# ---- design 1 ----
$ cat config.mk
export PLATFORM = sky130hd
export DESIGN_NAME = adder_decomposable_pipelined
export DESIGN_NICKNAME = d
export VERILOG_FILES = /design/src/rtl/pe_pkg.sv /design/src/rtl/adder_pipe_stage.sv /design/src/rtl/adder_decomposable_pipelined.sv
export SDC_FILE = /design/constraint.sdc
export NUM_CORES = 1
export LEC_CHECK = 0
export CAP_MARGIN = 20
export CORE_UTILIZATION = 64
export CTS_BUF_LIST = sky130_fd_sc_hd__clkbuf_2 sky130_fd_sc_hd__clkbuf_4 sky130_fd_sc_hd__clkbuf_8
export CTS_CLUSTER_SIZE = 16
export DETAILED_ROUTE_END_ITERATION = 16
export PLACE_DENSITY = 0.86
export SYNTH_ARGS = -nofsm -noshare
export SYNTH_HDL_FRONTEND = slang
export SYNTH_HIERARCHICAL = 1
export SYNTH_SLANG_ARGS = --single-unit
$ cat constraint.sdc
create_clock -name clk -period 9.3 [get_ports clk]
set_input_delay 1.395 -clock clk [delete_from_list [all_inputs] [get_ports clk]]
set_output_delay 1.395 -clock clk [all_outputs]
set_load 0.02 [all_outputs]
$ cat src/rtl/pe_pkg.sv
// Shared PE datapath types and helpers for the decomposable adder lanes.
package pe_pkg;

  localparam int ADDER_SEG_LEN = 8;
  localparam int ADDER_N_SEG   = 4;
  localparam int ADDER_MODE_L  = $clog2($clog2(ADDER_N_SEG) + 1);

  typedef logic [ADDER_MODE_L-1:0] adder_mode_t;

  localparam adder_mode_t ADDER_MODE_SEG  = adder_mode_t'(0);
  localparam adder_mode_t ADDER_MODE_FULL = adder_mode_t'($clog2(ADDER_N_SEG));

  // A segment starts a lane when its index is a multiple of 2^mode.
  function automatic logic seg_is_lane_base(input int seg, input int mode);
    return ((seg >> mode) << mode) == seg;
  endfunction

endpackage

$ cat src/rtl/adder_pipe_stage.sv
// One pipeline slice: GRP segment adders with lane-boundary carry masking, then a register slice.
// Subtraction hardware is built only when ADDER_DECOMP_SUB_EN is defined.
module adder_pipe_stage
  import pe_pkg::*;
#(
  parameter int SEG_LEN = ADDER_SEG_LEN,
  parameter int N_SEG   = ADDER_N_SEG,
  parameter int GRP     = 2,
  parameter int STAGE   = 0,
  parameter int MODE_L  = ADDER_MODE_L
) (
  input  logic                     clk,
  input  logic                     rst,
  input  logic                     advance_i,
  input  logic                     valid_i,
  input  logic [N_SEG*SEG_LEN-1:0] a_i,
  input  logic [N_SEG*SEG_LEN-1:0] b_i,
  input  logic [MODE_L-1:0]        mode_i,
`ifdef ADDER_DECOMP_SUB_EN
  input  logic                     sub_i,
  output logic                     sub_o,
`endif
  input  logic [N_SEG*SEG_LEN-1:0] sum_i,
  input  logic [N_SEG-1:0]         cout_i,
  input  logic                     carry_i,
  output logic                     valid_o,
  output logic [N_SEG*SEG_LEN-1:0] a_o,
  output logic [N_SEG*SEG_LEN-1:0] b_o,
  output logic [MODE_L-1:0]        mode_o,
  output logic [N_SEG*SEG_LEN-1:0] sum_o,
  output logic [N_SEG-1:0]         cout_o,
  output logic                     carry_o
);

  localparam int W    = N_SEG * SEG_LEN;
  localparam int BASE = STAGE * GRP;

  logic [GRP:0]           chain;
  logic [GRP*SEG_LEN-1:0] grp_sum;
  logic [GRP-1:0]         grp_cout;
  logic                   lane_cin;
  logic [W-1:0]           sum_d;
  logic [N_SEG-1:0]       cout_d;

  logic                   valid_q;
  logic [W-1:0]           a_q;
  logic [W-1:0]           b_q;
  logic [MODE_L-1:0]      mode_q;
  logic [W-1:0]           sum_q;
  logic [N_SEG-1:0]       cout_q;
  logic                   carry_q;

`ifdef ADDER_DECOMP_SUB_EN
  logic sub_q;
  assign lane_cin = sub_i;
`else
  assign lane_cin = 1'b0;
`endif

  assign chain[0] = carry_i;

  for (genvar gi = 0; gi < GRP; gi++) begin : g_seg
    localparam int SEG = BASE + gi;
    logic [SEG_LEN-1:0] b_seg;
    logic               cin;
    logic [SEG_LEN:0]   s;
`ifdef ADDER_DECOMP_SUB_EN
    assign b_seg = b_i[SEG*SEG_LEN +: SEG_LEN] ^ {SEG_LEN{sub_i}};
`else
    assign b_seg = b_i[SEG*SEG_LEN +: SEG_LEN];
`endif
    assign cin = seg_is_lane_base(SEG, int'(mode_i)) ? lane_cin : chain[gi];
    assign s   = {1'b0, a_i[SEG*SEG_LEN +: SEG_LEN]} + {1'b0, b_seg} + {{SEG_LEN{1'b0}}, cin};
    assign chain[gi+1] = s[SEG_LEN];
    assign grp_sum[gi*SEG_LEN +: SEG_LEN] = s[SEG_LEN-1:0];
    // Only the top segment of a lane reports its carry-out.
    assign grp_cout[gi] = s[SEG_LEN] & seg_is_lane_base(SEG + 1, int'(mode_i));
  end

  always_comb begin
    sum_d  = sum_i;
    cout_d = cout_i;
    sum_d[BASE*SEG_LEN +: GRP*SEG_LEN] = grp_sum;
    cout_d[BASE +: GRP]                = grp_cout;
  end

  always_ff @(posedge clk or posedge rst) begin
    if (rst) begin
      valid_q <= 1'b0;
      a_q     <= '0;
      b_q     <= '0;
      mode_q  <= '0;
      sum_q   <= '0;
      cout_q  <= '0;
      carry_q <= 1'b0;
`ifdef ADDER_DECOMP_SUB_EN
      sub_q   <= 1'b0;
`endif
    end else if (advance_i) begin
      valid_q <= valid_i;
      a_q     <= a_i;
      b_q     <= b_i;
      mode_q  <= mode_i;
      sum_q   <= sum_d;
      cout_q  <= cout_d;
      carry_q <= chain[GRP];
`ifdef ADDER_DECOMP_SUB_EN
      sub_q   <= sub_i;
`endif
    end
  end

  assign valid_o = valid_q;
  assign a_o     = a_q;
  assign b_o     = b_q;
  assign mode_o  = mode_q;
  assign sum_o   = sum_q;
  assign cout_o  = cout_q;
  assign carry_o = carry_q;
`ifdef ADDER_DECOMP_SUB_EN
  assign sub_o   = sub_q;
`endif

endmodule

$ cat src/rtl/adder_decomposable_pipelined.sv
// Pipelined decomposable adder: lanes of 2^mode segments, carry chain split over PIPE_STAGES slices.
// Define ADDER_DECOMP_SUB_EN to add the sub port and lane-wise subtraction.
module adder_decomposable_pipelined
  import pe_pkg::*;
#(
  parameter int SEG_LEN     = ADDER_SEG_LEN,
  parameter int N_SEG       = ADDER_N_SEG,
  parameter int PIPE_STAGES = 2,
  parameter int MODE_L      = $clog2($clog2(N_SEG) + 1)
) (
  input  logic                     clk,
  input  logic                     rst,
  input  logic                     in_valid,
  output logic                     in_ready,
  input  logic [N_SEG*SEG_LEN-1:0] in0,
  input  logic [N_SEG*SEG_LEN-1:0] in1,
  input  logic [MODE_L-1:0]        mode,
`ifdef ADDER_DECOMP_SUB_EN
  input  logic                     sub,
`endif
  output logic                     out_valid,
  input  logic                     out_ready,
  output logic [N_SEG*SEG_LEN-1:0] out_data,
  output logic [N_SEG-1:0]         out_carry
);

  localparam int W   = N_SEG * SEG_LEN;
  localparam int GRP = N_SEG / PIPE_STAGES;
  localparam logic [MODE_L-1:0] MODE_MAX = MODE_L'($clog2(N_SEG));

  // Index s feeds stage s; index s+1 is stage s's register output.
  logic              vld_s   [PIPE_STAGES+1];
  logic [W-1:0]      a_s     [PIPE_STAGES+1];
  logic [W-1:0]      b_s     [PIPE_STAGES+1];
  logic [MODE_L-1:0] mode_s  [PIPE_STAGES+1];
  logic [W-1:0]      sum_s   [PIPE_STAGES+1];
  logic [N_SEG-1:0]  cout_s  [PIPE_STAGES+1];
  logic              carry_s [PIPE_STAGES+1];
`ifdef ADDER_DECOMP_SUB_EN
  logic              sub_s   [PIPE_STAGES+1];
  assign sub_s[0] = sub;
`endif

  logic advance;

  assign advance  = !out_valid || out_ready;
  assign in_ready = advance;

  assign vld_s[0]   = in_valid;
  assign a_s[0]     = in0;
  assign b_s[0]     = in1;
  assign mode_s[0]  = (mode > MODE_MAX) ? MODE_MAX : mode;
  assign sum_s[0]   = '0;
  assign cout_s[0]  = '0;
  assign carry_s[0] = 1'b0;

  for (genvar gi = 0; gi < PIPE_STAGES; gi++) begin : g_stage
    adder_pipe_stage #(
      .SEG_LEN (SEG_LEN),
      .N_SEG   (N_SEG),
      .GRP     (GRP),
      .STAGE   (gi),
      .MODE_L  (MODE_L)
    ) u_stage (
      .clk       (clk),
      .rst       (rst),
      .advance_i (advance),
      .valid_i   (vld_s[gi]),
      .a_i       (a_s[gi]),
      .b_i       (b_s[gi]),
      .mode_i    (mode_s[gi]),
`ifdef ADDER_DECOMP_SUB_EN
      .sub_i     (sub_s[gi]),
      .sub_o     (sub_s[gi+1]),
`endif
      .sum_i     (sum_s[gi]),
      .cout_i    (cout_s[gi]),
      .carry_i   (carry_s[gi]),
      .valid_o   (vld_s[gi+1]),
      .a_o       (a_s[gi+1]),
      .b_o       (b_s[gi+1]),
      .mode_o    (mode_s[gi+1]),
      .sum_o     (sum_s[gi+1]),
      .cout_o    (cout_s[gi+1]),
      .carry_o   (carry_s[gi+1])
    );
  end

  assign out_valid = vld_s[PIPE_STAGES];
  assign out_data  = sum_s[PIPE_STAGES];
  assign out_carry = cout_s[PIPE_STAGES];

endmodule

# ---- design 2 ----
--- config.mk ---
export PLATFORM = sky130hd
export DESIGN_NAME = cache_arbiter
export DESIGN_NICKNAME = d
export VERILOG_FILES = /design/src/rtl/lc3b_types.sv /design/src/rtl/arbiter_control.sv /design/src/rtl/cache_arbiter.sv
export SDC_FILE = /design/constraint.sdc
export NUM_CORES = 1
export LEC_CHECK = 0
export CAP_MARGIN = 0
export CORE_AREA = 4 4 338 340
export CTS_CLUSTER_SIZE = 30
export DETAILED_ROUTE_END_ITERATION = 10
export DIE_AREA = 0 0 342 344
export GPL_ROUTABILITY_DRIVEN = 0
export HOLD_SLACK_MARGIN = 0.02
export MAX_ROUTING_LAYER = met4
export SLEW_MARGIN = 20
export SYNTH_ARGS = -nofsm -noshare
export SYNTH_HDL_FRONTEND = slang
export SYNTH_SLANG_ARGS = --single-unit
--- constraint.sdc ---
create_clock -name clk -period 5.35 [get_ports clk]
set_clock_uncertainty 0.2 [all_clocks]
set_input_delay 1.07 -clock clk [delete_from_list [all_inputs] [get_ports clk]]
set_output_delay 1.07 -clock clk [all_outputs]
set_load 0.03 [all_outputs]
--- src/rtl/lc3b_types.sv ---
`default_nettype none
// ============================================================================
// Module      : lc3b_types (package)
// Description : Shared types and widths for the cache-to-memory arbiter.
//               arb_state_t - arbiter FSM state encoding.
//               c_ADR_W / c_DAT_W / c_SEL_W - Wishbone field widths.
// Revision    : 1.0 - initial release
// ============================================================================
package lc3b_types;

    localparam int c_ADR_W = 12;
    localparam int c_DAT_W = 128;
    localparam int c_SEL_W = 16;

    typedef enum logic [1:0] {
        IDLE    = 2'd0,
        GRANT_I = 2'd1,
        GRANT_D = 2'd2
    } arb_state_t;

endpackage : lc3b_types
`default_nettype wire

--- src/rtl/arbiter_control.sv ---
`default_nettype none
// ============================================================================
// Module      : arbiter_control
// Description : Arbitration FSM and last-granted flag for cache_arbiter.
//               Ports:
//                 clk, rst_n          - clock, async active-low reset
//                 i_req_i / i_req_d   - icache / dcache request (STB && CYC)
//                 i_cyc_i / i_cyc_d   - CYC of each port (abort detection)
//                 i_mem_ack           - memory acknowledge
//                 o_state             - current FSM state (registered)
//                 o_load              - IDLE->GRANT transition this cycle
//                 o_load_d            - winner of that transition is dcache
// Revision    : 1.0 - initial release
// ============================================================================
module arbiter_control
    import lc3b_types::*;
#(
    parameter bit RR_EN = 1'b1
) (
    input  logic       clk,
    input  logic       rst_n,
    input  logic       i_req_i,
    input  logic       i_req_d,
    input  logic       i_cyc_i,
    input  logic       i_cyc_d,
    input  logic       i_mem_ack,
    output arb_state_t o_state,
    output logic       o_load,
    output logic       o_load_d
);

    arb_state_t r_state;
    // 1 = icache was granted last, 0 = dcache was granted last.
    logic       r_last_i;
    logic       w_win_d;

    // dcache wins when it is alone, when priority is fixed, or when icache
    // had the previous grant.
    assign w_win_d  = i_req_d && (!i_req_i || !RR_EN || r_last_i);
    assign o_load   = (r_state == IDLE) && (i_req_i || i_req_d);
    assign o_load_d = w_win_d;
    assign o_state  = r_state;

    always_ff @(posedge clk or negedge rst_n) begin
        if (!rst_n) begin
            r_state  <= IDLE;
            r_last_i <= 1'b0;
        end else begin
            case (r_state)
                IDLE: begin
                    // A mem ACK seen here is spurious and simply ignored.
                    if (i_req_i || i_req_d) begin
                        r_state <= w_win_d ? GRANT_D : GRANT_I;
                    end
                end
                GRANT_I: begin
                    // Completion or abort both end the grant.
                    if (i_mem_ack || !i_cyc_i) begin
                        r_state  <= IDLE;
                        r_last_i <= 1'b1;
                    end
                end
                GRANT_D: begin
                    if (i_mem_ack || !i_cyc_d) begin
                        r_state  <= IDLE;
                        r_last_i <= 1'b0;
                    end
                end
                default: r_state <= IDLE;
            endcase
        end
    end

endmodule : arbiter_control
`default_nettype wire

--- src/rtl/cache_arbiter.sv ---
`default_nettype none
// ============================================================================
// Module      : cache_arbiter
// Description : Arbitrates icache and dcache Wishbone miss ports onto a single
//               Wishbone memory master port. The winner's request fields are
//               latched at grant time; memory read data and ACK are routed
//               back combinationally.
//               Ports:
//                 clk, rst_n        - clock, async active-low reset
//                 i/o_icache_*      - icache slave port (ADR/DAT/SEL/WE/STB/CYC/ACK)
//                 i/o_dcache_*      - dcache slave port
//                 o/i_mem_*         - memory master port
//                 busy              - a grant is outstanding
//               Parameter RR_EN: 1 = round-robin, 0 = dcache priority.
// Revision    : 1.0 - initial release
// ============================================================================
module cache_arbiter
    import lc3b_types::*;
#(
    parameter bit RR_EN = 1'b1
) (
    input  logic               clk,
    input  logic               rst_n,
    // icache slave port
    input  logic [c_ADR_W-1:0] i_icache_adr,
    input  logic [c_DAT_W-1:0] i_icache_dat_m,
    input  logic [c_SEL_W-1:0] i_icache_sel,
    input  logic               i_icache_we,
    input  logic               i_icache_stb,
    input  logic               i_icache_cyc,
    output logic [c_DAT_W-1:0] o_icache_dat_s,
    output logic               o_icache_ack,
    // dcache slave port
    input  logic [c_ADR_W-1:0] i_dcache_adr,
    input  logic [c_DAT_W-1:0] i_dcache_dat_m,
    input  logic [c_SEL_W-1:0] i_dcache_sel,
    input  logic               i_dcache_we,
    input  logic               i_dcache_stb,
    input  logic               i_dcache_cyc,
    output logic [c_DAT_W-1:0] o_dcache_dat_s,
    output logic               o_dcache_ack,
    // memory master port
    output logic [c_ADR_W-1:0] o_mem_adr,
    output logic [c_DAT_W-1:0] o_mem_dat_m,
    output logic [c_SEL_W-1:0] o_mem_sel,
    output logic               o_mem_we,
    output logic               o_mem_stb,
    output logic               o_mem_cyc,
    input  logic [c_DAT_W-1:0] i_mem_dat_s,
    input  logic               i_mem_ack,
    // status
    output logic               busy
);

    arb_state_t         w_state;
    logic               w_req_i;
    logic               w_req_d;
    logic               w_load;
    logic               w_load_d;
    logic               w_active;

    logic [c_ADR_W-1:0] r_adr;
    logic [c_DAT_W-1:0] r_dat_m;
    logic [c_SEL_W-1:0] r_sel;
    logic               r_we;

    assign w_req_i = i_icache_stb && i_icache_cyc;
    assign w_req_d = i_dcache_stb && i_dcache_cyc;

    arbiter_control #(
        .RR_EN (RR_EN)
    ) u_ctrl (
        .clk       (clk),
        .rst_n     (rst_n),
        .i_req_i   (w_req_i),
        .i_req_d   (w_req_d),
        .i_cyc_i   (i_icache_cyc),
        .i_cyc_d   (i_dcache_cyc),
        .i_mem_ack (i_mem_ack),
        .o_state   (w_state),
        .o_load    (w_load),
        .o_load_d  (w_load_d)
    );

    // Request latch: memory sees a stable copy of the winner's request even
    // if the requester changes its outputs during the grant.
    always_ff @(posedge clk or negedge rst_n) begin
        if (!rst_n) begin
            r_adr   <= '0;
            r_dat_m <= '0;
            r_sel   <= '0;
            r_we    <= 1'b0;
        end else if (w_load) begin
            if (w_load_d) begin
                r_adr   <= i_dcache_adr;
                r_dat_m <= i_dcache_dat_m;
                r_sel   <= i_dcache_sel;
                r_we    <= i_dcache_we;
            end else begin
                r_adr   <= i_icache_adr;
                r_dat_m <= i_icache_dat_m;
                r_sel   <= i_icache_sel;
                r_we    <= i_icache_we;
            end
        end
    end

    // Strobe follows the granted requester so a dropped STB/CYC is seen by
    // memory in the same cycle.
    assign w_active = ((w_state == GRANT_I) && w_req_i) ||
                      ((w_state == GRANT_D) && w_req_d);

    assign o_mem_adr   = r_adr;
    assign o_mem_dat_m = r_dat_m;
    assign o_mem_sel   = r_sel;
    assign o_mem_we    = r_we;
    assign o_mem_stb   = w_active;
    assign o_mem_cyc   = w_active;

    assign o_icache_dat_s = i_mem_dat_s;
    assign o_dcache_dat_s = i_mem_dat_s;
    assign o_icache_ack   = (w_state == GRANT_I) && i_mem_ack;
    assign o_dcache_ack   = (w_state == GRANT_D) && i_mem_ack;

    assign busy = (w_state != IDLE);

endmodule : cache_arbiter
`default_nettype wire
# ---- design 3 ----
<file path="src/rtl/lcd_timing_pkg.sv">
// lcd_timing_pkg: shared timing defaults, colour constants and the sync-word
// layout for the LCD timing controller.
// Optional build macro: LCD_TEST_PATTERN_EN (uses bar_color below).
package lcd_timing_pkg;

   // Width of pixel coordinates and of the raster counters
   localparam int COORD_W = 11;

   // Default 800x480 panel timing (clocks / lines)
   localparam int DEF_H_SYNC  = 128;
   localparam int DEF_H_BP    = 88;
   localparam int DEF_H_ACT   = 800;
   localparam int DEF_H_FP    = 40;
   localparam int DEF_H_TOTAL = DEF_H_SYNC + DEF_H_BP + DEF_H_ACT + DEF_H_FP;

   localparam int DEF_V_SYNC  = 2;
   localparam int DEF_V_BP    = 33;
   localparam int DEF_V_ACT   = 480;
   localparam int DEF_V_FP    = 10;
   localparam int DEF_V_TOTAL = DEF_V_SYNC + DEF_V_BP + DEF_V_ACT + DEF_V_FP;

   // Colour constants (24-bit RGB)
   localparam logic [23:0] WHITE   = 24'hFFFFFF;
   localparam logic [23:0] BLACK   = 24'h000000;
   localparam logic [23:0] RED     = 24'hFF0000;
   localparam logic [23:0] YELLOW  = 24'hFFFF00;
   localparam logic [23:0] ORANGE  = 24'hFFA500;
   localparam logic [23:0] GRAY    = 24'h808080;
   localparam logic [23:0] CYAN    = 24'h00FFFF;
   localparam logic [23:0] GREEN   = 24'h00FF00;
   localparam logic [23:0] MAGENTA = 24'hFF00FF;
   localparam logic [23:0] BLUE    = 24'h0000FF;

   // Word carried through the latency-compensation delay line
   typedef struct packed {
      logic       hs;
      logic       vs;
      logic       de;
      logic [9:0] col;
   } sync_word_t;

   localparam int SYNC_W = $bits(sync_word_t);

   // Colour-bar lookup: eight 100-pixel-wide bars across the active line
   function automatic logic [23:0] bar_color(input logic [9:0] col);
      logic [23:0] c;
      if      (col < 10'd100) c = WHITE;
      else if (col < 10'd200) c = YELLOW;
      else if (col < 10'd300) c = CYAN;
      else if (col < 10'd400) c = GREEN;
      else if (col < 10'd500) c = MAGENTA;
      else if (col < 10'd600) c = RED;
      else if (col < 10'd700) c = BLUE;
      else                    c = BLACK;
      return c;
   endfunction

endpackage

</file>
<file path="src/rtl/lcd_timing_ctrl_sync_delay.sv">
// lcd_sync_delay: fixed-depth shift register that carries the sync/DE word
// alongside the pixel generator's latency. Synchronous clear empties every
// stage so no stale DE survives a reset.
module lcd_sync_delay #(
   parameter int DEPTH = 1,
   parameter int W     = 13
) (
   input  logic         clk_i,
   input  logic         srst_i,
   input  logic [W-1:0] d_i,
   output logic [W-1:0] q_o
);

   logic [W-1:0] stage_q [DEPTH];

   // Shift one stage per clock; clear the whole line on reset
   always_ff @(posedge clk_i) begin
      if (srst_i) begin
         for (int i = 0; i < DEPTH; i++) begin
            stage_q[i] <= '0;
         end
      end else begin
         stage_q[0] <= d_i;
         for (int i = 1; i < DEPTH; i++) begin
            stage_q[i] <= stage_q[i-1];
         end
      end
   end

   assign q_o = stage_q[DEPTH-1];

endmodule

</file>
<file path="src/rtl/lcd_timing_ctrl.sv">
// lcd_timing_ctrl: raster timing generator for an RGB panel. Issues pixel
// coordinates to the pixel generator, then lines up hsync/vsync/DE with the
// generator's returned data after a fixed PIX_LAT-cycle latency.
// Optional build macro: LCD_TEST_PATTERN_EN adds pattern_sel, which replaces
// pix_data with eight vertical colour bars.
module lcd_timing_ctrl
   import lcd_timing_pkg::*;
#(
   parameter int H_SYNC   = DEF_H_SYNC,
   parameter int H_BP     = DEF_H_BP,
   parameter int H_ACT    = DEF_H_ACT,
   parameter int H_FP     = DEF_H_FP,
   parameter int V_SYNC   = DEF_V_SYNC,
   parameter int V_BP     = DEF_V_BP,
   parameter int V_ACT    = DEF_V_ACT,
   parameter int V_FP     = DEF_V_FP,
   parameter int PIX_LAT  = 1,
   parameter bit SYNC_POL = 1'b0
) (
   input  logic               clk_in,
   input  logic               sys_rst,
   input  logic [23:0]        pix_data,
`ifdef LCD_TEST_PATTERN_EN
   input  logic               pattern_sel,
`endif
   output logic [COORD_W-1:0] pix_x,
   output logic [COORD_W-1:0] pix_y,
   output logic               pix_req,
   output logic               lcd_hs,
   output logic               lcd_vs,
   output logic               lcd_de,
   output logic [23:0]        lcd_rgb,
   output logic               frame_start
);

   // Region boundaries expressed at counter width
   localparam logic [COORD_W-1:0] H_TOT_C  = COORD_W'(H_SYNC + H_BP + H_ACT + H_FP);
   localparam logic [COORD_W-1:0] V_TOT_C  = COORD_W'(V_SYNC + V_BP + V_ACT + V_FP);
   localparam logic [COORD_W-1:0] H_SYNC_C = COORD_W'(H_SYNC);
   localparam logic [COORD_W-1:0] V_SYNC_C = COORD_W'(V_SYNC);
   localparam logic [COORD_W-1:0] H_LO_C   = COORD_W'(H_SYNC + H_BP);
   localparam logic [COORD_W-1:0] H_HI_C   = COORD_W'(H_SYNC + H_BP + H_ACT);
   localparam logic [COORD_W-1:0] V_LO_C   = COORD_W'(V_SYNC + V_BP);
   localparam logic [COORD_W-1:0] V_HI_C   = COORD_W'(V_SYNC + V_BP + V_ACT);

   logic [COORD_W-1:0] h_cnt_q, h_cnt_d;
   logic [COORD_W-1:0] v_cnt_q, v_cnt_d;

   logic               hsync_c, vsync_c, active_c;
   logic [COORD_W-1:0] pix_x_d, pix_y_d;

   logic               pix_req_q, frame_start_q, s0_hs_q, s0_vs_q;
   logic [COORD_W-1:0] pix_x_q, pix_y_q;

   sync_word_t         dly_in, dly_out;

   logic               lcd_hs_q, lcd_vs_q, lcd_de_q;
   logic [23:0]        lcd_rgb_q, lcd_rgb_d;

   // Raster counter next state: h wraps at end of line, v advances on h wrap
   always_comb begin
      h_cnt_d = h_cnt_q + 1'b1;
      v_cnt_d = v_cnt_q;
      if (h_cnt_q == H_TOT_C - 1'b1) begin
         h_cnt_d = '0;
         v_cnt_d = (v_cnt_q == V_TOT_C - 1'b1) ? '0 : v_cnt_q + 1'b1;
      end
   end

   // Raster counters, restarting at (0,0) on reset
   always_ff @(posedge clk_in) begin
      if (sys_rst) begin
         h_cnt_q <= '0;
         v_cnt_q <= '0;
      end else begin
         h_cnt_q <= h_cnt_d;
         v_cnt_q <= v_cnt_d;
      end
   end

   // Region decode and coordinate derivation for the current counter value
   always_comb begin
      hsync_c  = (h_cnt_q < H_SYNC_C);
      vsync_c  = (v_cnt_q < V_SYNC_C);
      active_c = (h_cnt_q >= H_LO_C) && (h_cnt_q < H_HI_C) &&
                 (v_cnt_q >= V_LO_C) && (v_cnt_q < V_HI_C);
      pix_x_d  = active_c ? (h_cnt_q - H_LO_C) : '0;
      pix_y_d  = active_c ? (v_cnt_q - V_LO_C) : '0;
   end

   // Stage 0: registered request to the pixel generator plus raw sync flags
   always_ff @(posedge clk_in) begin
      if (sys_rst) begin
         pix_req_q     <= 1'b0;
         pix_x_q       <= '0;
         pix_y_q       <= '0;
         frame_start_q <= 1'b0;
         s0_hs_q       <= 1'b0;
         s0_vs_q       <= 1'b0;
      end else begin
         pix_req_q     <= active_c;
         pix_x_q       <= pix_x_d;
         pix_y_q       <= pix_y_d;
         frame_start_q <= (h_cnt_q == '0) && (v_cnt_q == '0);
         s0_hs_q       <= hsync_c;
         s0_vs_q       <= vsync_c;
      end
   end

   assign dly_in = '{hs: s0_hs_q, vs: s0_vs_q, de: pix_req_q, col: pix_x_q[9:0]};

   lcd_sync_delay #(
      .DEPTH (PIX_LAT),
      .W     (SYNC_W)
   ) u_sync_delay (
      .clk_i  (clk_in),
      .srst_i (sys_rst),
      .d_i    (dly_in),
      .q_o    (dly_out)
   );

   // Panel RGB source: generator data (or colour bars) only inside the active area
   always_comb begin
      lcd_rgb_d = '0;
      if (dly_out.de) begin
`ifdef LCD_TEST_PATTERN_EN
         lcd_rgb_d = pattern_sel ? bar_color(dly_out.col) : pix_data;
`else
         lcd_rgb_d = pix_data;
`endif
      end
   end

`ifndef LCD_TEST_PATTERN_EN
   // The delayed column only feeds the colour-bar generator
   logic unused_col;
   assign unused_col = ^dly_out.col;
`endif

   // Output stage: apply sync polarity and capture the returned pixel
   always_ff @(posedge clk_in) begin
      if (sys_rst) begin
         lcd_hs_q  <= ~SYNC_POL;
         lcd_vs_q  <= ~SYNC_POL;
         lcd_de_q  <= 1'b0;
         lcd_rgb_q <= '0;
      end else begin
         lcd_hs_q  <= dly_out.hs ^ ~SYNC_POL;
         lcd_vs_q  <= dly_out.vs ^ ~SYNC_POL;
         lcd_de_q  <= dly_out.de;
         lcd_rgb_q <= lcd_rgb_d;
      end
   end

   assign pix_x       = pix_x_q;
   assign pix_y       = pix_y_q;
   assign pix_req     = pix_req_q;
   assign frame_start = frame_start_q;
   assign lcd_hs      = lcd_hs_q;
   assign lcd_vs      = lcd_vs_q;
   assign lcd_de      = lcd_de_q;
   assign lcd_rgb     = lcd_rgb_q;

endmodule

</file>
<file path="config.mk">
export PLATFORM = sky130hd
export DESIGN_NAME = lcd_timing_ctrl
export DESIGN_NICKNAME = d
export VERILOG_FILES = /design/src/rtl/lcd_timing_pkg.sv /design/src/rtl/lcd_timing_ctrl_sync_delay.sv /design/src/rtl/lcd_timing_ctrl.sv
export SDC_FILE = /design/constraint.sdc
export NUM_CORES = 1
export LEC_CHECK = 0
export CAP_MARGIN = 30
export CORE_ASPECT_RATIO = 0.9
export CORE_UTILIZATION = 35
export CTS_BUF_LIST = sky130_fd_sc_hd__clkbuf_16
export DETAILED_ROUTE_END_ITERATION = 12
export PLACE_DENSITY = 0.72
export SLEW_MARGIN = 25
export SYNTH_ARGS = -nofsm -noshare
export SYNTH_HDL_FRONTEND = slang
export SYNTH_SLANG_ARGS = --single-unit
</file>
<file path="constraint.sdc">
create_clock -name clk_in -period 3.6 [get_ports clk_in]
set_input_delay 0.72 -clock clk_in [delete_from_list [all_inputs] [get_ports clk_in]]
set_output_delay 0.72 -clock clk_in [all_outputs]
set_load 0.05 [all_outputs]
</file>
# ---- design 4 ----
[config.mk]
export PLATFORM = sky130hd
export DESIGN_NAME = load_store_unit
export DESIGN_NICKNAME = d
export VERILOG_FILES = /design/src/rtl/load_store_unit.sv
export SDC_FILE = /design/constraint.sdc
export NUM_CORES = 1
export LEC_CHECK = 0
export ABC_AREA = 1
export CAP_MARGIN = 20
export CORE_MARGIN = 5
export CORE_UTILIZATION = 28
export CTS_BUF_LIST = sky130_fd_sc_hd__clkbuf_8
export CTS_CLUSTER_DIAMETER = 150
export DETAILED_ROUTE_END_ITERATION = 10
export DONT_BUFFER_PORTS = 1
export SETUP_SLACK_MARGIN = 0.1
export SYNTH_ARGS = -nofsm -noshare
export SYNTH_HDL_FRONTEND = slang
export SYNTH_SLANG_ARGS = --single-unit
[constraint.sdc]
create_clock -name clk -period 3.5 [get_ports clk]
set_clock_uncertainty 0.15 [all_clocks]
set_input_delay 0.7 -clock clk [delete_from_list [all_inputs] [get_ports clk]]
set_output_delay 0.7 -clock clk [all_outputs]
set_load 0.1 [all_outputs]
[src/rtl/load_store_unit.sv]
// RV32I load/store unit: decodes size/sign from funct3, drives a req/ack data bus
// with byte enables and returns formatted load data, stalling the core until done.
module load_store_unit #(
  parameter int unsigned TIMEOUT = 16
) (
  input  logic        clk,
  input  logic        rst_n,
  input  logic        mem_read,
  input  logic        mem_write,
  input  logic [2:0]  funct3,
  input  logic [31:0] addr,
  input  logic [31:0] store_data,
  output logic [31:0] load_data,
  output logic        stall,
  output logic        misaligned,
  output logic        access_fault,
  output logic        bus_req,
  output logic        bus_we,
  output logic [31:0] bus_addr,
  output logic [31:0] bus_wdata,
  output logic [3:0]  bus_be,
  input  logic        bus_ack,
  input  logic [31:0] bus_rdata,
  input  logic        bus_err
);

  localparam int unsigned CW = (TIMEOUT > 1) ? $clog2(TIMEOUT) : 1;
  localparam logic [CW-1:0] CNT_LAST = CW'(TIMEOUT - 1);

  typedef enum logic [1:0] {IDLE, BUSY, DONE} state_t;

  state_t        state, state_nxt;
  logic [CW-1:0] cnt;
  logic [2:0]    lat_funct3;
  logic [1:0]    lat_sel;

  logic          req, legal, mis_addr, accept, abort, timeout_hit;
  logic [3:0]    be_nxt;
  logic [31:0]   wdata_nxt, fmt_data;
  logic [7:0]    sel_byte;
  logic [15:0]   sel_half;

  always_comb begin
    req      = mem_read | mem_write;
    legal    = 1'b0;
    mis_addr = 1'b0;
    be_nxt   = 4'b1111;
    wdata_nxt = store_data;
    // Both strobes set is a store, so load-only encodings become illegal then.
    case (funct3)
      3'b000, 3'b001, 3'b010: legal = 1'b1;
      3'b100, 3'b101:         legal = ~mem_write;
      default:                legal = 1'b0;
    endcase
    case (funct3[1:0])
      2'b00: begin
        be_nxt    = 4'b0001 << addr[1:0];
        wdata_nxt = {4{store_data[7:0]}};
      end
      2'b01: begin
        mis_addr  = addr[0];
        be_nxt    = addr[1] ? 4'b1100 : 4'b0011;
        wdata_nxt = {2{store_data[15:0]}};
      end
      default: mis_addr = (addr[1:0] != 2'b00);
    endcase
    accept      = (state == IDLE) & req & legal & ~mis_addr;
    misaligned  = (state == IDLE) & req & legal & mis_addr;
    stall       = accept | (state == BUSY);
    timeout_hit = (cnt == CNT_LAST);
    abort       = bus_err | (~bus_ack & timeout_hit);
  end

  always_comb begin
    sel_byte = bus_rdata[7:0];
    case (lat_sel)
      2'd1:    sel_byte = bus_rdata[15:8];
      2'd2:    sel_byte = bus_rdata[23:16];
      2'd3:    sel_byte = bus_rdata[31:24];
      default: sel_byte = bus_rdata[7:0];
    endcase
    sel_half = lat_sel[1] ? bus_rdata[31:16] : bus_rdata[15:0];
    case (lat_funct3)
      3'b000:  fmt_data = {{24{sel_byte[7]}}, sel_byte};
      3'b100:  fmt_data = {24'd0, sel_byte};
      3'b001:  fmt_data = {{16{sel_half[15]}}, sel_half};
      3'b101:  fmt_data = {16'd0, sel_half};
      default: fmt_data = bus_rdata;
    endcase
  end

  always_comb begin
    state_nxt = state;
    case (state)
      IDLE:    if (accept) state_nxt = BUSY;
      BUSY:    if (bus_err || bus_ack || timeout_hit) state_nxt = DONE;
      DONE:    state_nxt = IDLE;
      default: state_nxt = IDLE;
    endcase
  end

  always_ff @(posedge clk or negedge rst_n) begin
    if (!rst_n) state <= IDLE;
    else        state <= state_nxt;
  end

  always_ff @(posedge clk or negedge rst_n) begin
    if (!rst_n) begin
      bus_req      <= 1'b0;
      bus_we       <= 1'b0;
      bus_addr     <= '0;
      bus_wdata    <= '0;
      bus_be       <= '0;
      load_data    <= '0;
      access_fault <= 1'b0;
      cnt          <= '0;
      lat_funct3   <= '0;
      lat_sel      <= '0;
    end else begin
      case (state)
        IDLE: begin
          access_fault <= req & ~legal;
          if (misaligned) load_data <= '0;
          if (accept) begin
            bus_req    <= 1'b1;
            bus_we     <= mem_write;
            bus_addr   <= {addr[31:2], 2'b00};
            bus_wdata  <= wdata_nxt;
            bus_be     <= be_nxt;
            lat_funct3 <= funct3;
            lat_sel    <= addr[1:0];
            cnt        <= '0;
          end
        end
        BUSY: begin
          cnt <= cnt + CW'(1);
          if (abort) begin
            bus_req      <= 1'b0;
            access_fault <= 1'b1;
            load_data    <= '0;
          end else if (bus_ack) begin
            bus_req <= 1'b0;
            if (!bus_we) load_data <= fmt_data;
          end
        end
        DONE:    access_fault <= 1'b0;
        default: access_fault <= 1'b0;
      endcase
    end
  end

endmodule

==> design_2/clocks.png <==
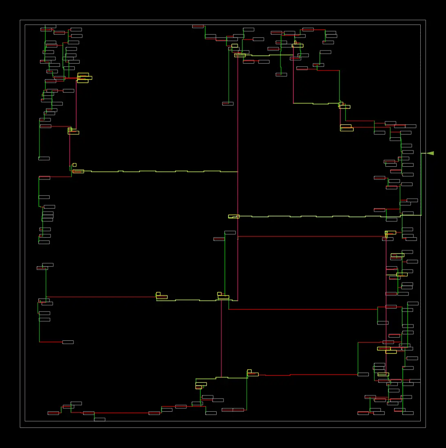
Clock Buffer Count: 22
Num CTS Buffers: 17
flip-flops: 160
clk latency late pin: 0.51 ns

==> run notes, design 2 <==
impl run done, here's what came out: num rows 123, Top FF cell, synth dfrtp_1, Worst path slowest cell clkdlybuf4s50_1, CP Launch Type input port, Crit path required time 4.08 ns, Longest Clk Path Bufs 2, 1st-iter DRT viols 438, PortBufs 482, status completed, post-layout util 0.132, Max transition margin 0.329, Vias 8,112, Setup crit end kind output port, Reg-to-Reg Start u_ctrl.o_state[0]$_DFFE_PN0P_, wire length per cell 25.1 µm, Sum Neg Setup Slack 0 ns, Final Power 8.29 mW, Via density 3.20, post-cts sizing count 0, First-pass DRT Iterations 5, CP bufs+invs 2, PD cells 565 nW/µm², Period Utilization, post-route 0.764, Pre-Place Util 0.0863, syn_nets 1,296, Cell Area, Synth ~9600 µm², hold slack 0.313 ns, Area Overhead vs Synth 52.4%
[design 2: layer usage]
layer,part of all wire,GRT usage
met1,0.40,0.120
met2,0.43,0.152
met3,0.14,0.0688
met4,0.026,0.0345
met5,0,-
[design 2: logic make-up after synthesis]
| kind of cell | after synthesis | synth area share |
|---|---|---|
| DFF | 160 | 0.416 |
| and+or+nand+nor | 167 | 0.151 |
| adders and majority gates | 3 | 0.00390 |
| AOI/OAI and AO/OA | 164 | 0.169 |
| muxes | 1 | 0.00104 |
| buffers and inverters | 349 | 0.259 |
[design 2: registers in the layout (all words and copies together) (netlist names)]
register / flops
o_mem_we: 1
o_mem_sel: 16
o_mem_adr: 12
u_ctrl.o_state: 2
u_ctrl.r_last_i: 1
o_mem_dat_m: 128
[design 2: where the power goes]
group	internal [mW]	switching [mW]
clock network	0.813	0.629
logic	1.82	2.81
registers	1.79	0.436
[design 2: layout make-up]
type	instances	area, µm²
Antenna cell	14	35.0
Clock buffer	22	464
Clock inverter	10	171
Fill cell	12600	96900
Inverter	4	15.0
Multi-Input combinational cell	335	3160
Sequential cell	160	4000
Tap cell	1500	1880
Timing Repair Buffer	492	4950
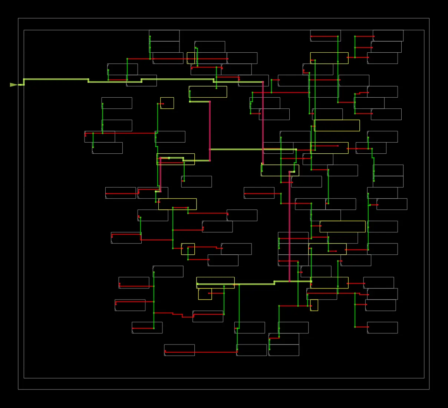
(design_3/clocks.png)
clk_skew: 0.00588 ns
flip-flops: 78
Clk power: 0.960 mW

==> run notes, design 3 <==
impl run done, here's what came out: # Max-Cap Violations 0, xor+xnor area frac 0.0554, switch share 0.202, top cells, area dfxtp_1, nor3_2, and2_1, post-cts sizing count 0, Reg2Reg Capture Point pix_y[10]$_SDFF_PP0_, Compound Share, Synth 0.0803, dpl hpwl 4460 µm, initial antenna violation count 0, HP Class flip-flop to flip-flop, H-tree levels 3, setup repair bufs after CTS 0, Worst-path clk slew 0.06 ns, Reg-to-Reg Start v_cnt_q[2]$_SDFFE_PP0P_, Layout Nets 398, Period Utilization, post-route 0.690, cell taking the most area after synthesis dfxtp_1, hold slack 0.368 ns, sequential power share 0.462, PD cells between 400 and 500 nW/µm², Critical Path End pix_y[10]$_SDFF_PP0_, status completed, simple share 0.276, global placement routability congestion 0.833, share of cells above drive strength 1 0.124, Num CTS Buffers 9, Hold Path End lcd_hs$_SDFF_PP1_, CTS tree yes
design 3: logic make-up after synthesis:
group           Yosys count
simple gates            132
flops                    78
compound gates           34
buf+inv                  28
xor+xnor                 19
fa+ha+maj                 5
mux                       1
design 3: critical path, cell delays in order (launching register included):
cell,delay (ns)
dfxtp_1,0.46
a2111o_1,0.53
o41ai_2,0.32
nand4_2,0.43
buf_4,0.36
nor4bb_1,0.28
design 3: layout make-up:
type | instances | area, µm²
well taps | 115 | 144
repair buffers | 78 | 776
clock buffers | 9 | 225
flip-flops and latches | 78 | 1560
inverters | 9 | 33.8
fillers | 729 | 4040
multi-input cells | 191 | 1310
clock inverters | 7 | 96.3
design 3: layer usage:
metal  vias to the layer above  part of all wire  routed length [µm]  GRT usage
li1                       1159                 -                   -          -
met1                      1060              0.47                2990      0.193
met2                        82              0.46                2910      0.222
met3                         9             0.064                 405     0.0498
met4                         0             0.011                  68     0.0576
met5                         -                 0                   0          0
design 3: power by group through the flow:
stage	Clock [mW]	Combinational, mW	Sequential [mW]
finish	0.960	0.0596	0.875
global route	1.02	0.0638	0.876
CTS	0.972	0.0602	0.876
detailed placement	0	0.0593	0.895
global placement	0	0.0592	0.894
floorplan	0	0.0178	0.900
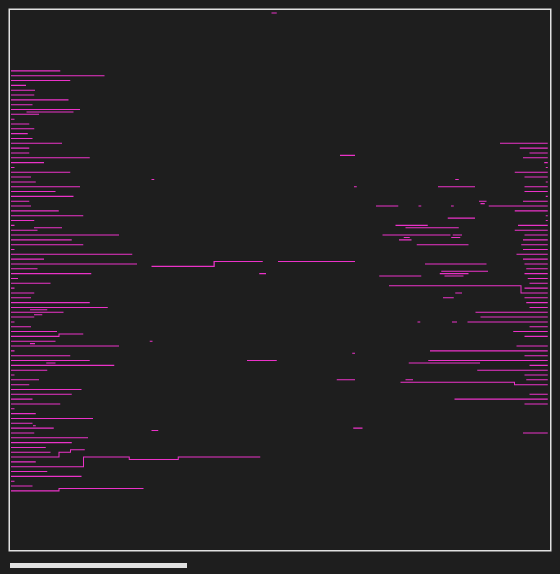
(design_4/layer_met3.png)
Scale bar: 50 µm.
The longest straight run is 37.0 µm. The layer carries 1,940 µm of wire. 163 nets have wire on it. The wires run mostly horizontal. The layer holds 12% of the routed length.
Vias: 4,652
grt met3 use: 0.0659
final WL: 16,700 µm

==> run notes, design 4 <==
impl run done, here's what came out: Fin. Hold Viols 112, hold slack -0.142 ns, critical path class flip-flop to output port, vias in the first global route 4,558, switch share 0.628, CP Launch Type flip-flop, HP Class input port to async pin, failing checks hold timing, #FFs+latches synth about 110, Synthesis Warnings 0, wire length per cell 16.9 µm, Area Overhead vs Synth 6.26%, DR top layer met4, Post-synth EDFFs 0, status finished with violations
design 4: metrics by stage:
step	instance area [µm²]	setup WS, ns	std cells	util	total power [mW]
global placement	5810	0.969	968	0.290	5.34
CTS	6010	0.788	984	0.300	6.19
detailed placement	5810	0.937	968	0.290	5.36
floorplan	5660	0.633	735	-	5.07
finish	6010	0.847	984	0.300	6.12
global route	6010	0.708	984	0.300	6.43
design 4: worst max-delay path, stage by stage (launching register included):
cell,delay (ns)
dfrtp_1,0.41
inv_2,0.07
nand2_2,0.09
nor2_2,0.23
nand2_4,0.09
nor2_4,0.54
design 4: final timing paths:
check	start	end	slack, ns
max	state[0]$_DFFE_PN0P_	misaligned	0.85
min	rst_n	load_data[2]$_DFFE_PN0P_	-0.14
max reg2reg	lat_sel[1]$_DFFE_PN0P_	load_data[19]$_DFFE_PN0P_	1.14
min reg2reg	cnt[1]$_DFFE_PN0P_	cnt[1]$_DFFE_PN0P_	0.36
max in group asynchronous	rst_n	bus_addr[16]$_DFFE_PN0P_	3.17
min in group clk	addr[21]	bus_addr[21]$_DFFE_PN0P_	0.27
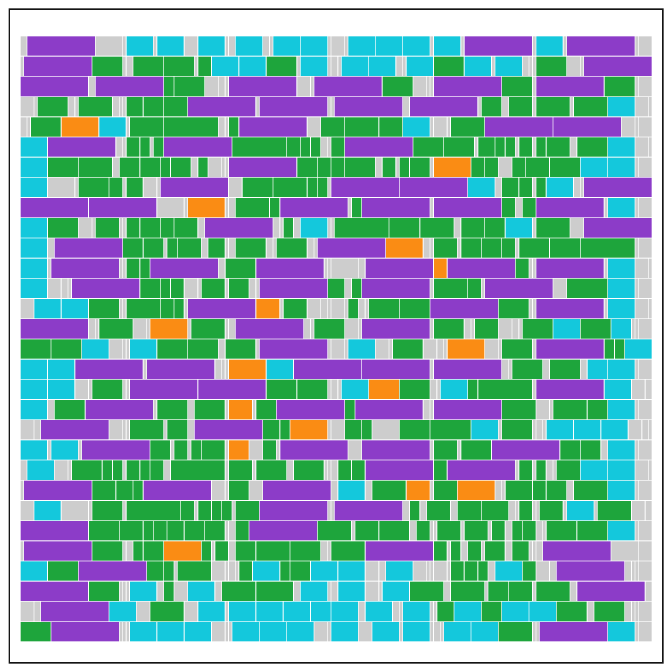
(design_1/placement_by_type.png)
Fill, decap, tap and diode cells in grey.
Key: combinational and other logic = green [cells 280, share of their area 40%]; other buffers and delay cells = cyan [cells 110, share of their area 19%]; clock drivers and dummy loads = orange [cells 16, share of their area 3.2%]; flops = purple [cells 91, share of their area 39%]
num rows: 30
core area: 6940 µm²
post-layout util: 0.868
fraction of area in registers: 0.378

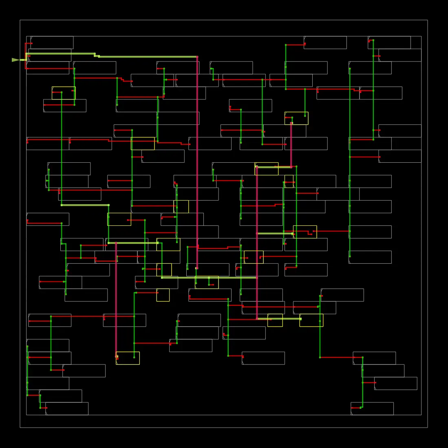
(design_1/clocks.png)
Num CTS Buffers: 9
Clock Buffer Count: 10
clk_skew: 0.0118 ns
flip-flops: 91

==> run notes, design 1 <==
impl run done, here's what came out: clk latency late pin 0.36 ns, status completed, Worst-path clk slew 0.09 ns, setup repair bufs after CTS 0, H-tree levels 3, Final Max-Slew Violation Tally 0, CP Launch Type input port, global placement routability congestion 0.862, Setup crit end kind flip-flop, hold slack 0.496 ns, First-pass DRT Iterations 4, slack of the critical path around 4.6 ns, WP data arrival 4.98 ns, HP Class flip-flop to flip-flop, R2R setup slack 5.13 ns, PortBufs 107, fmax approximately 210 MHz, CTS root buf clkbuf_8, slowest stage delay, CP approximately 0.47 ns, placed insts 577
design 1: metal layers:
| layer | track usage | vias up | share of wire |
|---|---|---|---|
| li1 | - | 1600 | - |
| met4 | 0.174 | 0 | 0.036 |
| met3 | 0.0641 | 38 | 0.068 |
| met1 | 0.355 | 1743 | 0.40 |
| met5 | 0 | - | 0 |
| met2 | 0.519 | 172 | 0.50 |
design 1: cell usage in the layout (no fill, tap or decap), types with 6 or more instances in the layout:
cell type	count
fa_1	7
clkdlybuf4s50_1	107
a21o_1	7
nand2_1	17
a211oi_1	10
a21oi_1	18
clkbuf_8	10
o21ai_0	19
inv_1	12
ha_1	29
dfrtp_1	91
xnor2_1	12
nor2_1	17
o21a_1	6
mux2_2	69
nor3_1	6
design 1: layout make-up:
cell class                 count  area (µm²)
multi-input combinational    266        2300
sequential                    91        2280
timing repair buffer         110        1090
fill                         338         913
clock buffer                  10         138
tap                           96         120
inverter                      14        52.6
clock inverter                 6        50.0
design 1: report_power, final:
part	switching (mW)	internal, mW
Clock	0.147	0.107
Sequential	0.0705	0.505
Combinational	0.289	0.306
Total	0.506	0.918

==> gallery <==
M1 wires.
shot_01.png
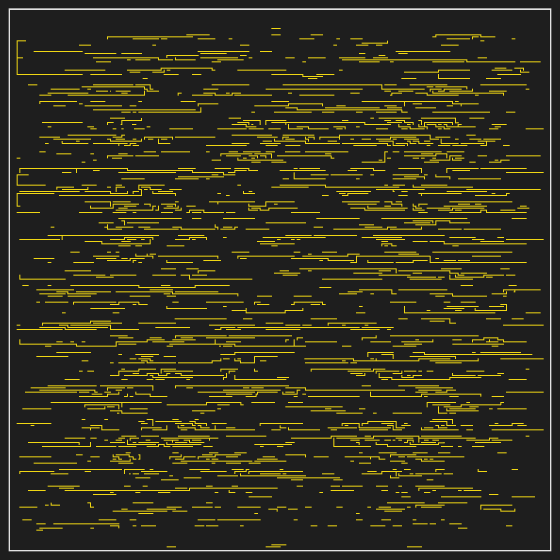
shot_02.png
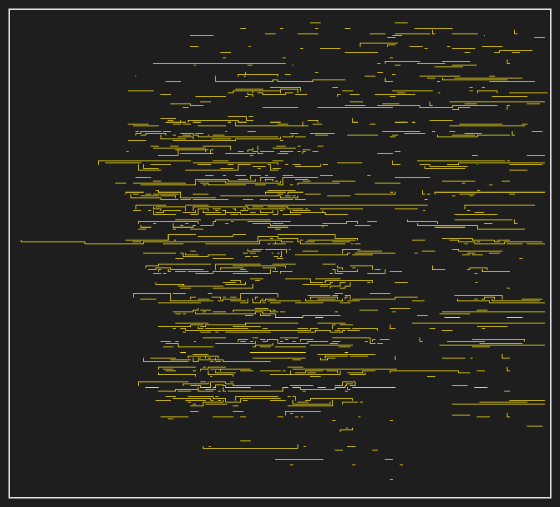
shot_03.png
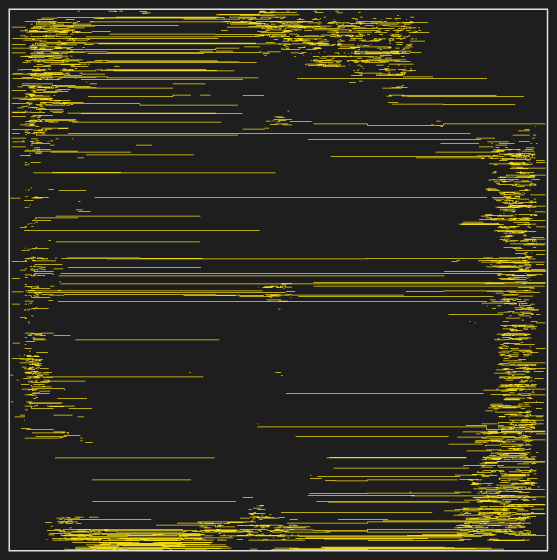
shot_04.png
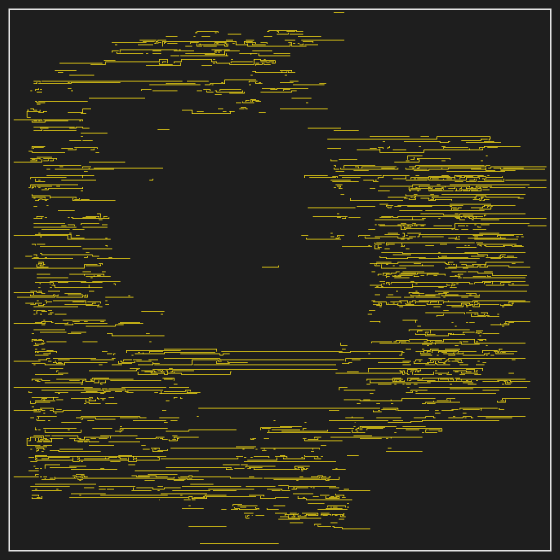
| from | picture |
|---|---|
| design 3 | shot_02.png |
| design 2 | shot_03.png |
| design 4 | shot_04.png |
| design 1 | shot_01.png |

Key to shot_03.png:
1,196 nets have wire on it. The longest straight run is 296 µm.


# ---- design 5 ----
**config.mk**
```make
export PLATFORM = sky130hd
export DESIGN_NAME = pp_sched
export DESIGN_NICKNAME = d
export VERILOG_FILES = /design/src/rtl/pp_sched.sv
export SDC_FILE = /design/constraint.sdc
export NUM_CORES = 1
export LEC_CHECK = 0
export CORE_MARGIN = 8
export CORE_UTILIZATION = 49
export CTS_BUF_LIST = sky130_fd_sc_hd__clkbuf_2
export DETAILED_ROUTE_END_ITERATION = 8
export HOLD_SLACK_MARGIN = 0.06
export PLACE_DENSITY_LB_ADDON = 0.05
export SLEW_MARGIN = 10
export SYNTH_ARGS = -nofsm -noshare
export SYNTH_HDL_FRONTEND = slang
export SYNTH_SLANG_ARGS = --single-unit
export TNS_END_PERCENT = 30
```
**constraint.sdc**
```tcl
create_clock -name clk -period 7 [get_ports clk]
set_input_delay 0.7 -clock clk [delete_from_list [all_inputs] [get_ports clk]]
set_output_delay 0.7 -clock clk [all_outputs]
set_load 0.05 [all_outputs]
```
**src/rtl/pp_sched.sv**
```systemverilog
// rtl/pp_sched.sv - round-robin command scheduler for the pp column datapath
module pp_sched #(
  parameter int NUM_REQ  = 4,
  parameter int NUM_SIZE = 32,
  parameter int LEN_W    = 16,
  parameter int OP_W     = 4
) (
  input  logic                         clk,
  input  logic                         reset,
  input  logic [NUM_REQ-1:0]           req_valid,
  input  logic [NUM_REQ*OP_W-1:0]      req_op,
  input  logic [NUM_REQ*LEN_W-1:0]     req_len,
  output logic [NUM_REQ-1:0]           req_ready,
  output logic [NUM_REQ-1:0]           req_done,
  input  logic [NUM_REQ*NUM_SIZE-1:0]  src_data,
  input  logic [NUM_REQ-1:0]           src_valid,
  output logic [NUM_REQ-1:0]           src_ready,
  output logic [OP_W-1:0]              dp_cmd,
  output logic [NUM_SIZE-1:0]          dp_in1,
  output logic                         dp_in_valid,
  input  logic                         dp_valid,
  output logic                         err
);

  localparam int IDX_W = (NUM_REQ > 1) ? $clog2(NUM_REQ) : 1;

  typedef enum logic [1:0] {IDLE, ISSUE, DRAIN, DONE} state_t;

  state_t            state, state_n;
  logic [IDX_W-1:0]  ptr, g, pick, cand;
  logic              found;
  logic [OP_W-1:0]   op;
  logic [LEN_W-1:0]  len, issued, returned, issued_n, returned_n;
  logic              beat, ret, err_hit;

  logic [OP_W-1:0]     op_a   [NUM_REQ];
  logic [LEN_W-1:0]    len_a  [NUM_REQ];
  logic [NUM_SIZE-1:0] data_a [NUM_REQ];

  // Unpack the per-requester slices so they can be indexed by grant id
  for (genvar i = 0; i < NUM_REQ; i++) begin : g_unpack
    assign op_a[i]   = req_op[i*OP_W +: OP_W];
    assign len_a[i]  = req_len[i*LEN_W +: LEN_W];
    assign data_a[i] = src_data[i*NUM_SIZE +: NUM_SIZE];
  end

  // Round-robin pick: first pending requester at or after ptr, with wrap
  always_comb begin
    found = 1'b0;
    pick  = ptr;
    cand  = ptr;
    for (int i = 0; i < NUM_REQ; i++) begin
      cand = IDX_W'((int'(ptr) + i) % NUM_REQ);
      if (!found && req_valid[cand]) begin
        found = 1'b1;
        pick  = cand;
      end
    end
  end

  // Beat/return qualification and next counter values
  always_comb begin
    beat       = (state == ISSUE) && src_valid[g] && (issued < len);
    ret        = dp_valid && ((state == ISSUE) || (state == DRAIN)) && (returned < len);
    issued_n   = issued + LEN_W'(beat);
    returned_n = returned + LEN_W'(ret);
    err_hit    = (dp_valid && ((state == IDLE) || (state == DONE) ||
                               (returned == len)))
              || ((state == IDLE) && found && (op_a[pick] == '0));
  end

  // Next-state and datapath/handshake outputs; everything forced idle in reset
  always_comb begin
    state_n     = state;
    req_ready   = '0;
    req_done    = '0;
    src_ready   = '0;
    dp_cmd      = '0;
    dp_in1      = '0;
    dp_in_valid = 1'b0;
    case (state)
      IDLE: begin
        if (found) begin
          req_ready[pick] = 1'b1;
          state_n = (len_a[pick] == '0) ? DONE : ISSUE;
        end
      end
      ISSUE: begin
        dp_cmd       = op;
        src_ready[g] = (issued < len);
        dp_in_valid  = beat;
        dp_in1       = beat ? data_a[g] : '0;
        if (issued_n == len)
          state_n = (returned_n == len) ? DONE : DRAIN;
      end
      DRAIN: begin
        dp_cmd = op;
        if (returned_n == len)
          state_n = DONE;
      end
      DONE: begin
        req_done[g] = 1'b1;
        state_n     = IDLE;
      end
      default: state_n = IDLE;
    endcase
    if (!reset) begin
      state_n     = IDLE;
      req_ready   = '0;
      req_done    = '0;
      src_ready   = '0;
      dp_cmd      = '0;
      dp_in1      = '0;
      dp_in_valid = 1'b0;
    end
  end

  // Command registers, counters, round-robin pointer and sticky error
  always_ff @(posedge clk or negedge reset) begin
    if (!reset) begin
      state    <= IDLE;
      ptr      <= '0;
      g        <= '0;
      op       <= '0;
      len      <= '0;
      issued   <= '0;
      returned <= '0;
      err      <= 1'b0;
    end else begin
      state <= state_n;
      if (err_hit)
        err <= 1'b1;
      case (state)
        IDLE: begin
          if (found) begin
            g        <= pick;
            op       <= op_a[pick];
            len      <= len_a[pick];
            issued   <= '0;
            returned <= '0;
          end
        end
        ISSUE, DRAIN: begin
          issued   <= issued_n;
          returned <= returned_n;
        end
        DONE: ptr <= (g == IDX_W'(NUM_REQ - 1)) ? '0 : g + 1'b1;
        default: ;
      endcase
    end
  end

endmodule

```
# ---- design 6 ----
File: config.mk
export PLATFORM = sky130hd
export DESIGN_NAME = i2c_slave_read_byte
export DESIGN_NICKNAME = d
export VERILOG_FILES = /design/src/rtl/i2c_slave_read_byte.sv
export SDC_FILE = /design/constraint.sdc
export NUM_CORES = 1
export LEC_CHECK = 0
export CAP_MARGIN = 10
export CORE_ASPECT_RATIO = 0.9
export CORE_MARGIN = 8
export CORE_UTILIZATION = 25
export CTS_BUF_LIST = sky130_fd_sc_hd__clkbuf_4
export DETAILED_ROUTE_END_ITERATION = 7
export GPL_ROUTABILITY_DRIVEN = 0
export PLACE_DENSITY = 0.48
export REMOVE_ABC_BUFFERS = 1
export SLEW_MARGIN = 20
export SYNTH_ARGS = -nofsm -noshare
export SYNTH_HDL_FRONTEND = slang
export SYNTH_SLANG_ARGS = --single-unit
File: constraint.sdc
create_clock -name clock -period 4 [get_ports clock]
set_input_delay 0.8 -clock clock [delete_from_list [all_inputs] [get_ports clock]]
set_output_delay 0.8 -clock clock [all_outputs]
set_load 0.02 [all_outputs]
File: src/rtl/i2c_slave_read_byte.sv
// ---------------------------------------------------------------------------
// i2c_slave_read_byte
//   Receives one 8-bit byte (MSB first) from an I2C master. The master drives
//   both scl and sda; this block only observes them. A reception is started
//   by a one-cycle enable pulse while scl is low. Eight scl rising edges
//   sample the data bits. The following scl falling edge completes the byte.
//   A START or STOP condition seen mid-byte aborts the reception.
//
// Ports
//   clock     in   system clock, rising-edge active
//   reset_n   in   asynchronous active-low reset
//   enable    in   start request (one-cycle pulse, scl low)
//   scl       in   I2C clock from master
//   sda       in   I2C data from master (never driven here)
//   data_out  out  [7:0] last completely received byte
//   finish    out  one-cycle pulse, byte complete
//   error     out  one-cycle pulse, START/STOP detected mid-byte
//   busy      out  high while a reception is in progress
//
// Build option
//   I2C_SLAVE_READ_FILTER_EN : when defined, scl/sda pass through a 2-flop
//   synchronizer followed by a 3-sample stability filter (4-clock lag,
//   glitches of up to 2 clocks rejected). When undefined, the pins are used
//   directly.
// ---------------------------------------------------------------------------
module i2c_slave_read_byte (
  input  logic       clock,
  input  logic       reset_n,
  input  logic       enable,
  input  logic       scl,
  input  logic       sda,
  output logic [7:0] data_out,
  output logic       finish,
  output logic       error,
  output logic       busy
);

  localparam logic [1:0] ST_IDLE      = 2'd0;
  localparam logic [1:0] ST_RECEIVE   = 2'd1;
  localparam logic [1:0] ST_WAIT_FALL = 2'd2;

  logic scl_i;
  logic sda_i;

`ifdef I2C_SLAVE_READ_FILTER_EN
  logic [1:0] scl_sync_q;
  logic [1:0] sda_sync_q;
  logic [1:0] scl_hist_q;
  logic [1:0] sda_hist_q;
  logic       scl_filt_q;
  logic       sda_filt_q;

  // The filtered level follows the synchronized input only once three
  // consecutive samples agree; otherwise the previously held level is kept.
  function automatic logic stable_level(input logic       cur,
                                        input logic [1:0] hist,
                                        input logic       held);
    logic res;
    if ((cur == hist[0]) && (cur == hist[1])) begin
      res = cur;
    end else begin
      res = held;
    end
    return res;
  endfunction

  assign scl_i = stable_level(scl_sync_q[1], scl_hist_q, scl_filt_q);
  assign sda_i = stable_level(sda_sync_q[1], sda_hist_q, sda_filt_q);

  // Synchronizer chain, sample history and held filter level.
  always_ff @(posedge clock or negedge reset_n) begin
    if (!reset_n) begin
      scl_sync_q <= 2'b11;
      sda_sync_q <= 2'b11;
      scl_hist_q <= 2'b11;
      sda_hist_q <= 2'b11;
      scl_filt_q <= 1'b1;
      sda_filt_q <= 1'b1;
    end else begin
      scl_sync_q <= {scl_sync_q[0], scl};
      sda_sync_q <= {sda_sync_q[0], sda};
      scl_hist_q <= {scl_hist_q[0], scl_sync_q[1]};
      sda_hist_q <= {sda_hist_q[0], sda_sync_q[1]};
      scl_filt_q <= scl_i;
      sda_filt_q <= sda_i;
    end
  end
`else
  assign scl_i = scl;
  assign sda_i = sda;
`endif

  logic [1:0] state_q,    state_d;
  logic [3:0] cnt_q,      cnt_d;
  logic [7:0] shift_q,    shift_d;
  logic [7:0] data_q,     data_d;
  logic       finish_q,   finish_d;
  logic       error_q,    error_d;
  logic       scl_last_q;
  logic       sda_last_q;

  logic rise_s;
  logic fall_s;
  logic start_s;
  logic stop_s;

  assign rise_s  = !scl_last_q && scl_i;
  assign fall_s  = scl_last_q && !scl_i;
  assign start_s = scl_i && scl_last_q && sda_last_q && !sda_i;
  assign stop_s  = scl_i && scl_last_q && !sda_last_q && sda_i;

  // Next-state logic; bus conditions take priority over clock edges.
  always_comb begin
    state_d  = state_q;
    cnt_d    = cnt_q;
    shift_d  = shift_q;
    data_d   = data_q;
    finish_d = 1'b0;
    error_d  = 1'b0;
    case (state_q)
      ST_IDLE: begin
        if (enable && !scl_i) begin
          state_d = ST_RECEIVE;
          cnt_d   = 4'd0;
          shift_d = 8'h00;
        end else begin
          state_d = ST_IDLE;
        end
      end
      ST_RECEIVE: begin
        if (start_s || stop_s) begin
          state_d = ST_IDLE;
          error_d = 1'b1;
        end else if (rise_s) begin
          shift_d = {shift_q[6:0], sda_i};
          cnt_d   = cnt_q + 4'd1;
          if (cnt_q == 4'd7) begin
            state_d = ST_WAIT_FALL;
          end else begin
            state_d = ST_RECEIVE;
          end
        end else begin
          state_d = ST_RECEIVE;
        end
      end
      ST_WAIT_FALL: begin
        if (start_s || stop_s) begin
          state_d = ST_IDLE;
          error_d = 1'b1;
        end else if (fall_s) begin
          state_d  = ST_IDLE;
          data_d   = shift_q;
          finish_d = 1'b1;
        end else begin
          state_d = ST_WAIT_FALL;
        end
      end
      default: begin
        state_d = ST_IDLE;
      end
    endcase
  end

  // State, datapath and registered output pulses.
  always_ff @(posedge clock or negedge reset_n) begin
    if (!reset_n) begin
      state_q    <= ST_IDLE;
      cnt_q      <= 4'd0;
      shift_q    <= 8'h00;
      data_q     <= 8'h00;
      finish_q   <= 1'b0;
      error_q    <= 1'b0;
      scl_last_q <= 1'b1;
      sda_last_q <= 1'b1;
    end else begin
      state_q    <= state_d;
      cnt_q      <= cnt_d;
      shift_q    <= shift_d;
      data_q     <= data_d;
      finish_q   <= finish_d;
      error_q    <= error_d;
      scl_last_q <= scl_i;
      sda_last_q <= sda_i;
    end
  end

  assign data_out = data_q;
  assign finish   = finish_q;
  assign error    = error_q;
  assign busy     = (state_q != ST_IDLE);

endmodule
# ---- design 7 ----
===== config.mk =====
export PLATFORM = sky130hd
export DESIGN_NAME = fifo_wr_arbiter
export DESIGN_NICKNAME = d
export VERILOG_FILES = /design/src/rtl/fifo_wr_arbiter.sv
export SDC_FILE = /design/constraint.sdc
export NUM_CORES = 1
export LEC_CHECK = 0
export CAP_MARGIN = 20
export CORE_ASPECT_RATIO = 1.2
export CORE_MARGIN = 4
export CORE_UTILIZATION = 47
export DETAILED_ROUTE_END_ITERATION = 12
export HOLD_SLACK_MARGIN = 0.06
export PLACE_DENSITY = 0.79
export SLEW_MARGIN = 20
export SYNTH_ARGS = -nofsm -noshare
export SYNTH_HDL_FRONTEND = slang
export SYNTH_SLANG_ARGS = --single-unit

===== constraint.sdc =====
create_clock -name CLK -period 2.12 [get_ports CLK]
set_clock_uncertainty 0.2 [all_clocks]
set_input_delay 0.424 -clock CLK [delete_from_list [all_inputs] [get_ports CLK]]
set_output_delay 0.424 -clock CLK [all_outputs]
set_load 0.03 [all_outputs]

===== src/rtl/fifo_wr_arbiter.sv =====
// fifo_wr_arbiter
//
// Shares the single write port of the asynchronous FIFO between two
// requesters in the write (reference) clock domain:
//   - register-file read path: one byte per transfer
//   - ALU result path: one 2*DATA_WIDTH word, written low byte first
// The granted requester's data is captured into HOLD on grant, and one
// W_INC is issued per byte, never while FULL is high.
//
// Ports
//   CLK       in   write-domain clock, rising edge
//   RST       in   synchronous active-high reset
//   RF_REQ    in   register-file request, held until RF_ACK
//   RF_DATA   in   register-file byte, stable while RF_REQ is high
//   RF_ACK    out  one-cycle pulse: RF data captured
//   ALU_REQ   in   ALU request, held until ALU_ACK
//   ALU_DATA  in   ALU word, stable while ALU_REQ is high
//   ALU_ACK   out  one-cycle pulse: ALU data captured
//   FULL      in   FIFO full flag (write domain)
//   WR_DATA   out  FIFO write data, registered
//   W_INC     out  FIFO write strobe
//   BUSY      out  high whenever a transfer is in progress
//
// States
//   state | meaning
//   IDLE  | no transfer; requests sampled and arbitrated
//   WR_LO | low (or only) byte presented on WR_DATA, waiting for !FULL
//   WR_HI | ALU high byte presented on WR_DATA, waiting for !FULL

module fifo_wr_arbiter #(
    parameter int DATA_WIDTH = 8
) (
    input  logic                    CLK,
    input  logic                    RST,
    input  logic                    RF_REQ,
    input  logic [DATA_WIDTH-1:0]   RF_DATA,
    output logic                    RF_ACK,
    input  logic                    ALU_REQ,
    input  logic [2*DATA_WIDTH-1:0] ALU_DATA,
    output logic                    ALU_ACK,
    input  logic                    FULL,
    output logic [DATA_WIDTH-1:0]   WR_DATA,
    output logic                    W_INC,
    output logic                    BUSY
);

    localparam logic [1:0] IDLE  = 2'd0;
    localparam logic [1:0] WR_LO = 2'd1;
    localparam logic [1:0] WR_HI = 2'd2;

    logic [1:0]              state;
    logic [2*DATA_WIDTH-1:0] hold;
    logic                    last_gnt;   // 0 = RF, 1 = ALU
    logic                    gnt_rf;
    logic                    gnt_alu;

    // Round-robin on a tie: the requester that did not win last time.
    always_comb begin
        gnt_rf  = 1'b0;
        gnt_alu = 1'b0;
        if (state == IDLE) begin
            gnt_rf  = RF_REQ  && (!ALU_REQ || last_gnt);
            gnt_alu = ALU_REQ && (!RF_REQ  || !last_gnt);
        end
    end

    // Combinational on FULL so a full FIFO is never written; suppressed
    // during reset so an aborted transfer writes nothing more.
    assign W_INC = (state != IDLE) && !FULL && !RST;

    always_ff @(posedge CLK) begin
        if (RST) begin
            state    <= IDLE;
            hold     <= '0;
            last_gnt <= 1'b1;
            WR_DATA  <= '0;
            RF_ACK   <= 1'b0;
            ALU_ACK  <= 1'b0;
            BUSY     <= 1'b0;
        end else begin
            RF_ACK  <= gnt_rf;
            ALU_ACK <= gnt_alu;
            case (state)
                IDLE: begin
                    if (gnt_alu) begin
                        hold     <= ALU_DATA;
                        WR_DATA  <= ALU_DATA[DATA_WIDTH-1:0];
                        last_gnt <= 1'b1;
                        state    <= WR_LO;
                        BUSY     <= 1'b1;
                    end else if (gnt_rf) begin
                        hold     <= {{DATA_WIDTH{1'b0}}, RF_DATA};
                        WR_DATA  <= RF_DATA;
                        last_gnt <= 1'b0;
                        state    <= WR_LO;
                        BUSY     <= 1'b1;
                    end
                end
                WR_LO: begin
                    if (W_INC) begin
                        if (last_gnt) begin
                            // ALU pair stays atomic: high byte follows directly.
                            WR_DATA <= hold[2*DATA_WIDTH-1:DATA_WIDTH];
                            state   <= WR_HI;
                        end else begin
                            state <= IDLE;
                            BUSY  <= 1'b0;
                        end
                    end else begin
                        // Stalled: keep presenting the captured low byte.
                        WR_DATA <= hold[DATA_WIDTH-1:0];
                    end
                end
                WR_HI: begin
                    if (W_INC) begin
                        state <= IDLE;
                        BUSY  <= 1'b0;
                    end
                end
                default: begin
                    state <= IDLE;
                    BUSY  <= 1'b0;
                end
            endcase
        end
    end

endmodule

# ---- design 8 ----
File: src/rtl/axi_mem_rw_arbiter_pkg.sv
// Shared constants for the read/write SRAM arbiter.
// Port identifiers and run-counter sizing helper.
package axi_mem_arb_pkg;

    localparam logic PORT_RD = 1'b0;
    localparam logic PORT_WR = 1'b1;

    localparam int MAX_BURST_DEF = 4;

    function automatic int run_w(input int max_burst);
        return $clog2(max_burst + 1);
    endfunction

    localparam int RUN_W = run_w(MAX_BURST_DEF);

endpackage

File: src/rtl/axi_mem_rw_arbiter_if.sv
// Bus bundle between the AXI controllers, the arbiter and the SRAM.
// Optional conflict counter present when AXI_MEM_ARB_STATS_EN is defined.
interface axi_mem_rw_arbiter_if #(
    parameter int DW = 64,
    parameter int AW = 13,
    parameter int NB = DW / 8
);
    logic          rd_valid_i;
    logic          rd_wen_i;
    logic [AW-1:0] rd_a_i;
    logic          rd_grant_o;
    logic          rd_rvalid_o;
    logic          wr_valid_i;
    logic          wr_wen_i;
    logic [AW-1:0] wr_a_i;
    logic [DW-1:0] wr_d_i;
    logic [NB-1:0] wr_be_i;
    logic          wr_grant_o;
    logic          wr_rvalid_o;
    logic [DW-1:0] q_o;
    logic          MEM_CEN_o;
    logic          MEM_WEN_o;
    logic [AW-1:0] MEM_A_o;
    logic [DW-1:0] MEM_D_o;
    logic [NB-1:0] MEM_BE_o;
    logic [DW-1:0] MEM_Q_i;
`ifdef AXI_MEM_ARB_STATS_EN
    logic [31:0]   conflict_cnt_o;
`endif

    modport slave (
        input  rd_valid_i, rd_wen_i, rd_a_i,
        input  wr_valid_i, wr_wen_i, wr_a_i, wr_d_i, wr_be_i,
        input  MEM_Q_i,
        output rd_grant_o, rd_rvalid_o,
        output wr_grant_o, wr_rvalid_o,
        output q_o,
        output MEM_CEN_o, MEM_WEN_o, MEM_A_o, MEM_D_o, MEM_BE_o
`ifdef AXI_MEM_ARB_STATS_EN
        , output conflict_cnt_o
`endif
    );

    modport master (
        output rd_valid_i, rd_wen_i, rd_a_i,
        output wr_valid_i, wr_wen_i, wr_a_i, wr_d_i, wr_be_i,
        output MEM_Q_i,
        input  rd_grant_o, rd_rvalid_o,
        input  wr_grant_o, wr_rvalid_o,
        input  q_o,
        input  MEM_CEN_o, MEM_WEN_o, MEM_A_o, MEM_D_o, MEM_BE_o
`ifdef AXI_MEM_ARB_STATS_EN
        , input conflict_cnt_o
`endif
    );

endinterface

File: src/rtl/axi_mem_rw_arbiter_rr_core.sv
// Bounded-run two-way arbitration core: picks RD or WR each cycle.
// The last winner keeps the memory for up to MAX_BURST contested grants.
module axi_mem_arb_rr_core
    import axi_mem_arb_pkg::*;
#(
    parameter int MAX_BURST = 4
) (
    input  logic       clk,
    input  logic       rst_n,
    input  logic [1:0] req,
    output logic [1:0] gnt,
    output logic       winner
);

    localparam int RW = run_w(MAX_BURST);
    localparam logic [RW-1:0] RUN_MAX = RW'(MAX_BURST);
    localparam logic [RW-1:0] RUN_ONE = RW'(1);

    logic          last_q;
    logic [RW-1:0] run_q;
    logic          any_req;

    // Winner: lone requester wins; on contention the incumbent keeps it until its run is spent.
    always_comb begin
        winner  = PORT_RD;
        gnt     = 2'b00;
        any_req = |req;
        if (req[0] && req[1]) begin
            winner = (run_q < RUN_MAX) ? last_q : ~last_q;
        end else if (req[1]) begin
            winner = PORT_WR;
        end
        gnt[0] = any_req && (winner == PORT_RD);
        gnt[1] = any_req && (winner == PORT_WR);
    end

    // Track the last winner and how many consecutive grants it has had.
    always_ff @(posedge clk or negedge rst_n) begin
        if (!rst_n) begin
            last_q <= PORT_RD;
            run_q  <= '0;
        end else if (any_req) begin
            if (winner == last_q) begin
                if (run_q != RUN_MAX) begin
                    run_q <= run_q + RUN_ONE;
                end
            end else begin
                last_q <= winner;
                run_q  <= RUN_ONE;
            end
        end
    end

endmodule

File: src/rtl/axi_mem_rw_arbiter.sv
// Merges AXI read and write controller memory requests onto one SRAM port.
// Define AXI_MEM_ARB_STATS_EN to add the contested-cycle counter output.
module axi_mem_rw_arbiter
    import axi_mem_arb_pkg::*;
#(
    parameter int AXI4_DATA_WIDTH = 64,
    parameter int AXI_NUMBYTES    = AXI4_DATA_WIDTH / 8,
    parameter int MEM_ADDR_WIDTH  = 13,
    parameter int MAX_BURST       = 4
) (
    input logic                  clk,
    input logic                  rst_n,
    axi_mem_rw_arbiter_if.slave  bus
);

    logic [1:0]                 gnt;
    logic                       winner;
    logic                       rv_q;
    logic                       own_q;
    logic                       mem_cen;
    logic                       mem_wen;
    logic [MEM_ADDR_WIDTH-1:0]  mem_a;
    logic [AXI4_DATA_WIDTH-1:0] mem_d;
    logic [AXI_NUMBYTES-1:0]    mem_be;

    axi_mem_arb_rr_core #(
        .MAX_BURST (MAX_BURST)
    ) u_core (
        .clk    (clk),
        .rst_n  (rst_n),
        .req    ({bus.wr_valid_i, bus.rd_valid_i}),
        .gnt    (gnt),
        .winner (winner)
    );

    // Steer the winning port onto the SRAM; idle keeps the SRAM deselected.
    always_comb begin
        mem_cen = 1'b1;
        mem_wen = 1'b1;
        mem_a   = '0;
        mem_d   = '0;
        mem_be  = '0;
        unique case (1'b1)
            gnt[0]: begin
                mem_cen = 1'b0;
                mem_wen = bus.rd_wen_i;
                mem_a   = bus.rd_a_i;
            end
            gnt[1]: begin
                mem_cen = 1'b0;
                mem_wen = bus.wr_wen_i;
                mem_a   = bus.wr_a_i;
                mem_d   = bus.wr_d_i;
                mem_be  = bus.wr_be_i;
            end
            default: begin
            end
        endcase
    end

    // Remember who owns the SRAM response that returns next cycle.
    always_ff @(posedge clk or negedge rst_n) begin
        if (!rst_n) begin
            rv_q  <= 1'b0;
            own_q <= PORT_RD;
        end else begin
            rv_q  <= |gnt;
            own_q <= winner;
        end
    end

    assign bus.rd_grant_o  = gnt[0];
    assign bus.wr_grant_o  = gnt[1];
    assign bus.rd_rvalid_o = rv_q & ~own_q;
    assign bus.wr_rvalid_o = rv_q & own_q;
    assign bus.q_o         = bus.MEM_Q_i;
    assign bus.MEM_CEN_o   = mem_cen;
    assign bus.MEM_WEN_o   = mem_wen;
    assign bus.MEM_A_o     = mem_a;
    assign bus.MEM_D_o     = mem_d;
    assign bus.MEM_BE_o    = mem_be;

`ifdef AXI_MEM_ARB_STATS_EN
    logic [31:0] conflict_q;

    // Count cycles where both controllers want the SRAM, saturating.
    always_ff @(posedge clk or negedge rst_n) begin
        if (!rst_n) begin
            conflict_q <= '0;
        end else if (bus.rd_valid_i && bus.wr_valid_i && (conflict_q != 32'hFFFF_FFFF)) begin
            conflict_q <= conflict_q + 32'd1;
        end
    end

    assign bus.conflict_cnt_o = conflict_q;
`endif

endmodule

File: src/flat_wrapper.sv
// flat-port wrapper written by rule: the top's interface ports become plain ports
module axi_mem_rw_arbiter_flat import axi_mem_arb_pkg::*;
#(
    parameter int AXI4_DATA_WIDTH = 64,
    parameter int AXI_NUMBYTES    = AXI4_DATA_WIDTH / 8,
    parameter int MEM_ADDR_WIDTH  = 13,
    parameter int MAX_BURST       = 4
)
  (clk, rst_n, bus_rd_valid_i, bus_rd_wen_i, bus_rd_a_i, bus_wr_valid_i, bus_wr_wen_i, bus_wr_a_i, bus_wr_d_i, bus_wr_be_i, bus_MEM_Q_i, bus_rd_grant_o, bus_rd_rvalid_o, bus_wr_grant_o, bus_wr_rvalid_o, bus_q_o, bus_MEM_CEN_o, bus_MEM_WEN_o, bus_MEM_A_o, bus_MEM_D_o, bus_MEM_BE_o);
  axi_mem_rw_arbiter_if bus_i ();
  input logic clk;
  input logic rst_n;
  input wire logic [$bits(bus_i.rd_valid_i)-1:0] bus_rd_valid_i;
  input wire logic [$bits(bus_i.rd_wen_i)-1:0] bus_rd_wen_i;
  input wire logic [$bits(bus_i.rd_a_i)-1:0] bus_rd_a_i;
  input wire logic [$bits(bus_i.wr_valid_i)-1:0] bus_wr_valid_i;
  input wire logic [$bits(bus_i.wr_wen_i)-1:0] bus_wr_wen_i;
  input wire logic [$bits(bus_i.wr_a_i)-1:0] bus_wr_a_i;
  input wire logic [$bits(bus_i.wr_d_i)-1:0] bus_wr_d_i;
  input wire logic [$bits(bus_i.wr_be_i)-1:0] bus_wr_be_i;
  input wire logic [$bits(bus_i.MEM_Q_i)-1:0] bus_MEM_Q_i;
  output wire logic [$bits(bus_i.rd_grant_o)-1:0] bus_rd_grant_o;
  output wire logic [$bits(bus_i.rd_rvalid_o)-1:0] bus_rd_rvalid_o;
  output wire logic [$bits(bus_i.wr_grant_o)-1:0] bus_wr_grant_o;
  output wire logic [$bits(bus_i.wr_rvalid_o)-1:0] bus_wr_rvalid_o;
  output wire logic [$bits(bus_i.q_o)-1:0] bus_q_o;
  output wire logic [$bits(bus_i.MEM_CEN_o)-1:0] bus_MEM_CEN_o;
  output wire logic [$bits(bus_i.MEM_WEN_o)-1:0] bus_MEM_WEN_o;
  output wire logic [$bits(bus_i.MEM_A_o)-1:0] bus_MEM_A_o;
  output wire logic [$bits(bus_i.MEM_D_o)-1:0] bus_MEM_D_o;
  output wire logic [$bits(bus_i.MEM_BE_o)-1:0] bus_MEM_BE_o;
  assign bus_i.rd_valid_i = bus_rd_valid_i;
  assign bus_i.rd_wen_i = bus_rd_wen_i;
  assign bus_i.rd_a_i = bus_rd_a_i;
  assign bus_i.wr_valid_i = bus_wr_valid_i;
  assign bus_i.wr_wen_i = bus_wr_wen_i;
  assign bus_i.wr_a_i = bus_wr_a_i;
  assign bus_i.wr_d_i = bus_wr_d_i;
  assign bus_i.wr_be_i = bus_wr_be_i;
  assign bus_i.MEM_Q_i = bus_MEM_Q_i;
  assign bus_rd_grant_o = bus_i.rd_grant_o;
  assign bus_rd_rvalid_o = bus_i.rd_rvalid_o;
  assign bus_wr_grant_o = bus_i.wr_grant_o;
  assign bus_wr_rvalid_o = bus_i.wr_rvalid_o;
  assign bus_q_o = bus_i.q_o;
  assign bus_MEM_CEN_o = bus_i.MEM_CEN_o;
  assign bus_MEM_WEN_o = bus_i.MEM_WEN_o;
  assign bus_MEM_A_o = bus_i.MEM_A_o;
  assign bus_MEM_D_o = bus_i.MEM_D_o;
  assign bus_MEM_BE_o = bus_i.MEM_BE_o;
  axi_mem_rw_arbiter #(.AXI4_DATA_WIDTH(AXI4_DATA_WIDTH), .AXI_NUMBYTES(AXI_NUMBYTES), .MEM_ADDR_WIDTH(MEM_ADDR_WIDTH), .MAX_BURST(MAX_BURST)) u_core (.clk(clk), .rst_n(rst_n), .bus(bus_i));
endmodule
File: config.mk
export PLATFORM = sky130hd
export DESIGN_NAME = axi_mem_rw_arbiter_flat
export DESIGN_NICKNAME = d
export VERILOG_FILES = /design/src/rtl/axi_mem_rw_arbiter_pkg.sv /design/src/rtl/axi_mem_rw_arbiter_if.sv /design/src/rtl/axi_mem_rw_arbiter_rr_core.sv /design/src/rtl/axi_mem_rw_arbiter.sv /design/src/flat_wrapper.sv
export SDC_FILE = /design/constraint.sdc
export NUM_CORES = 1
export LEC_CHECK = 0
export CORE_AREA = 2 2 126 128
export DETAILED_ROUTE_END_ITERATION = 12
export DIE_AREA = 0 0 128 130
export GPL_ROUTABILITY_DRIVEN = 0
export SLEW_MARGIN = 20
export SYNTH_ARGS = -nofsm -noshare
export SYNTH_HDL_FRONTEND = slang
export SYNTH_SLANG_ARGS = --single-unit
File: constraint.sdc
create_clock -name clk -period 1.7 [get_ports clk]
set_input_delay 0.34 -clock clk [delete_from_list [all_inputs] [get_ports clk]]
set_output_delay 0.34 -clock clk [all_outputs]
set_load 0.05 [all_outputs]
==> design_6/layer_met3.png <==
Scale bar: 20 µm.
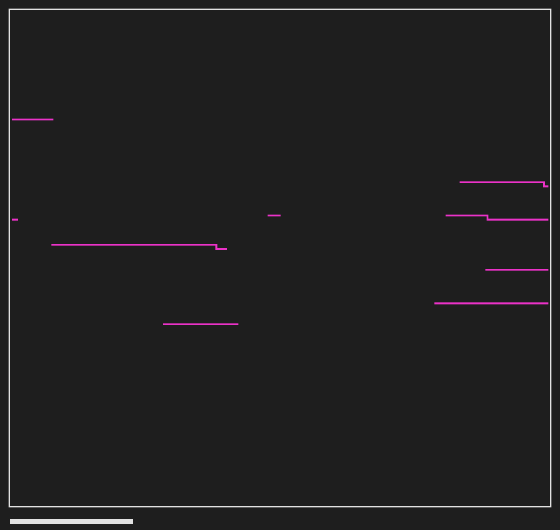
8 nets have wire on it. The longest straight run is 26.7 µm. The layer holds 4.9% of the routed length. The wires run mostly horizontal. The layer carries 110 µm of wire.
final WL: 2230 µm
Vias: 789
grt met3 use: 0.0214

==> run notes, design 6 <==
impl run done, here's what came out: status completed, ys async rst share 1.00, vias in the first global route 770, Num CTS Buffers 3, sequential power share 0.528, first-pass GRT wire length 3630 µm, ys cells about 110, H-tree levels 1, yosys synthesis chip area 1160 µm², Fin. Hold Viols 0, xor+xnor area frac 0.00753, core area 4460 µm², Crit path required time 3.20 ns, hold path startpoint data_out[6]$_DFFE_PN0P_, CTS Sinks 26, Via density 4.26, # hold bufs at CTS 0, die span in y 80.7 µm, Syn Area/Cell approximately 11 µm², # fillers 461, Post-synth top cells dfrtp_1, inv_1, nand2_1, nand3_1, o21ai_2, total die area 7100 µm², largest net degree at the start of global routing 21
[design 6: area by class of cell]
type | instances | share of cell area
well taps | 62 | 0.0554
inverters | 15 | 0.0402
repair buffers | 16 | 0.113
clock buffers | 3 | 0.0161
flip-flops and latches | 26 | 0.466
multi-input cells | 62 | 0.307
clock inverters | 1 | 0.00268
[design 6: critical path, cell delays in order (launching register included)]
cell	delay, ns
dfrtp_1	0.39
inv_1	0.07
ha_1	0.23
inv_1	0.06
clkdlybuf4s50_1	0.60
[design 6: metal layers]
metal / up-vias / global-route usage / share of wire
li1: 392 / - / -
met1: 384 / 0.0796 / 0.46
met2: 11 / 0.101 / 0.48
met3: 2 / 0.0214 / 0.049
met4: 0 / 0.0360 / 0.0090
met5: - / 0 / 0
[design 6: stage by stage]
step                setup WS, ns  power, mW  cell area, µm²  cells  hold WS (ns)
floorplan                   2.12      0.459            1140    103         0.455
global placement            1.41      0.521            1370    181         0.470
detailed placement          1.35      0.527            1370    181         0.473
CTS                         1.50      0.643            1400    185         0.506
global route                1.43      0.675            1400    185         0.529
finish                      1.54      0.630            1400    185         0.496
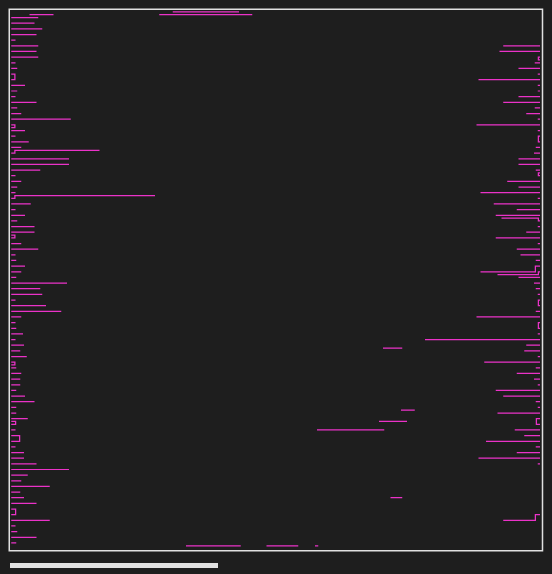
(design_8/layer_met3.png)
Scale bar: 50 µm.
The layer holds 11% of the routed length. 156 nets have wire on it. The wires run mostly horizontal. The layer carries 848 µm of wire.
Vias: 1,913
grt met3 use: 0.0267
final WL: 7720 µm

==> run notes, design 8 <==
impl run done, here's what came out: CTS tree yes, LEAKAGE 1.95 nW, clk latency late pin 0.23 ns, Critical Path End bus_MEM_A_o[2], slack of the critical path -0.359 ns, PD cells 870 nW/µm², grt peak-use layer met2, # Max-Cap Violations 0, power share of the clock group 0.096, Comb gate area 1110 µm², Pwr top combinational cells, internal power 2.29 mW, CP bufs+invs 3, final setup fails roughly 90, num rows roughly 46, status finished with violations, post-layout util 0.303, failing checks setup timing, all-layer global routing usage 0.0849
==> design 8: logic make-up after synthesis <==
| kind of cell | share of synthesized area |
|---|---|
| multiplexers | 0.0127 |
| flip-flops | 0.0956 |
| AND/OR/NAND/NOR | 0.325 |
| XOR/XNOR | 0.0175 |
| buffers and inverters | 0.379 |
| adder cells (fa/ha/maj) | 0.0223 |
| AND-OR/OR-AND | 0.147 |
==> design 8: synth_stat cells <==
library cell and instances:
o2bb2ai_1 1, nand2_1 1, inv_1 6, a21o_1 1, nor3b_1 1, o221a_2 1
o31ai_1 1, dfrtp_1 6, a21oi_4 1, a22o_1 13, nand3_1 1, nor2b_1 3
buf_2 2, o22ai_1 1, nand3b_1 1, a21oi_1 2, xnor2_4 1, o21a_1 1
a32o_1 1, nor2_1 3, ha_1 2, a211oi_1 2, mux2i_1 2, buf_6 4
a22oi_1 1, buf_4 66, and2_1 73, clkbuf_1 6, o21ai_0 2, maj3_1 1
==> design 8: final cells by class <==
cell class                 count  share of cell area
timing repair buffer         209               0.657
multi-input combinational    117               0.238
tap                          192              0.0514
sequential                     6              0.0326
clock buffer                   3              0.0161
inverter                       6             0.00482
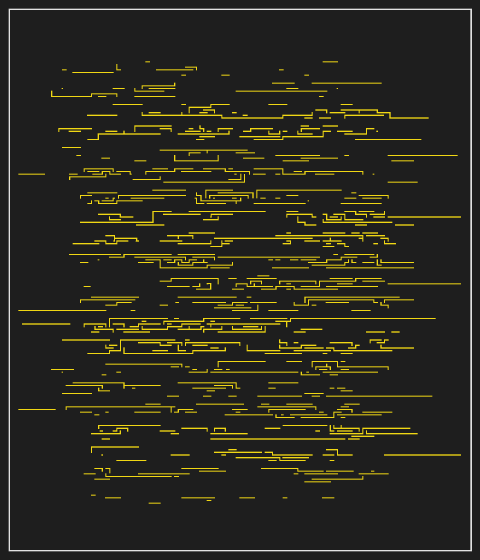
(design_7/layer_met1.png)
218 nets have wire on it. The layer holds 41% of the routed length. The longest straight run is 18.4 µm.
final WL: 3840 µm
Vias: 1,473
global routing usage on met1: 0.235

==> run notes, design 7 <==
impl run done, here's what came out: status completed, grt peak-use layer met2, Crit Path Max Fanout 5, fmax 492 MHz, H-tree levels 2, CP bufs+invs 3, wire length per cell about 15 µm, First-pass DRT Iterations 4, vias in the first global route roughly 1,500, yosys synthesis chip area 1440 µm², Area Overhead vs Synth 39.5%, Pre-Place Util 0.503, Cells after Synth roughly 170, fin area 2010 µm², clk latency late pin 0.33 ns, grt met3 use 0.0484, Via density roughly 5.8, Final Max-Slew Violation Tally 0, num ports between 40 and 50, Hold Path End WR_DATA[6]$_SDFFE_PP0P_, Final Power between 1 and 1.5 mW, Critical Path End W_INC, #FFs+latches synth 30, crit path time final 2.03 ns, setup repair bufs after CTS 0, Sum Neg Setup Slack 0 ns, CTS root buf clkbuf_4, most frequent logic cells in the routed design clkdlybuf4s50_1, dfxtp_1, nor2_1, buf_4, o21ai_0
[design 7: final cells by class]
type	instances	area [µm²]
inverter	3	11.3
sequential	30	601
clock buffer	7	55.1
fill	247	855
timing repair buffer	56	533
tap	34	42.5
multi-input combinational	125	762
clock inverter	1	5.00
[design 7: kinds of logic after synthesis]
| family | Yosys count | share of synthesized area |
|---|---|---|
| buffers and inverters | 15 | 0.0573 |
| flip-flops | 30 | 0.417 |
| AND-OR/OR-AND | 55 | 0.295 |
| AND/OR/NAND/NOR | 70 | 0.230 |
[design 7: power breakdown]
group | switching (mW) | internal (mW)
Combinational | 0.235 | 0.218
Clock | 0.192 | 0.160
Sequential | 0.0401 | 0.623
Total | 0.467 | 1.00
[design 7: registers in the layout, indices dropped and copies added (netlist names)]
signal    count
ALU_ACK       1
BUSY          1
RF_ACK        1
WR_DATA       8
hold         16
last_gnt      1
state         2
[design 7: routing by layer]
layer | vias up | share of wire
li1 | 731 | -
met1 | 681 | 0.41
met2 | 52 | 0.50
met3 | 9 | 0.073
met4 | 0 | 0.016
met5 | - | 0
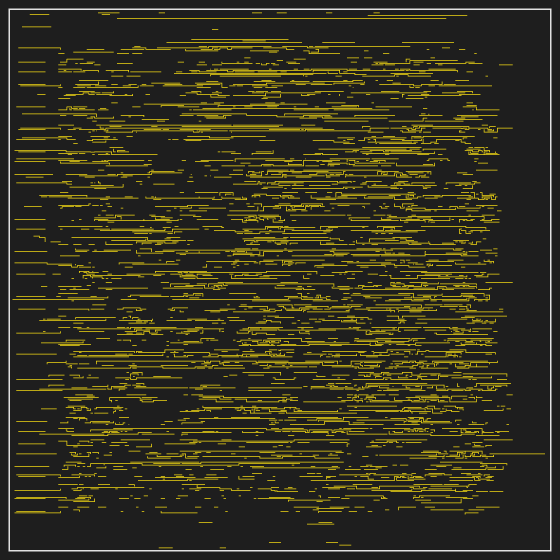
(design_5/layer_met1.png)
1,108 nets have wire on it. The layer holds 38% of the routed length. The wires run mostly horizontal.
global routing usage on met1: 0.351
Vias: 6,834
final WL: 25,300 µm

==> run notes, design 5 <==
impl run done, here's what came out: Commonest Layout Cell clkdlybuf4s50_1, switch share 0.495, Layout Nets ~1,200, die width 131 µm, sw power 1.35 mW, sequential power share 0.202, Met1 Routed Length ~9500 µm, placed insts 1,131, grt met2 use 0.503, CP bufs+invs 1, ys async rst share 1.00, CTS root buf clkbuf_2, # hold bufs at CTS 0, WP data arrival 5.55 ns, clk_skew 0.0394 ns, Compound Share, Synth 0.162, cells on worst reg2reg path 19, distinct cell type count after synthesis between 60 and 70, status completed, Cell Area, Synth ~6500 µm², placed cell areas about 9200 µm²
[design 5: worst max path at each step]
stage | to | slack (ns) | depth (start not counted)
finish | state[0]$_DFFE_PN0P_ | 1.94 | 19
global route | state[0]$_DFFE_PN0P_ | 1.59 | 19
CTS | state[0]$_DFFE_PN0P_ | 1.69 | 19
detailed placement | state[0]$_DFFE_PN0P_ | 1.70 | 19
global placement | state[0]$_DFFE_PN0P_ | 1.94 | 18
floorplan | state[0]$_DFFE_PN0P_ | 2.71 | 21
[design 5: cell type report]
class | count | area [µm²] | area share
Multi-Input combinational cell | 593 | 4660 | 0.497
Clock buffer | 9 | 45.0 | 0.00481
Antenna cell | 1 | 2.50 | 0.000267
Tap cell | 176 | 220 | 0.0235
Timing Repair Buffer | 275 | 2730 | 0.292
Inverter | 28 | 105 | 0.0112
Sequential cell | 59 | 1480 | 0.158
Clock inverter | 7 | 124 | 0.0132
[design 5: power by group through the flow]
stage               registers (mW)  clock network [mW]  logic, mW
global placement             0.548                   0       1.80
floorplan                    0.496                   0       1.33
finish                       0.550               0.319       1.86
CTS                          0.547               0.317       1.85
detailed placement           0.555                   0       1.84
global route                 0.561               0.333       2.02

==> gallery <==
Clock wiring as the flow saved it.
(a)
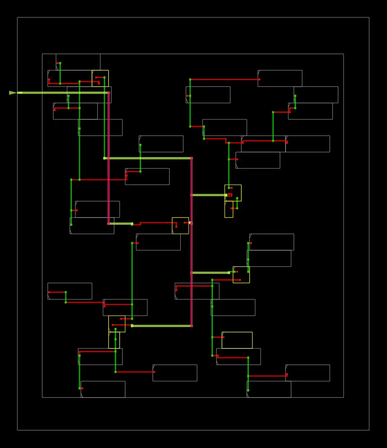
(b)
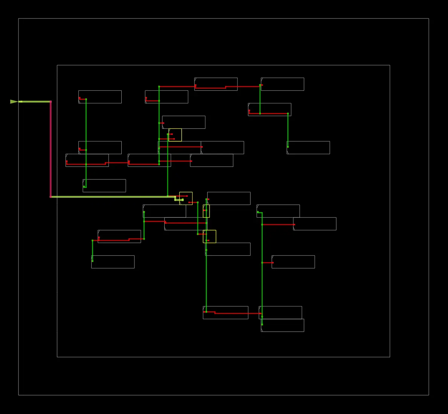
(c)
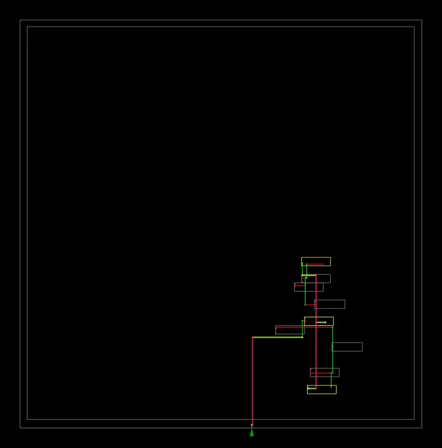
(d)
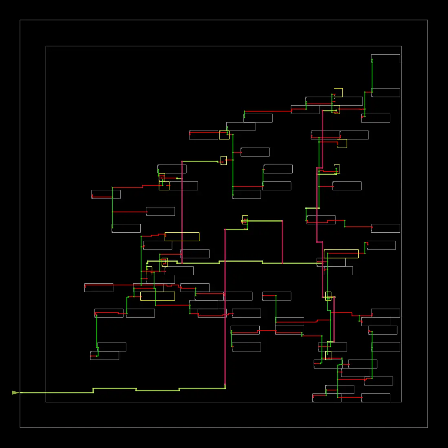
- (a) = design 7
- (d) = design 5
- (b) = design 6
- (c) = design 8
- most sequential cells: (d)
- fewest sequential cells: (c)



==> gallery <==
Met3 routing.
picture 1
Scale bar: 50 µm.
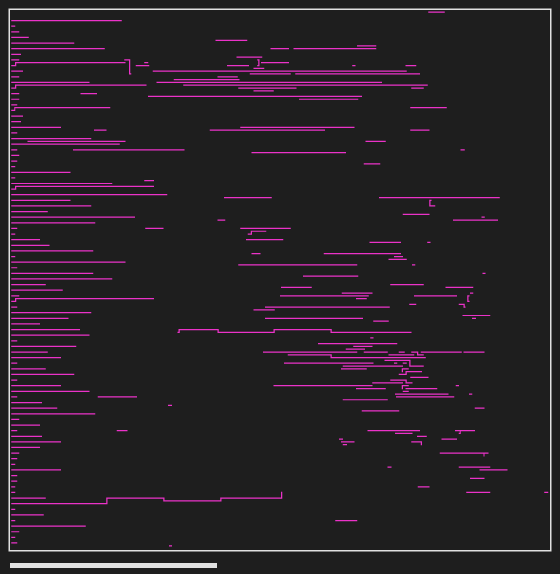
picture 2
Scale bar: 100 µm.
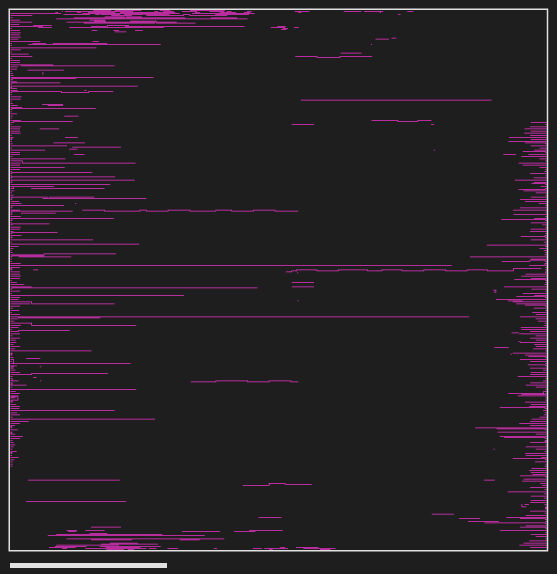
picture 3
Scale bar: 20 µm.
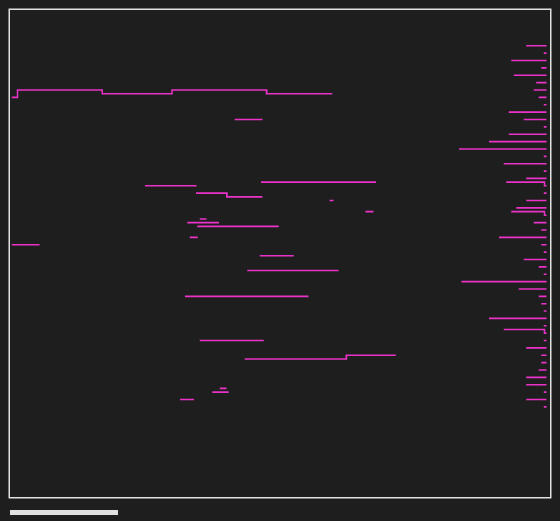
picture 4
Scale bar: 20 µm.
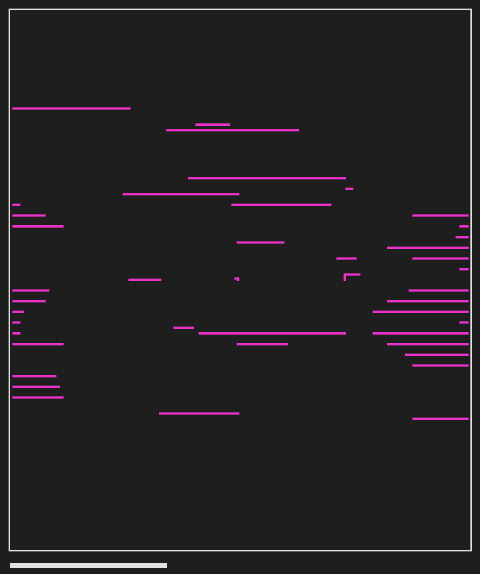
picture 5
Scale bar: 20 µm.
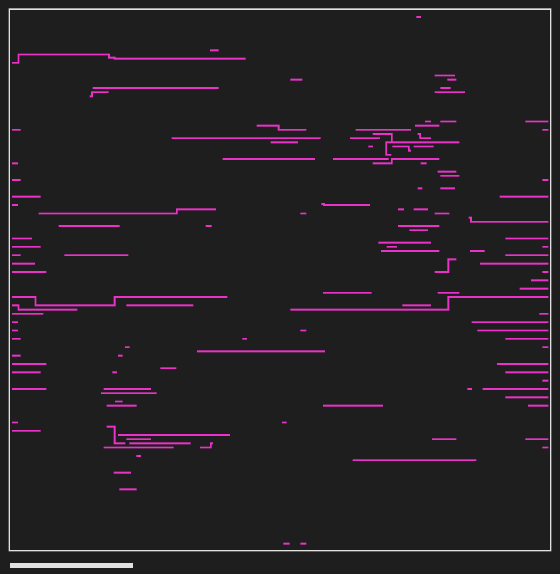
design 5 -> picture 1
design 3 -> picture 3
design 1 -> picture 5
design 7 -> picture 4
design 2 -> picture 2

Key to picture 3:
The longest straight run is 22.5 µm. 64 nets have wire on it. The layer holds 6.4% of the routed length. The layer carries 405 µm of wire.


==> layout pictures side by side <==
Cell classes on the final placement.
Fill, decap, tap and diode cells in grey.
Plate I
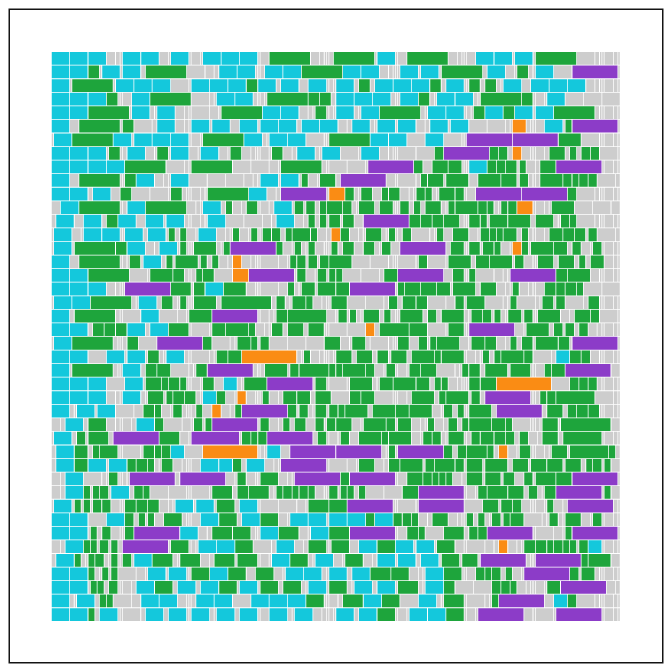
Plate II
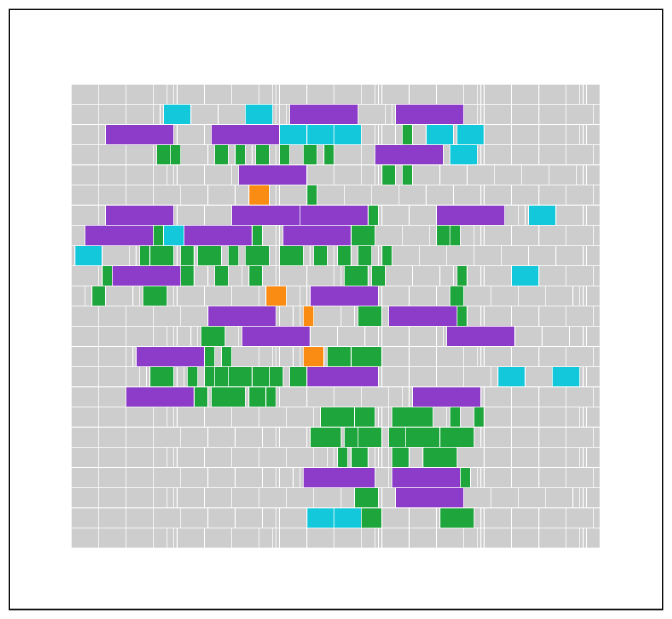
Plate III
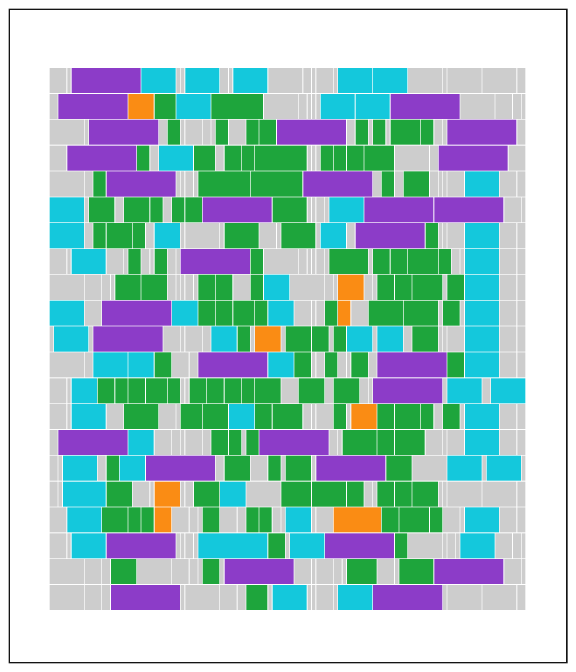
Plate IV
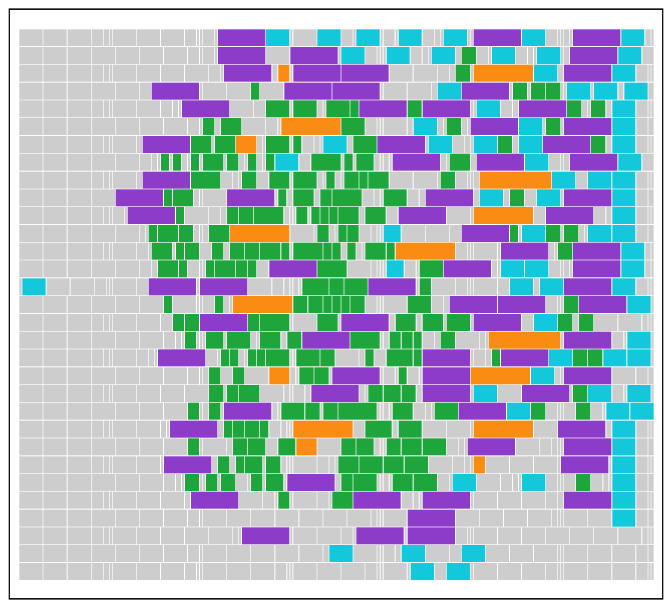
Plate V
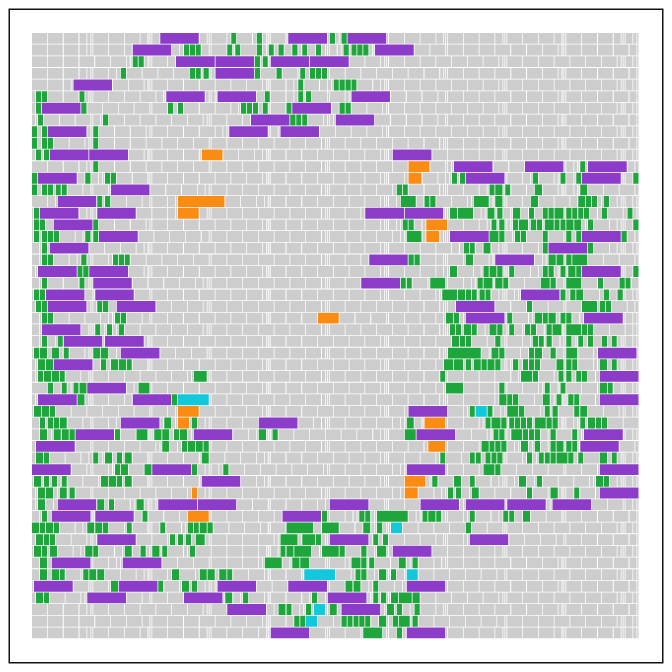
Plate VI
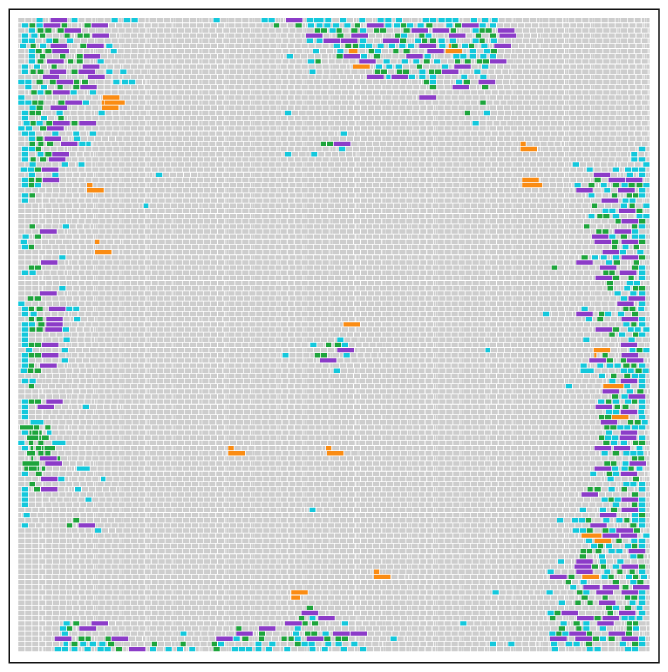
- most cells: Plate VI
| from | picture |
|---|---|
| design 4 | Plate V |
| design 7 | Plate III |
| design 2 | Plate VI |
| design 3 | Plate IV |
| design 5 | Plate I |
| design 6 | Plate II |

Power figures rest on the tool's default switching activity, not on a simulated workload.
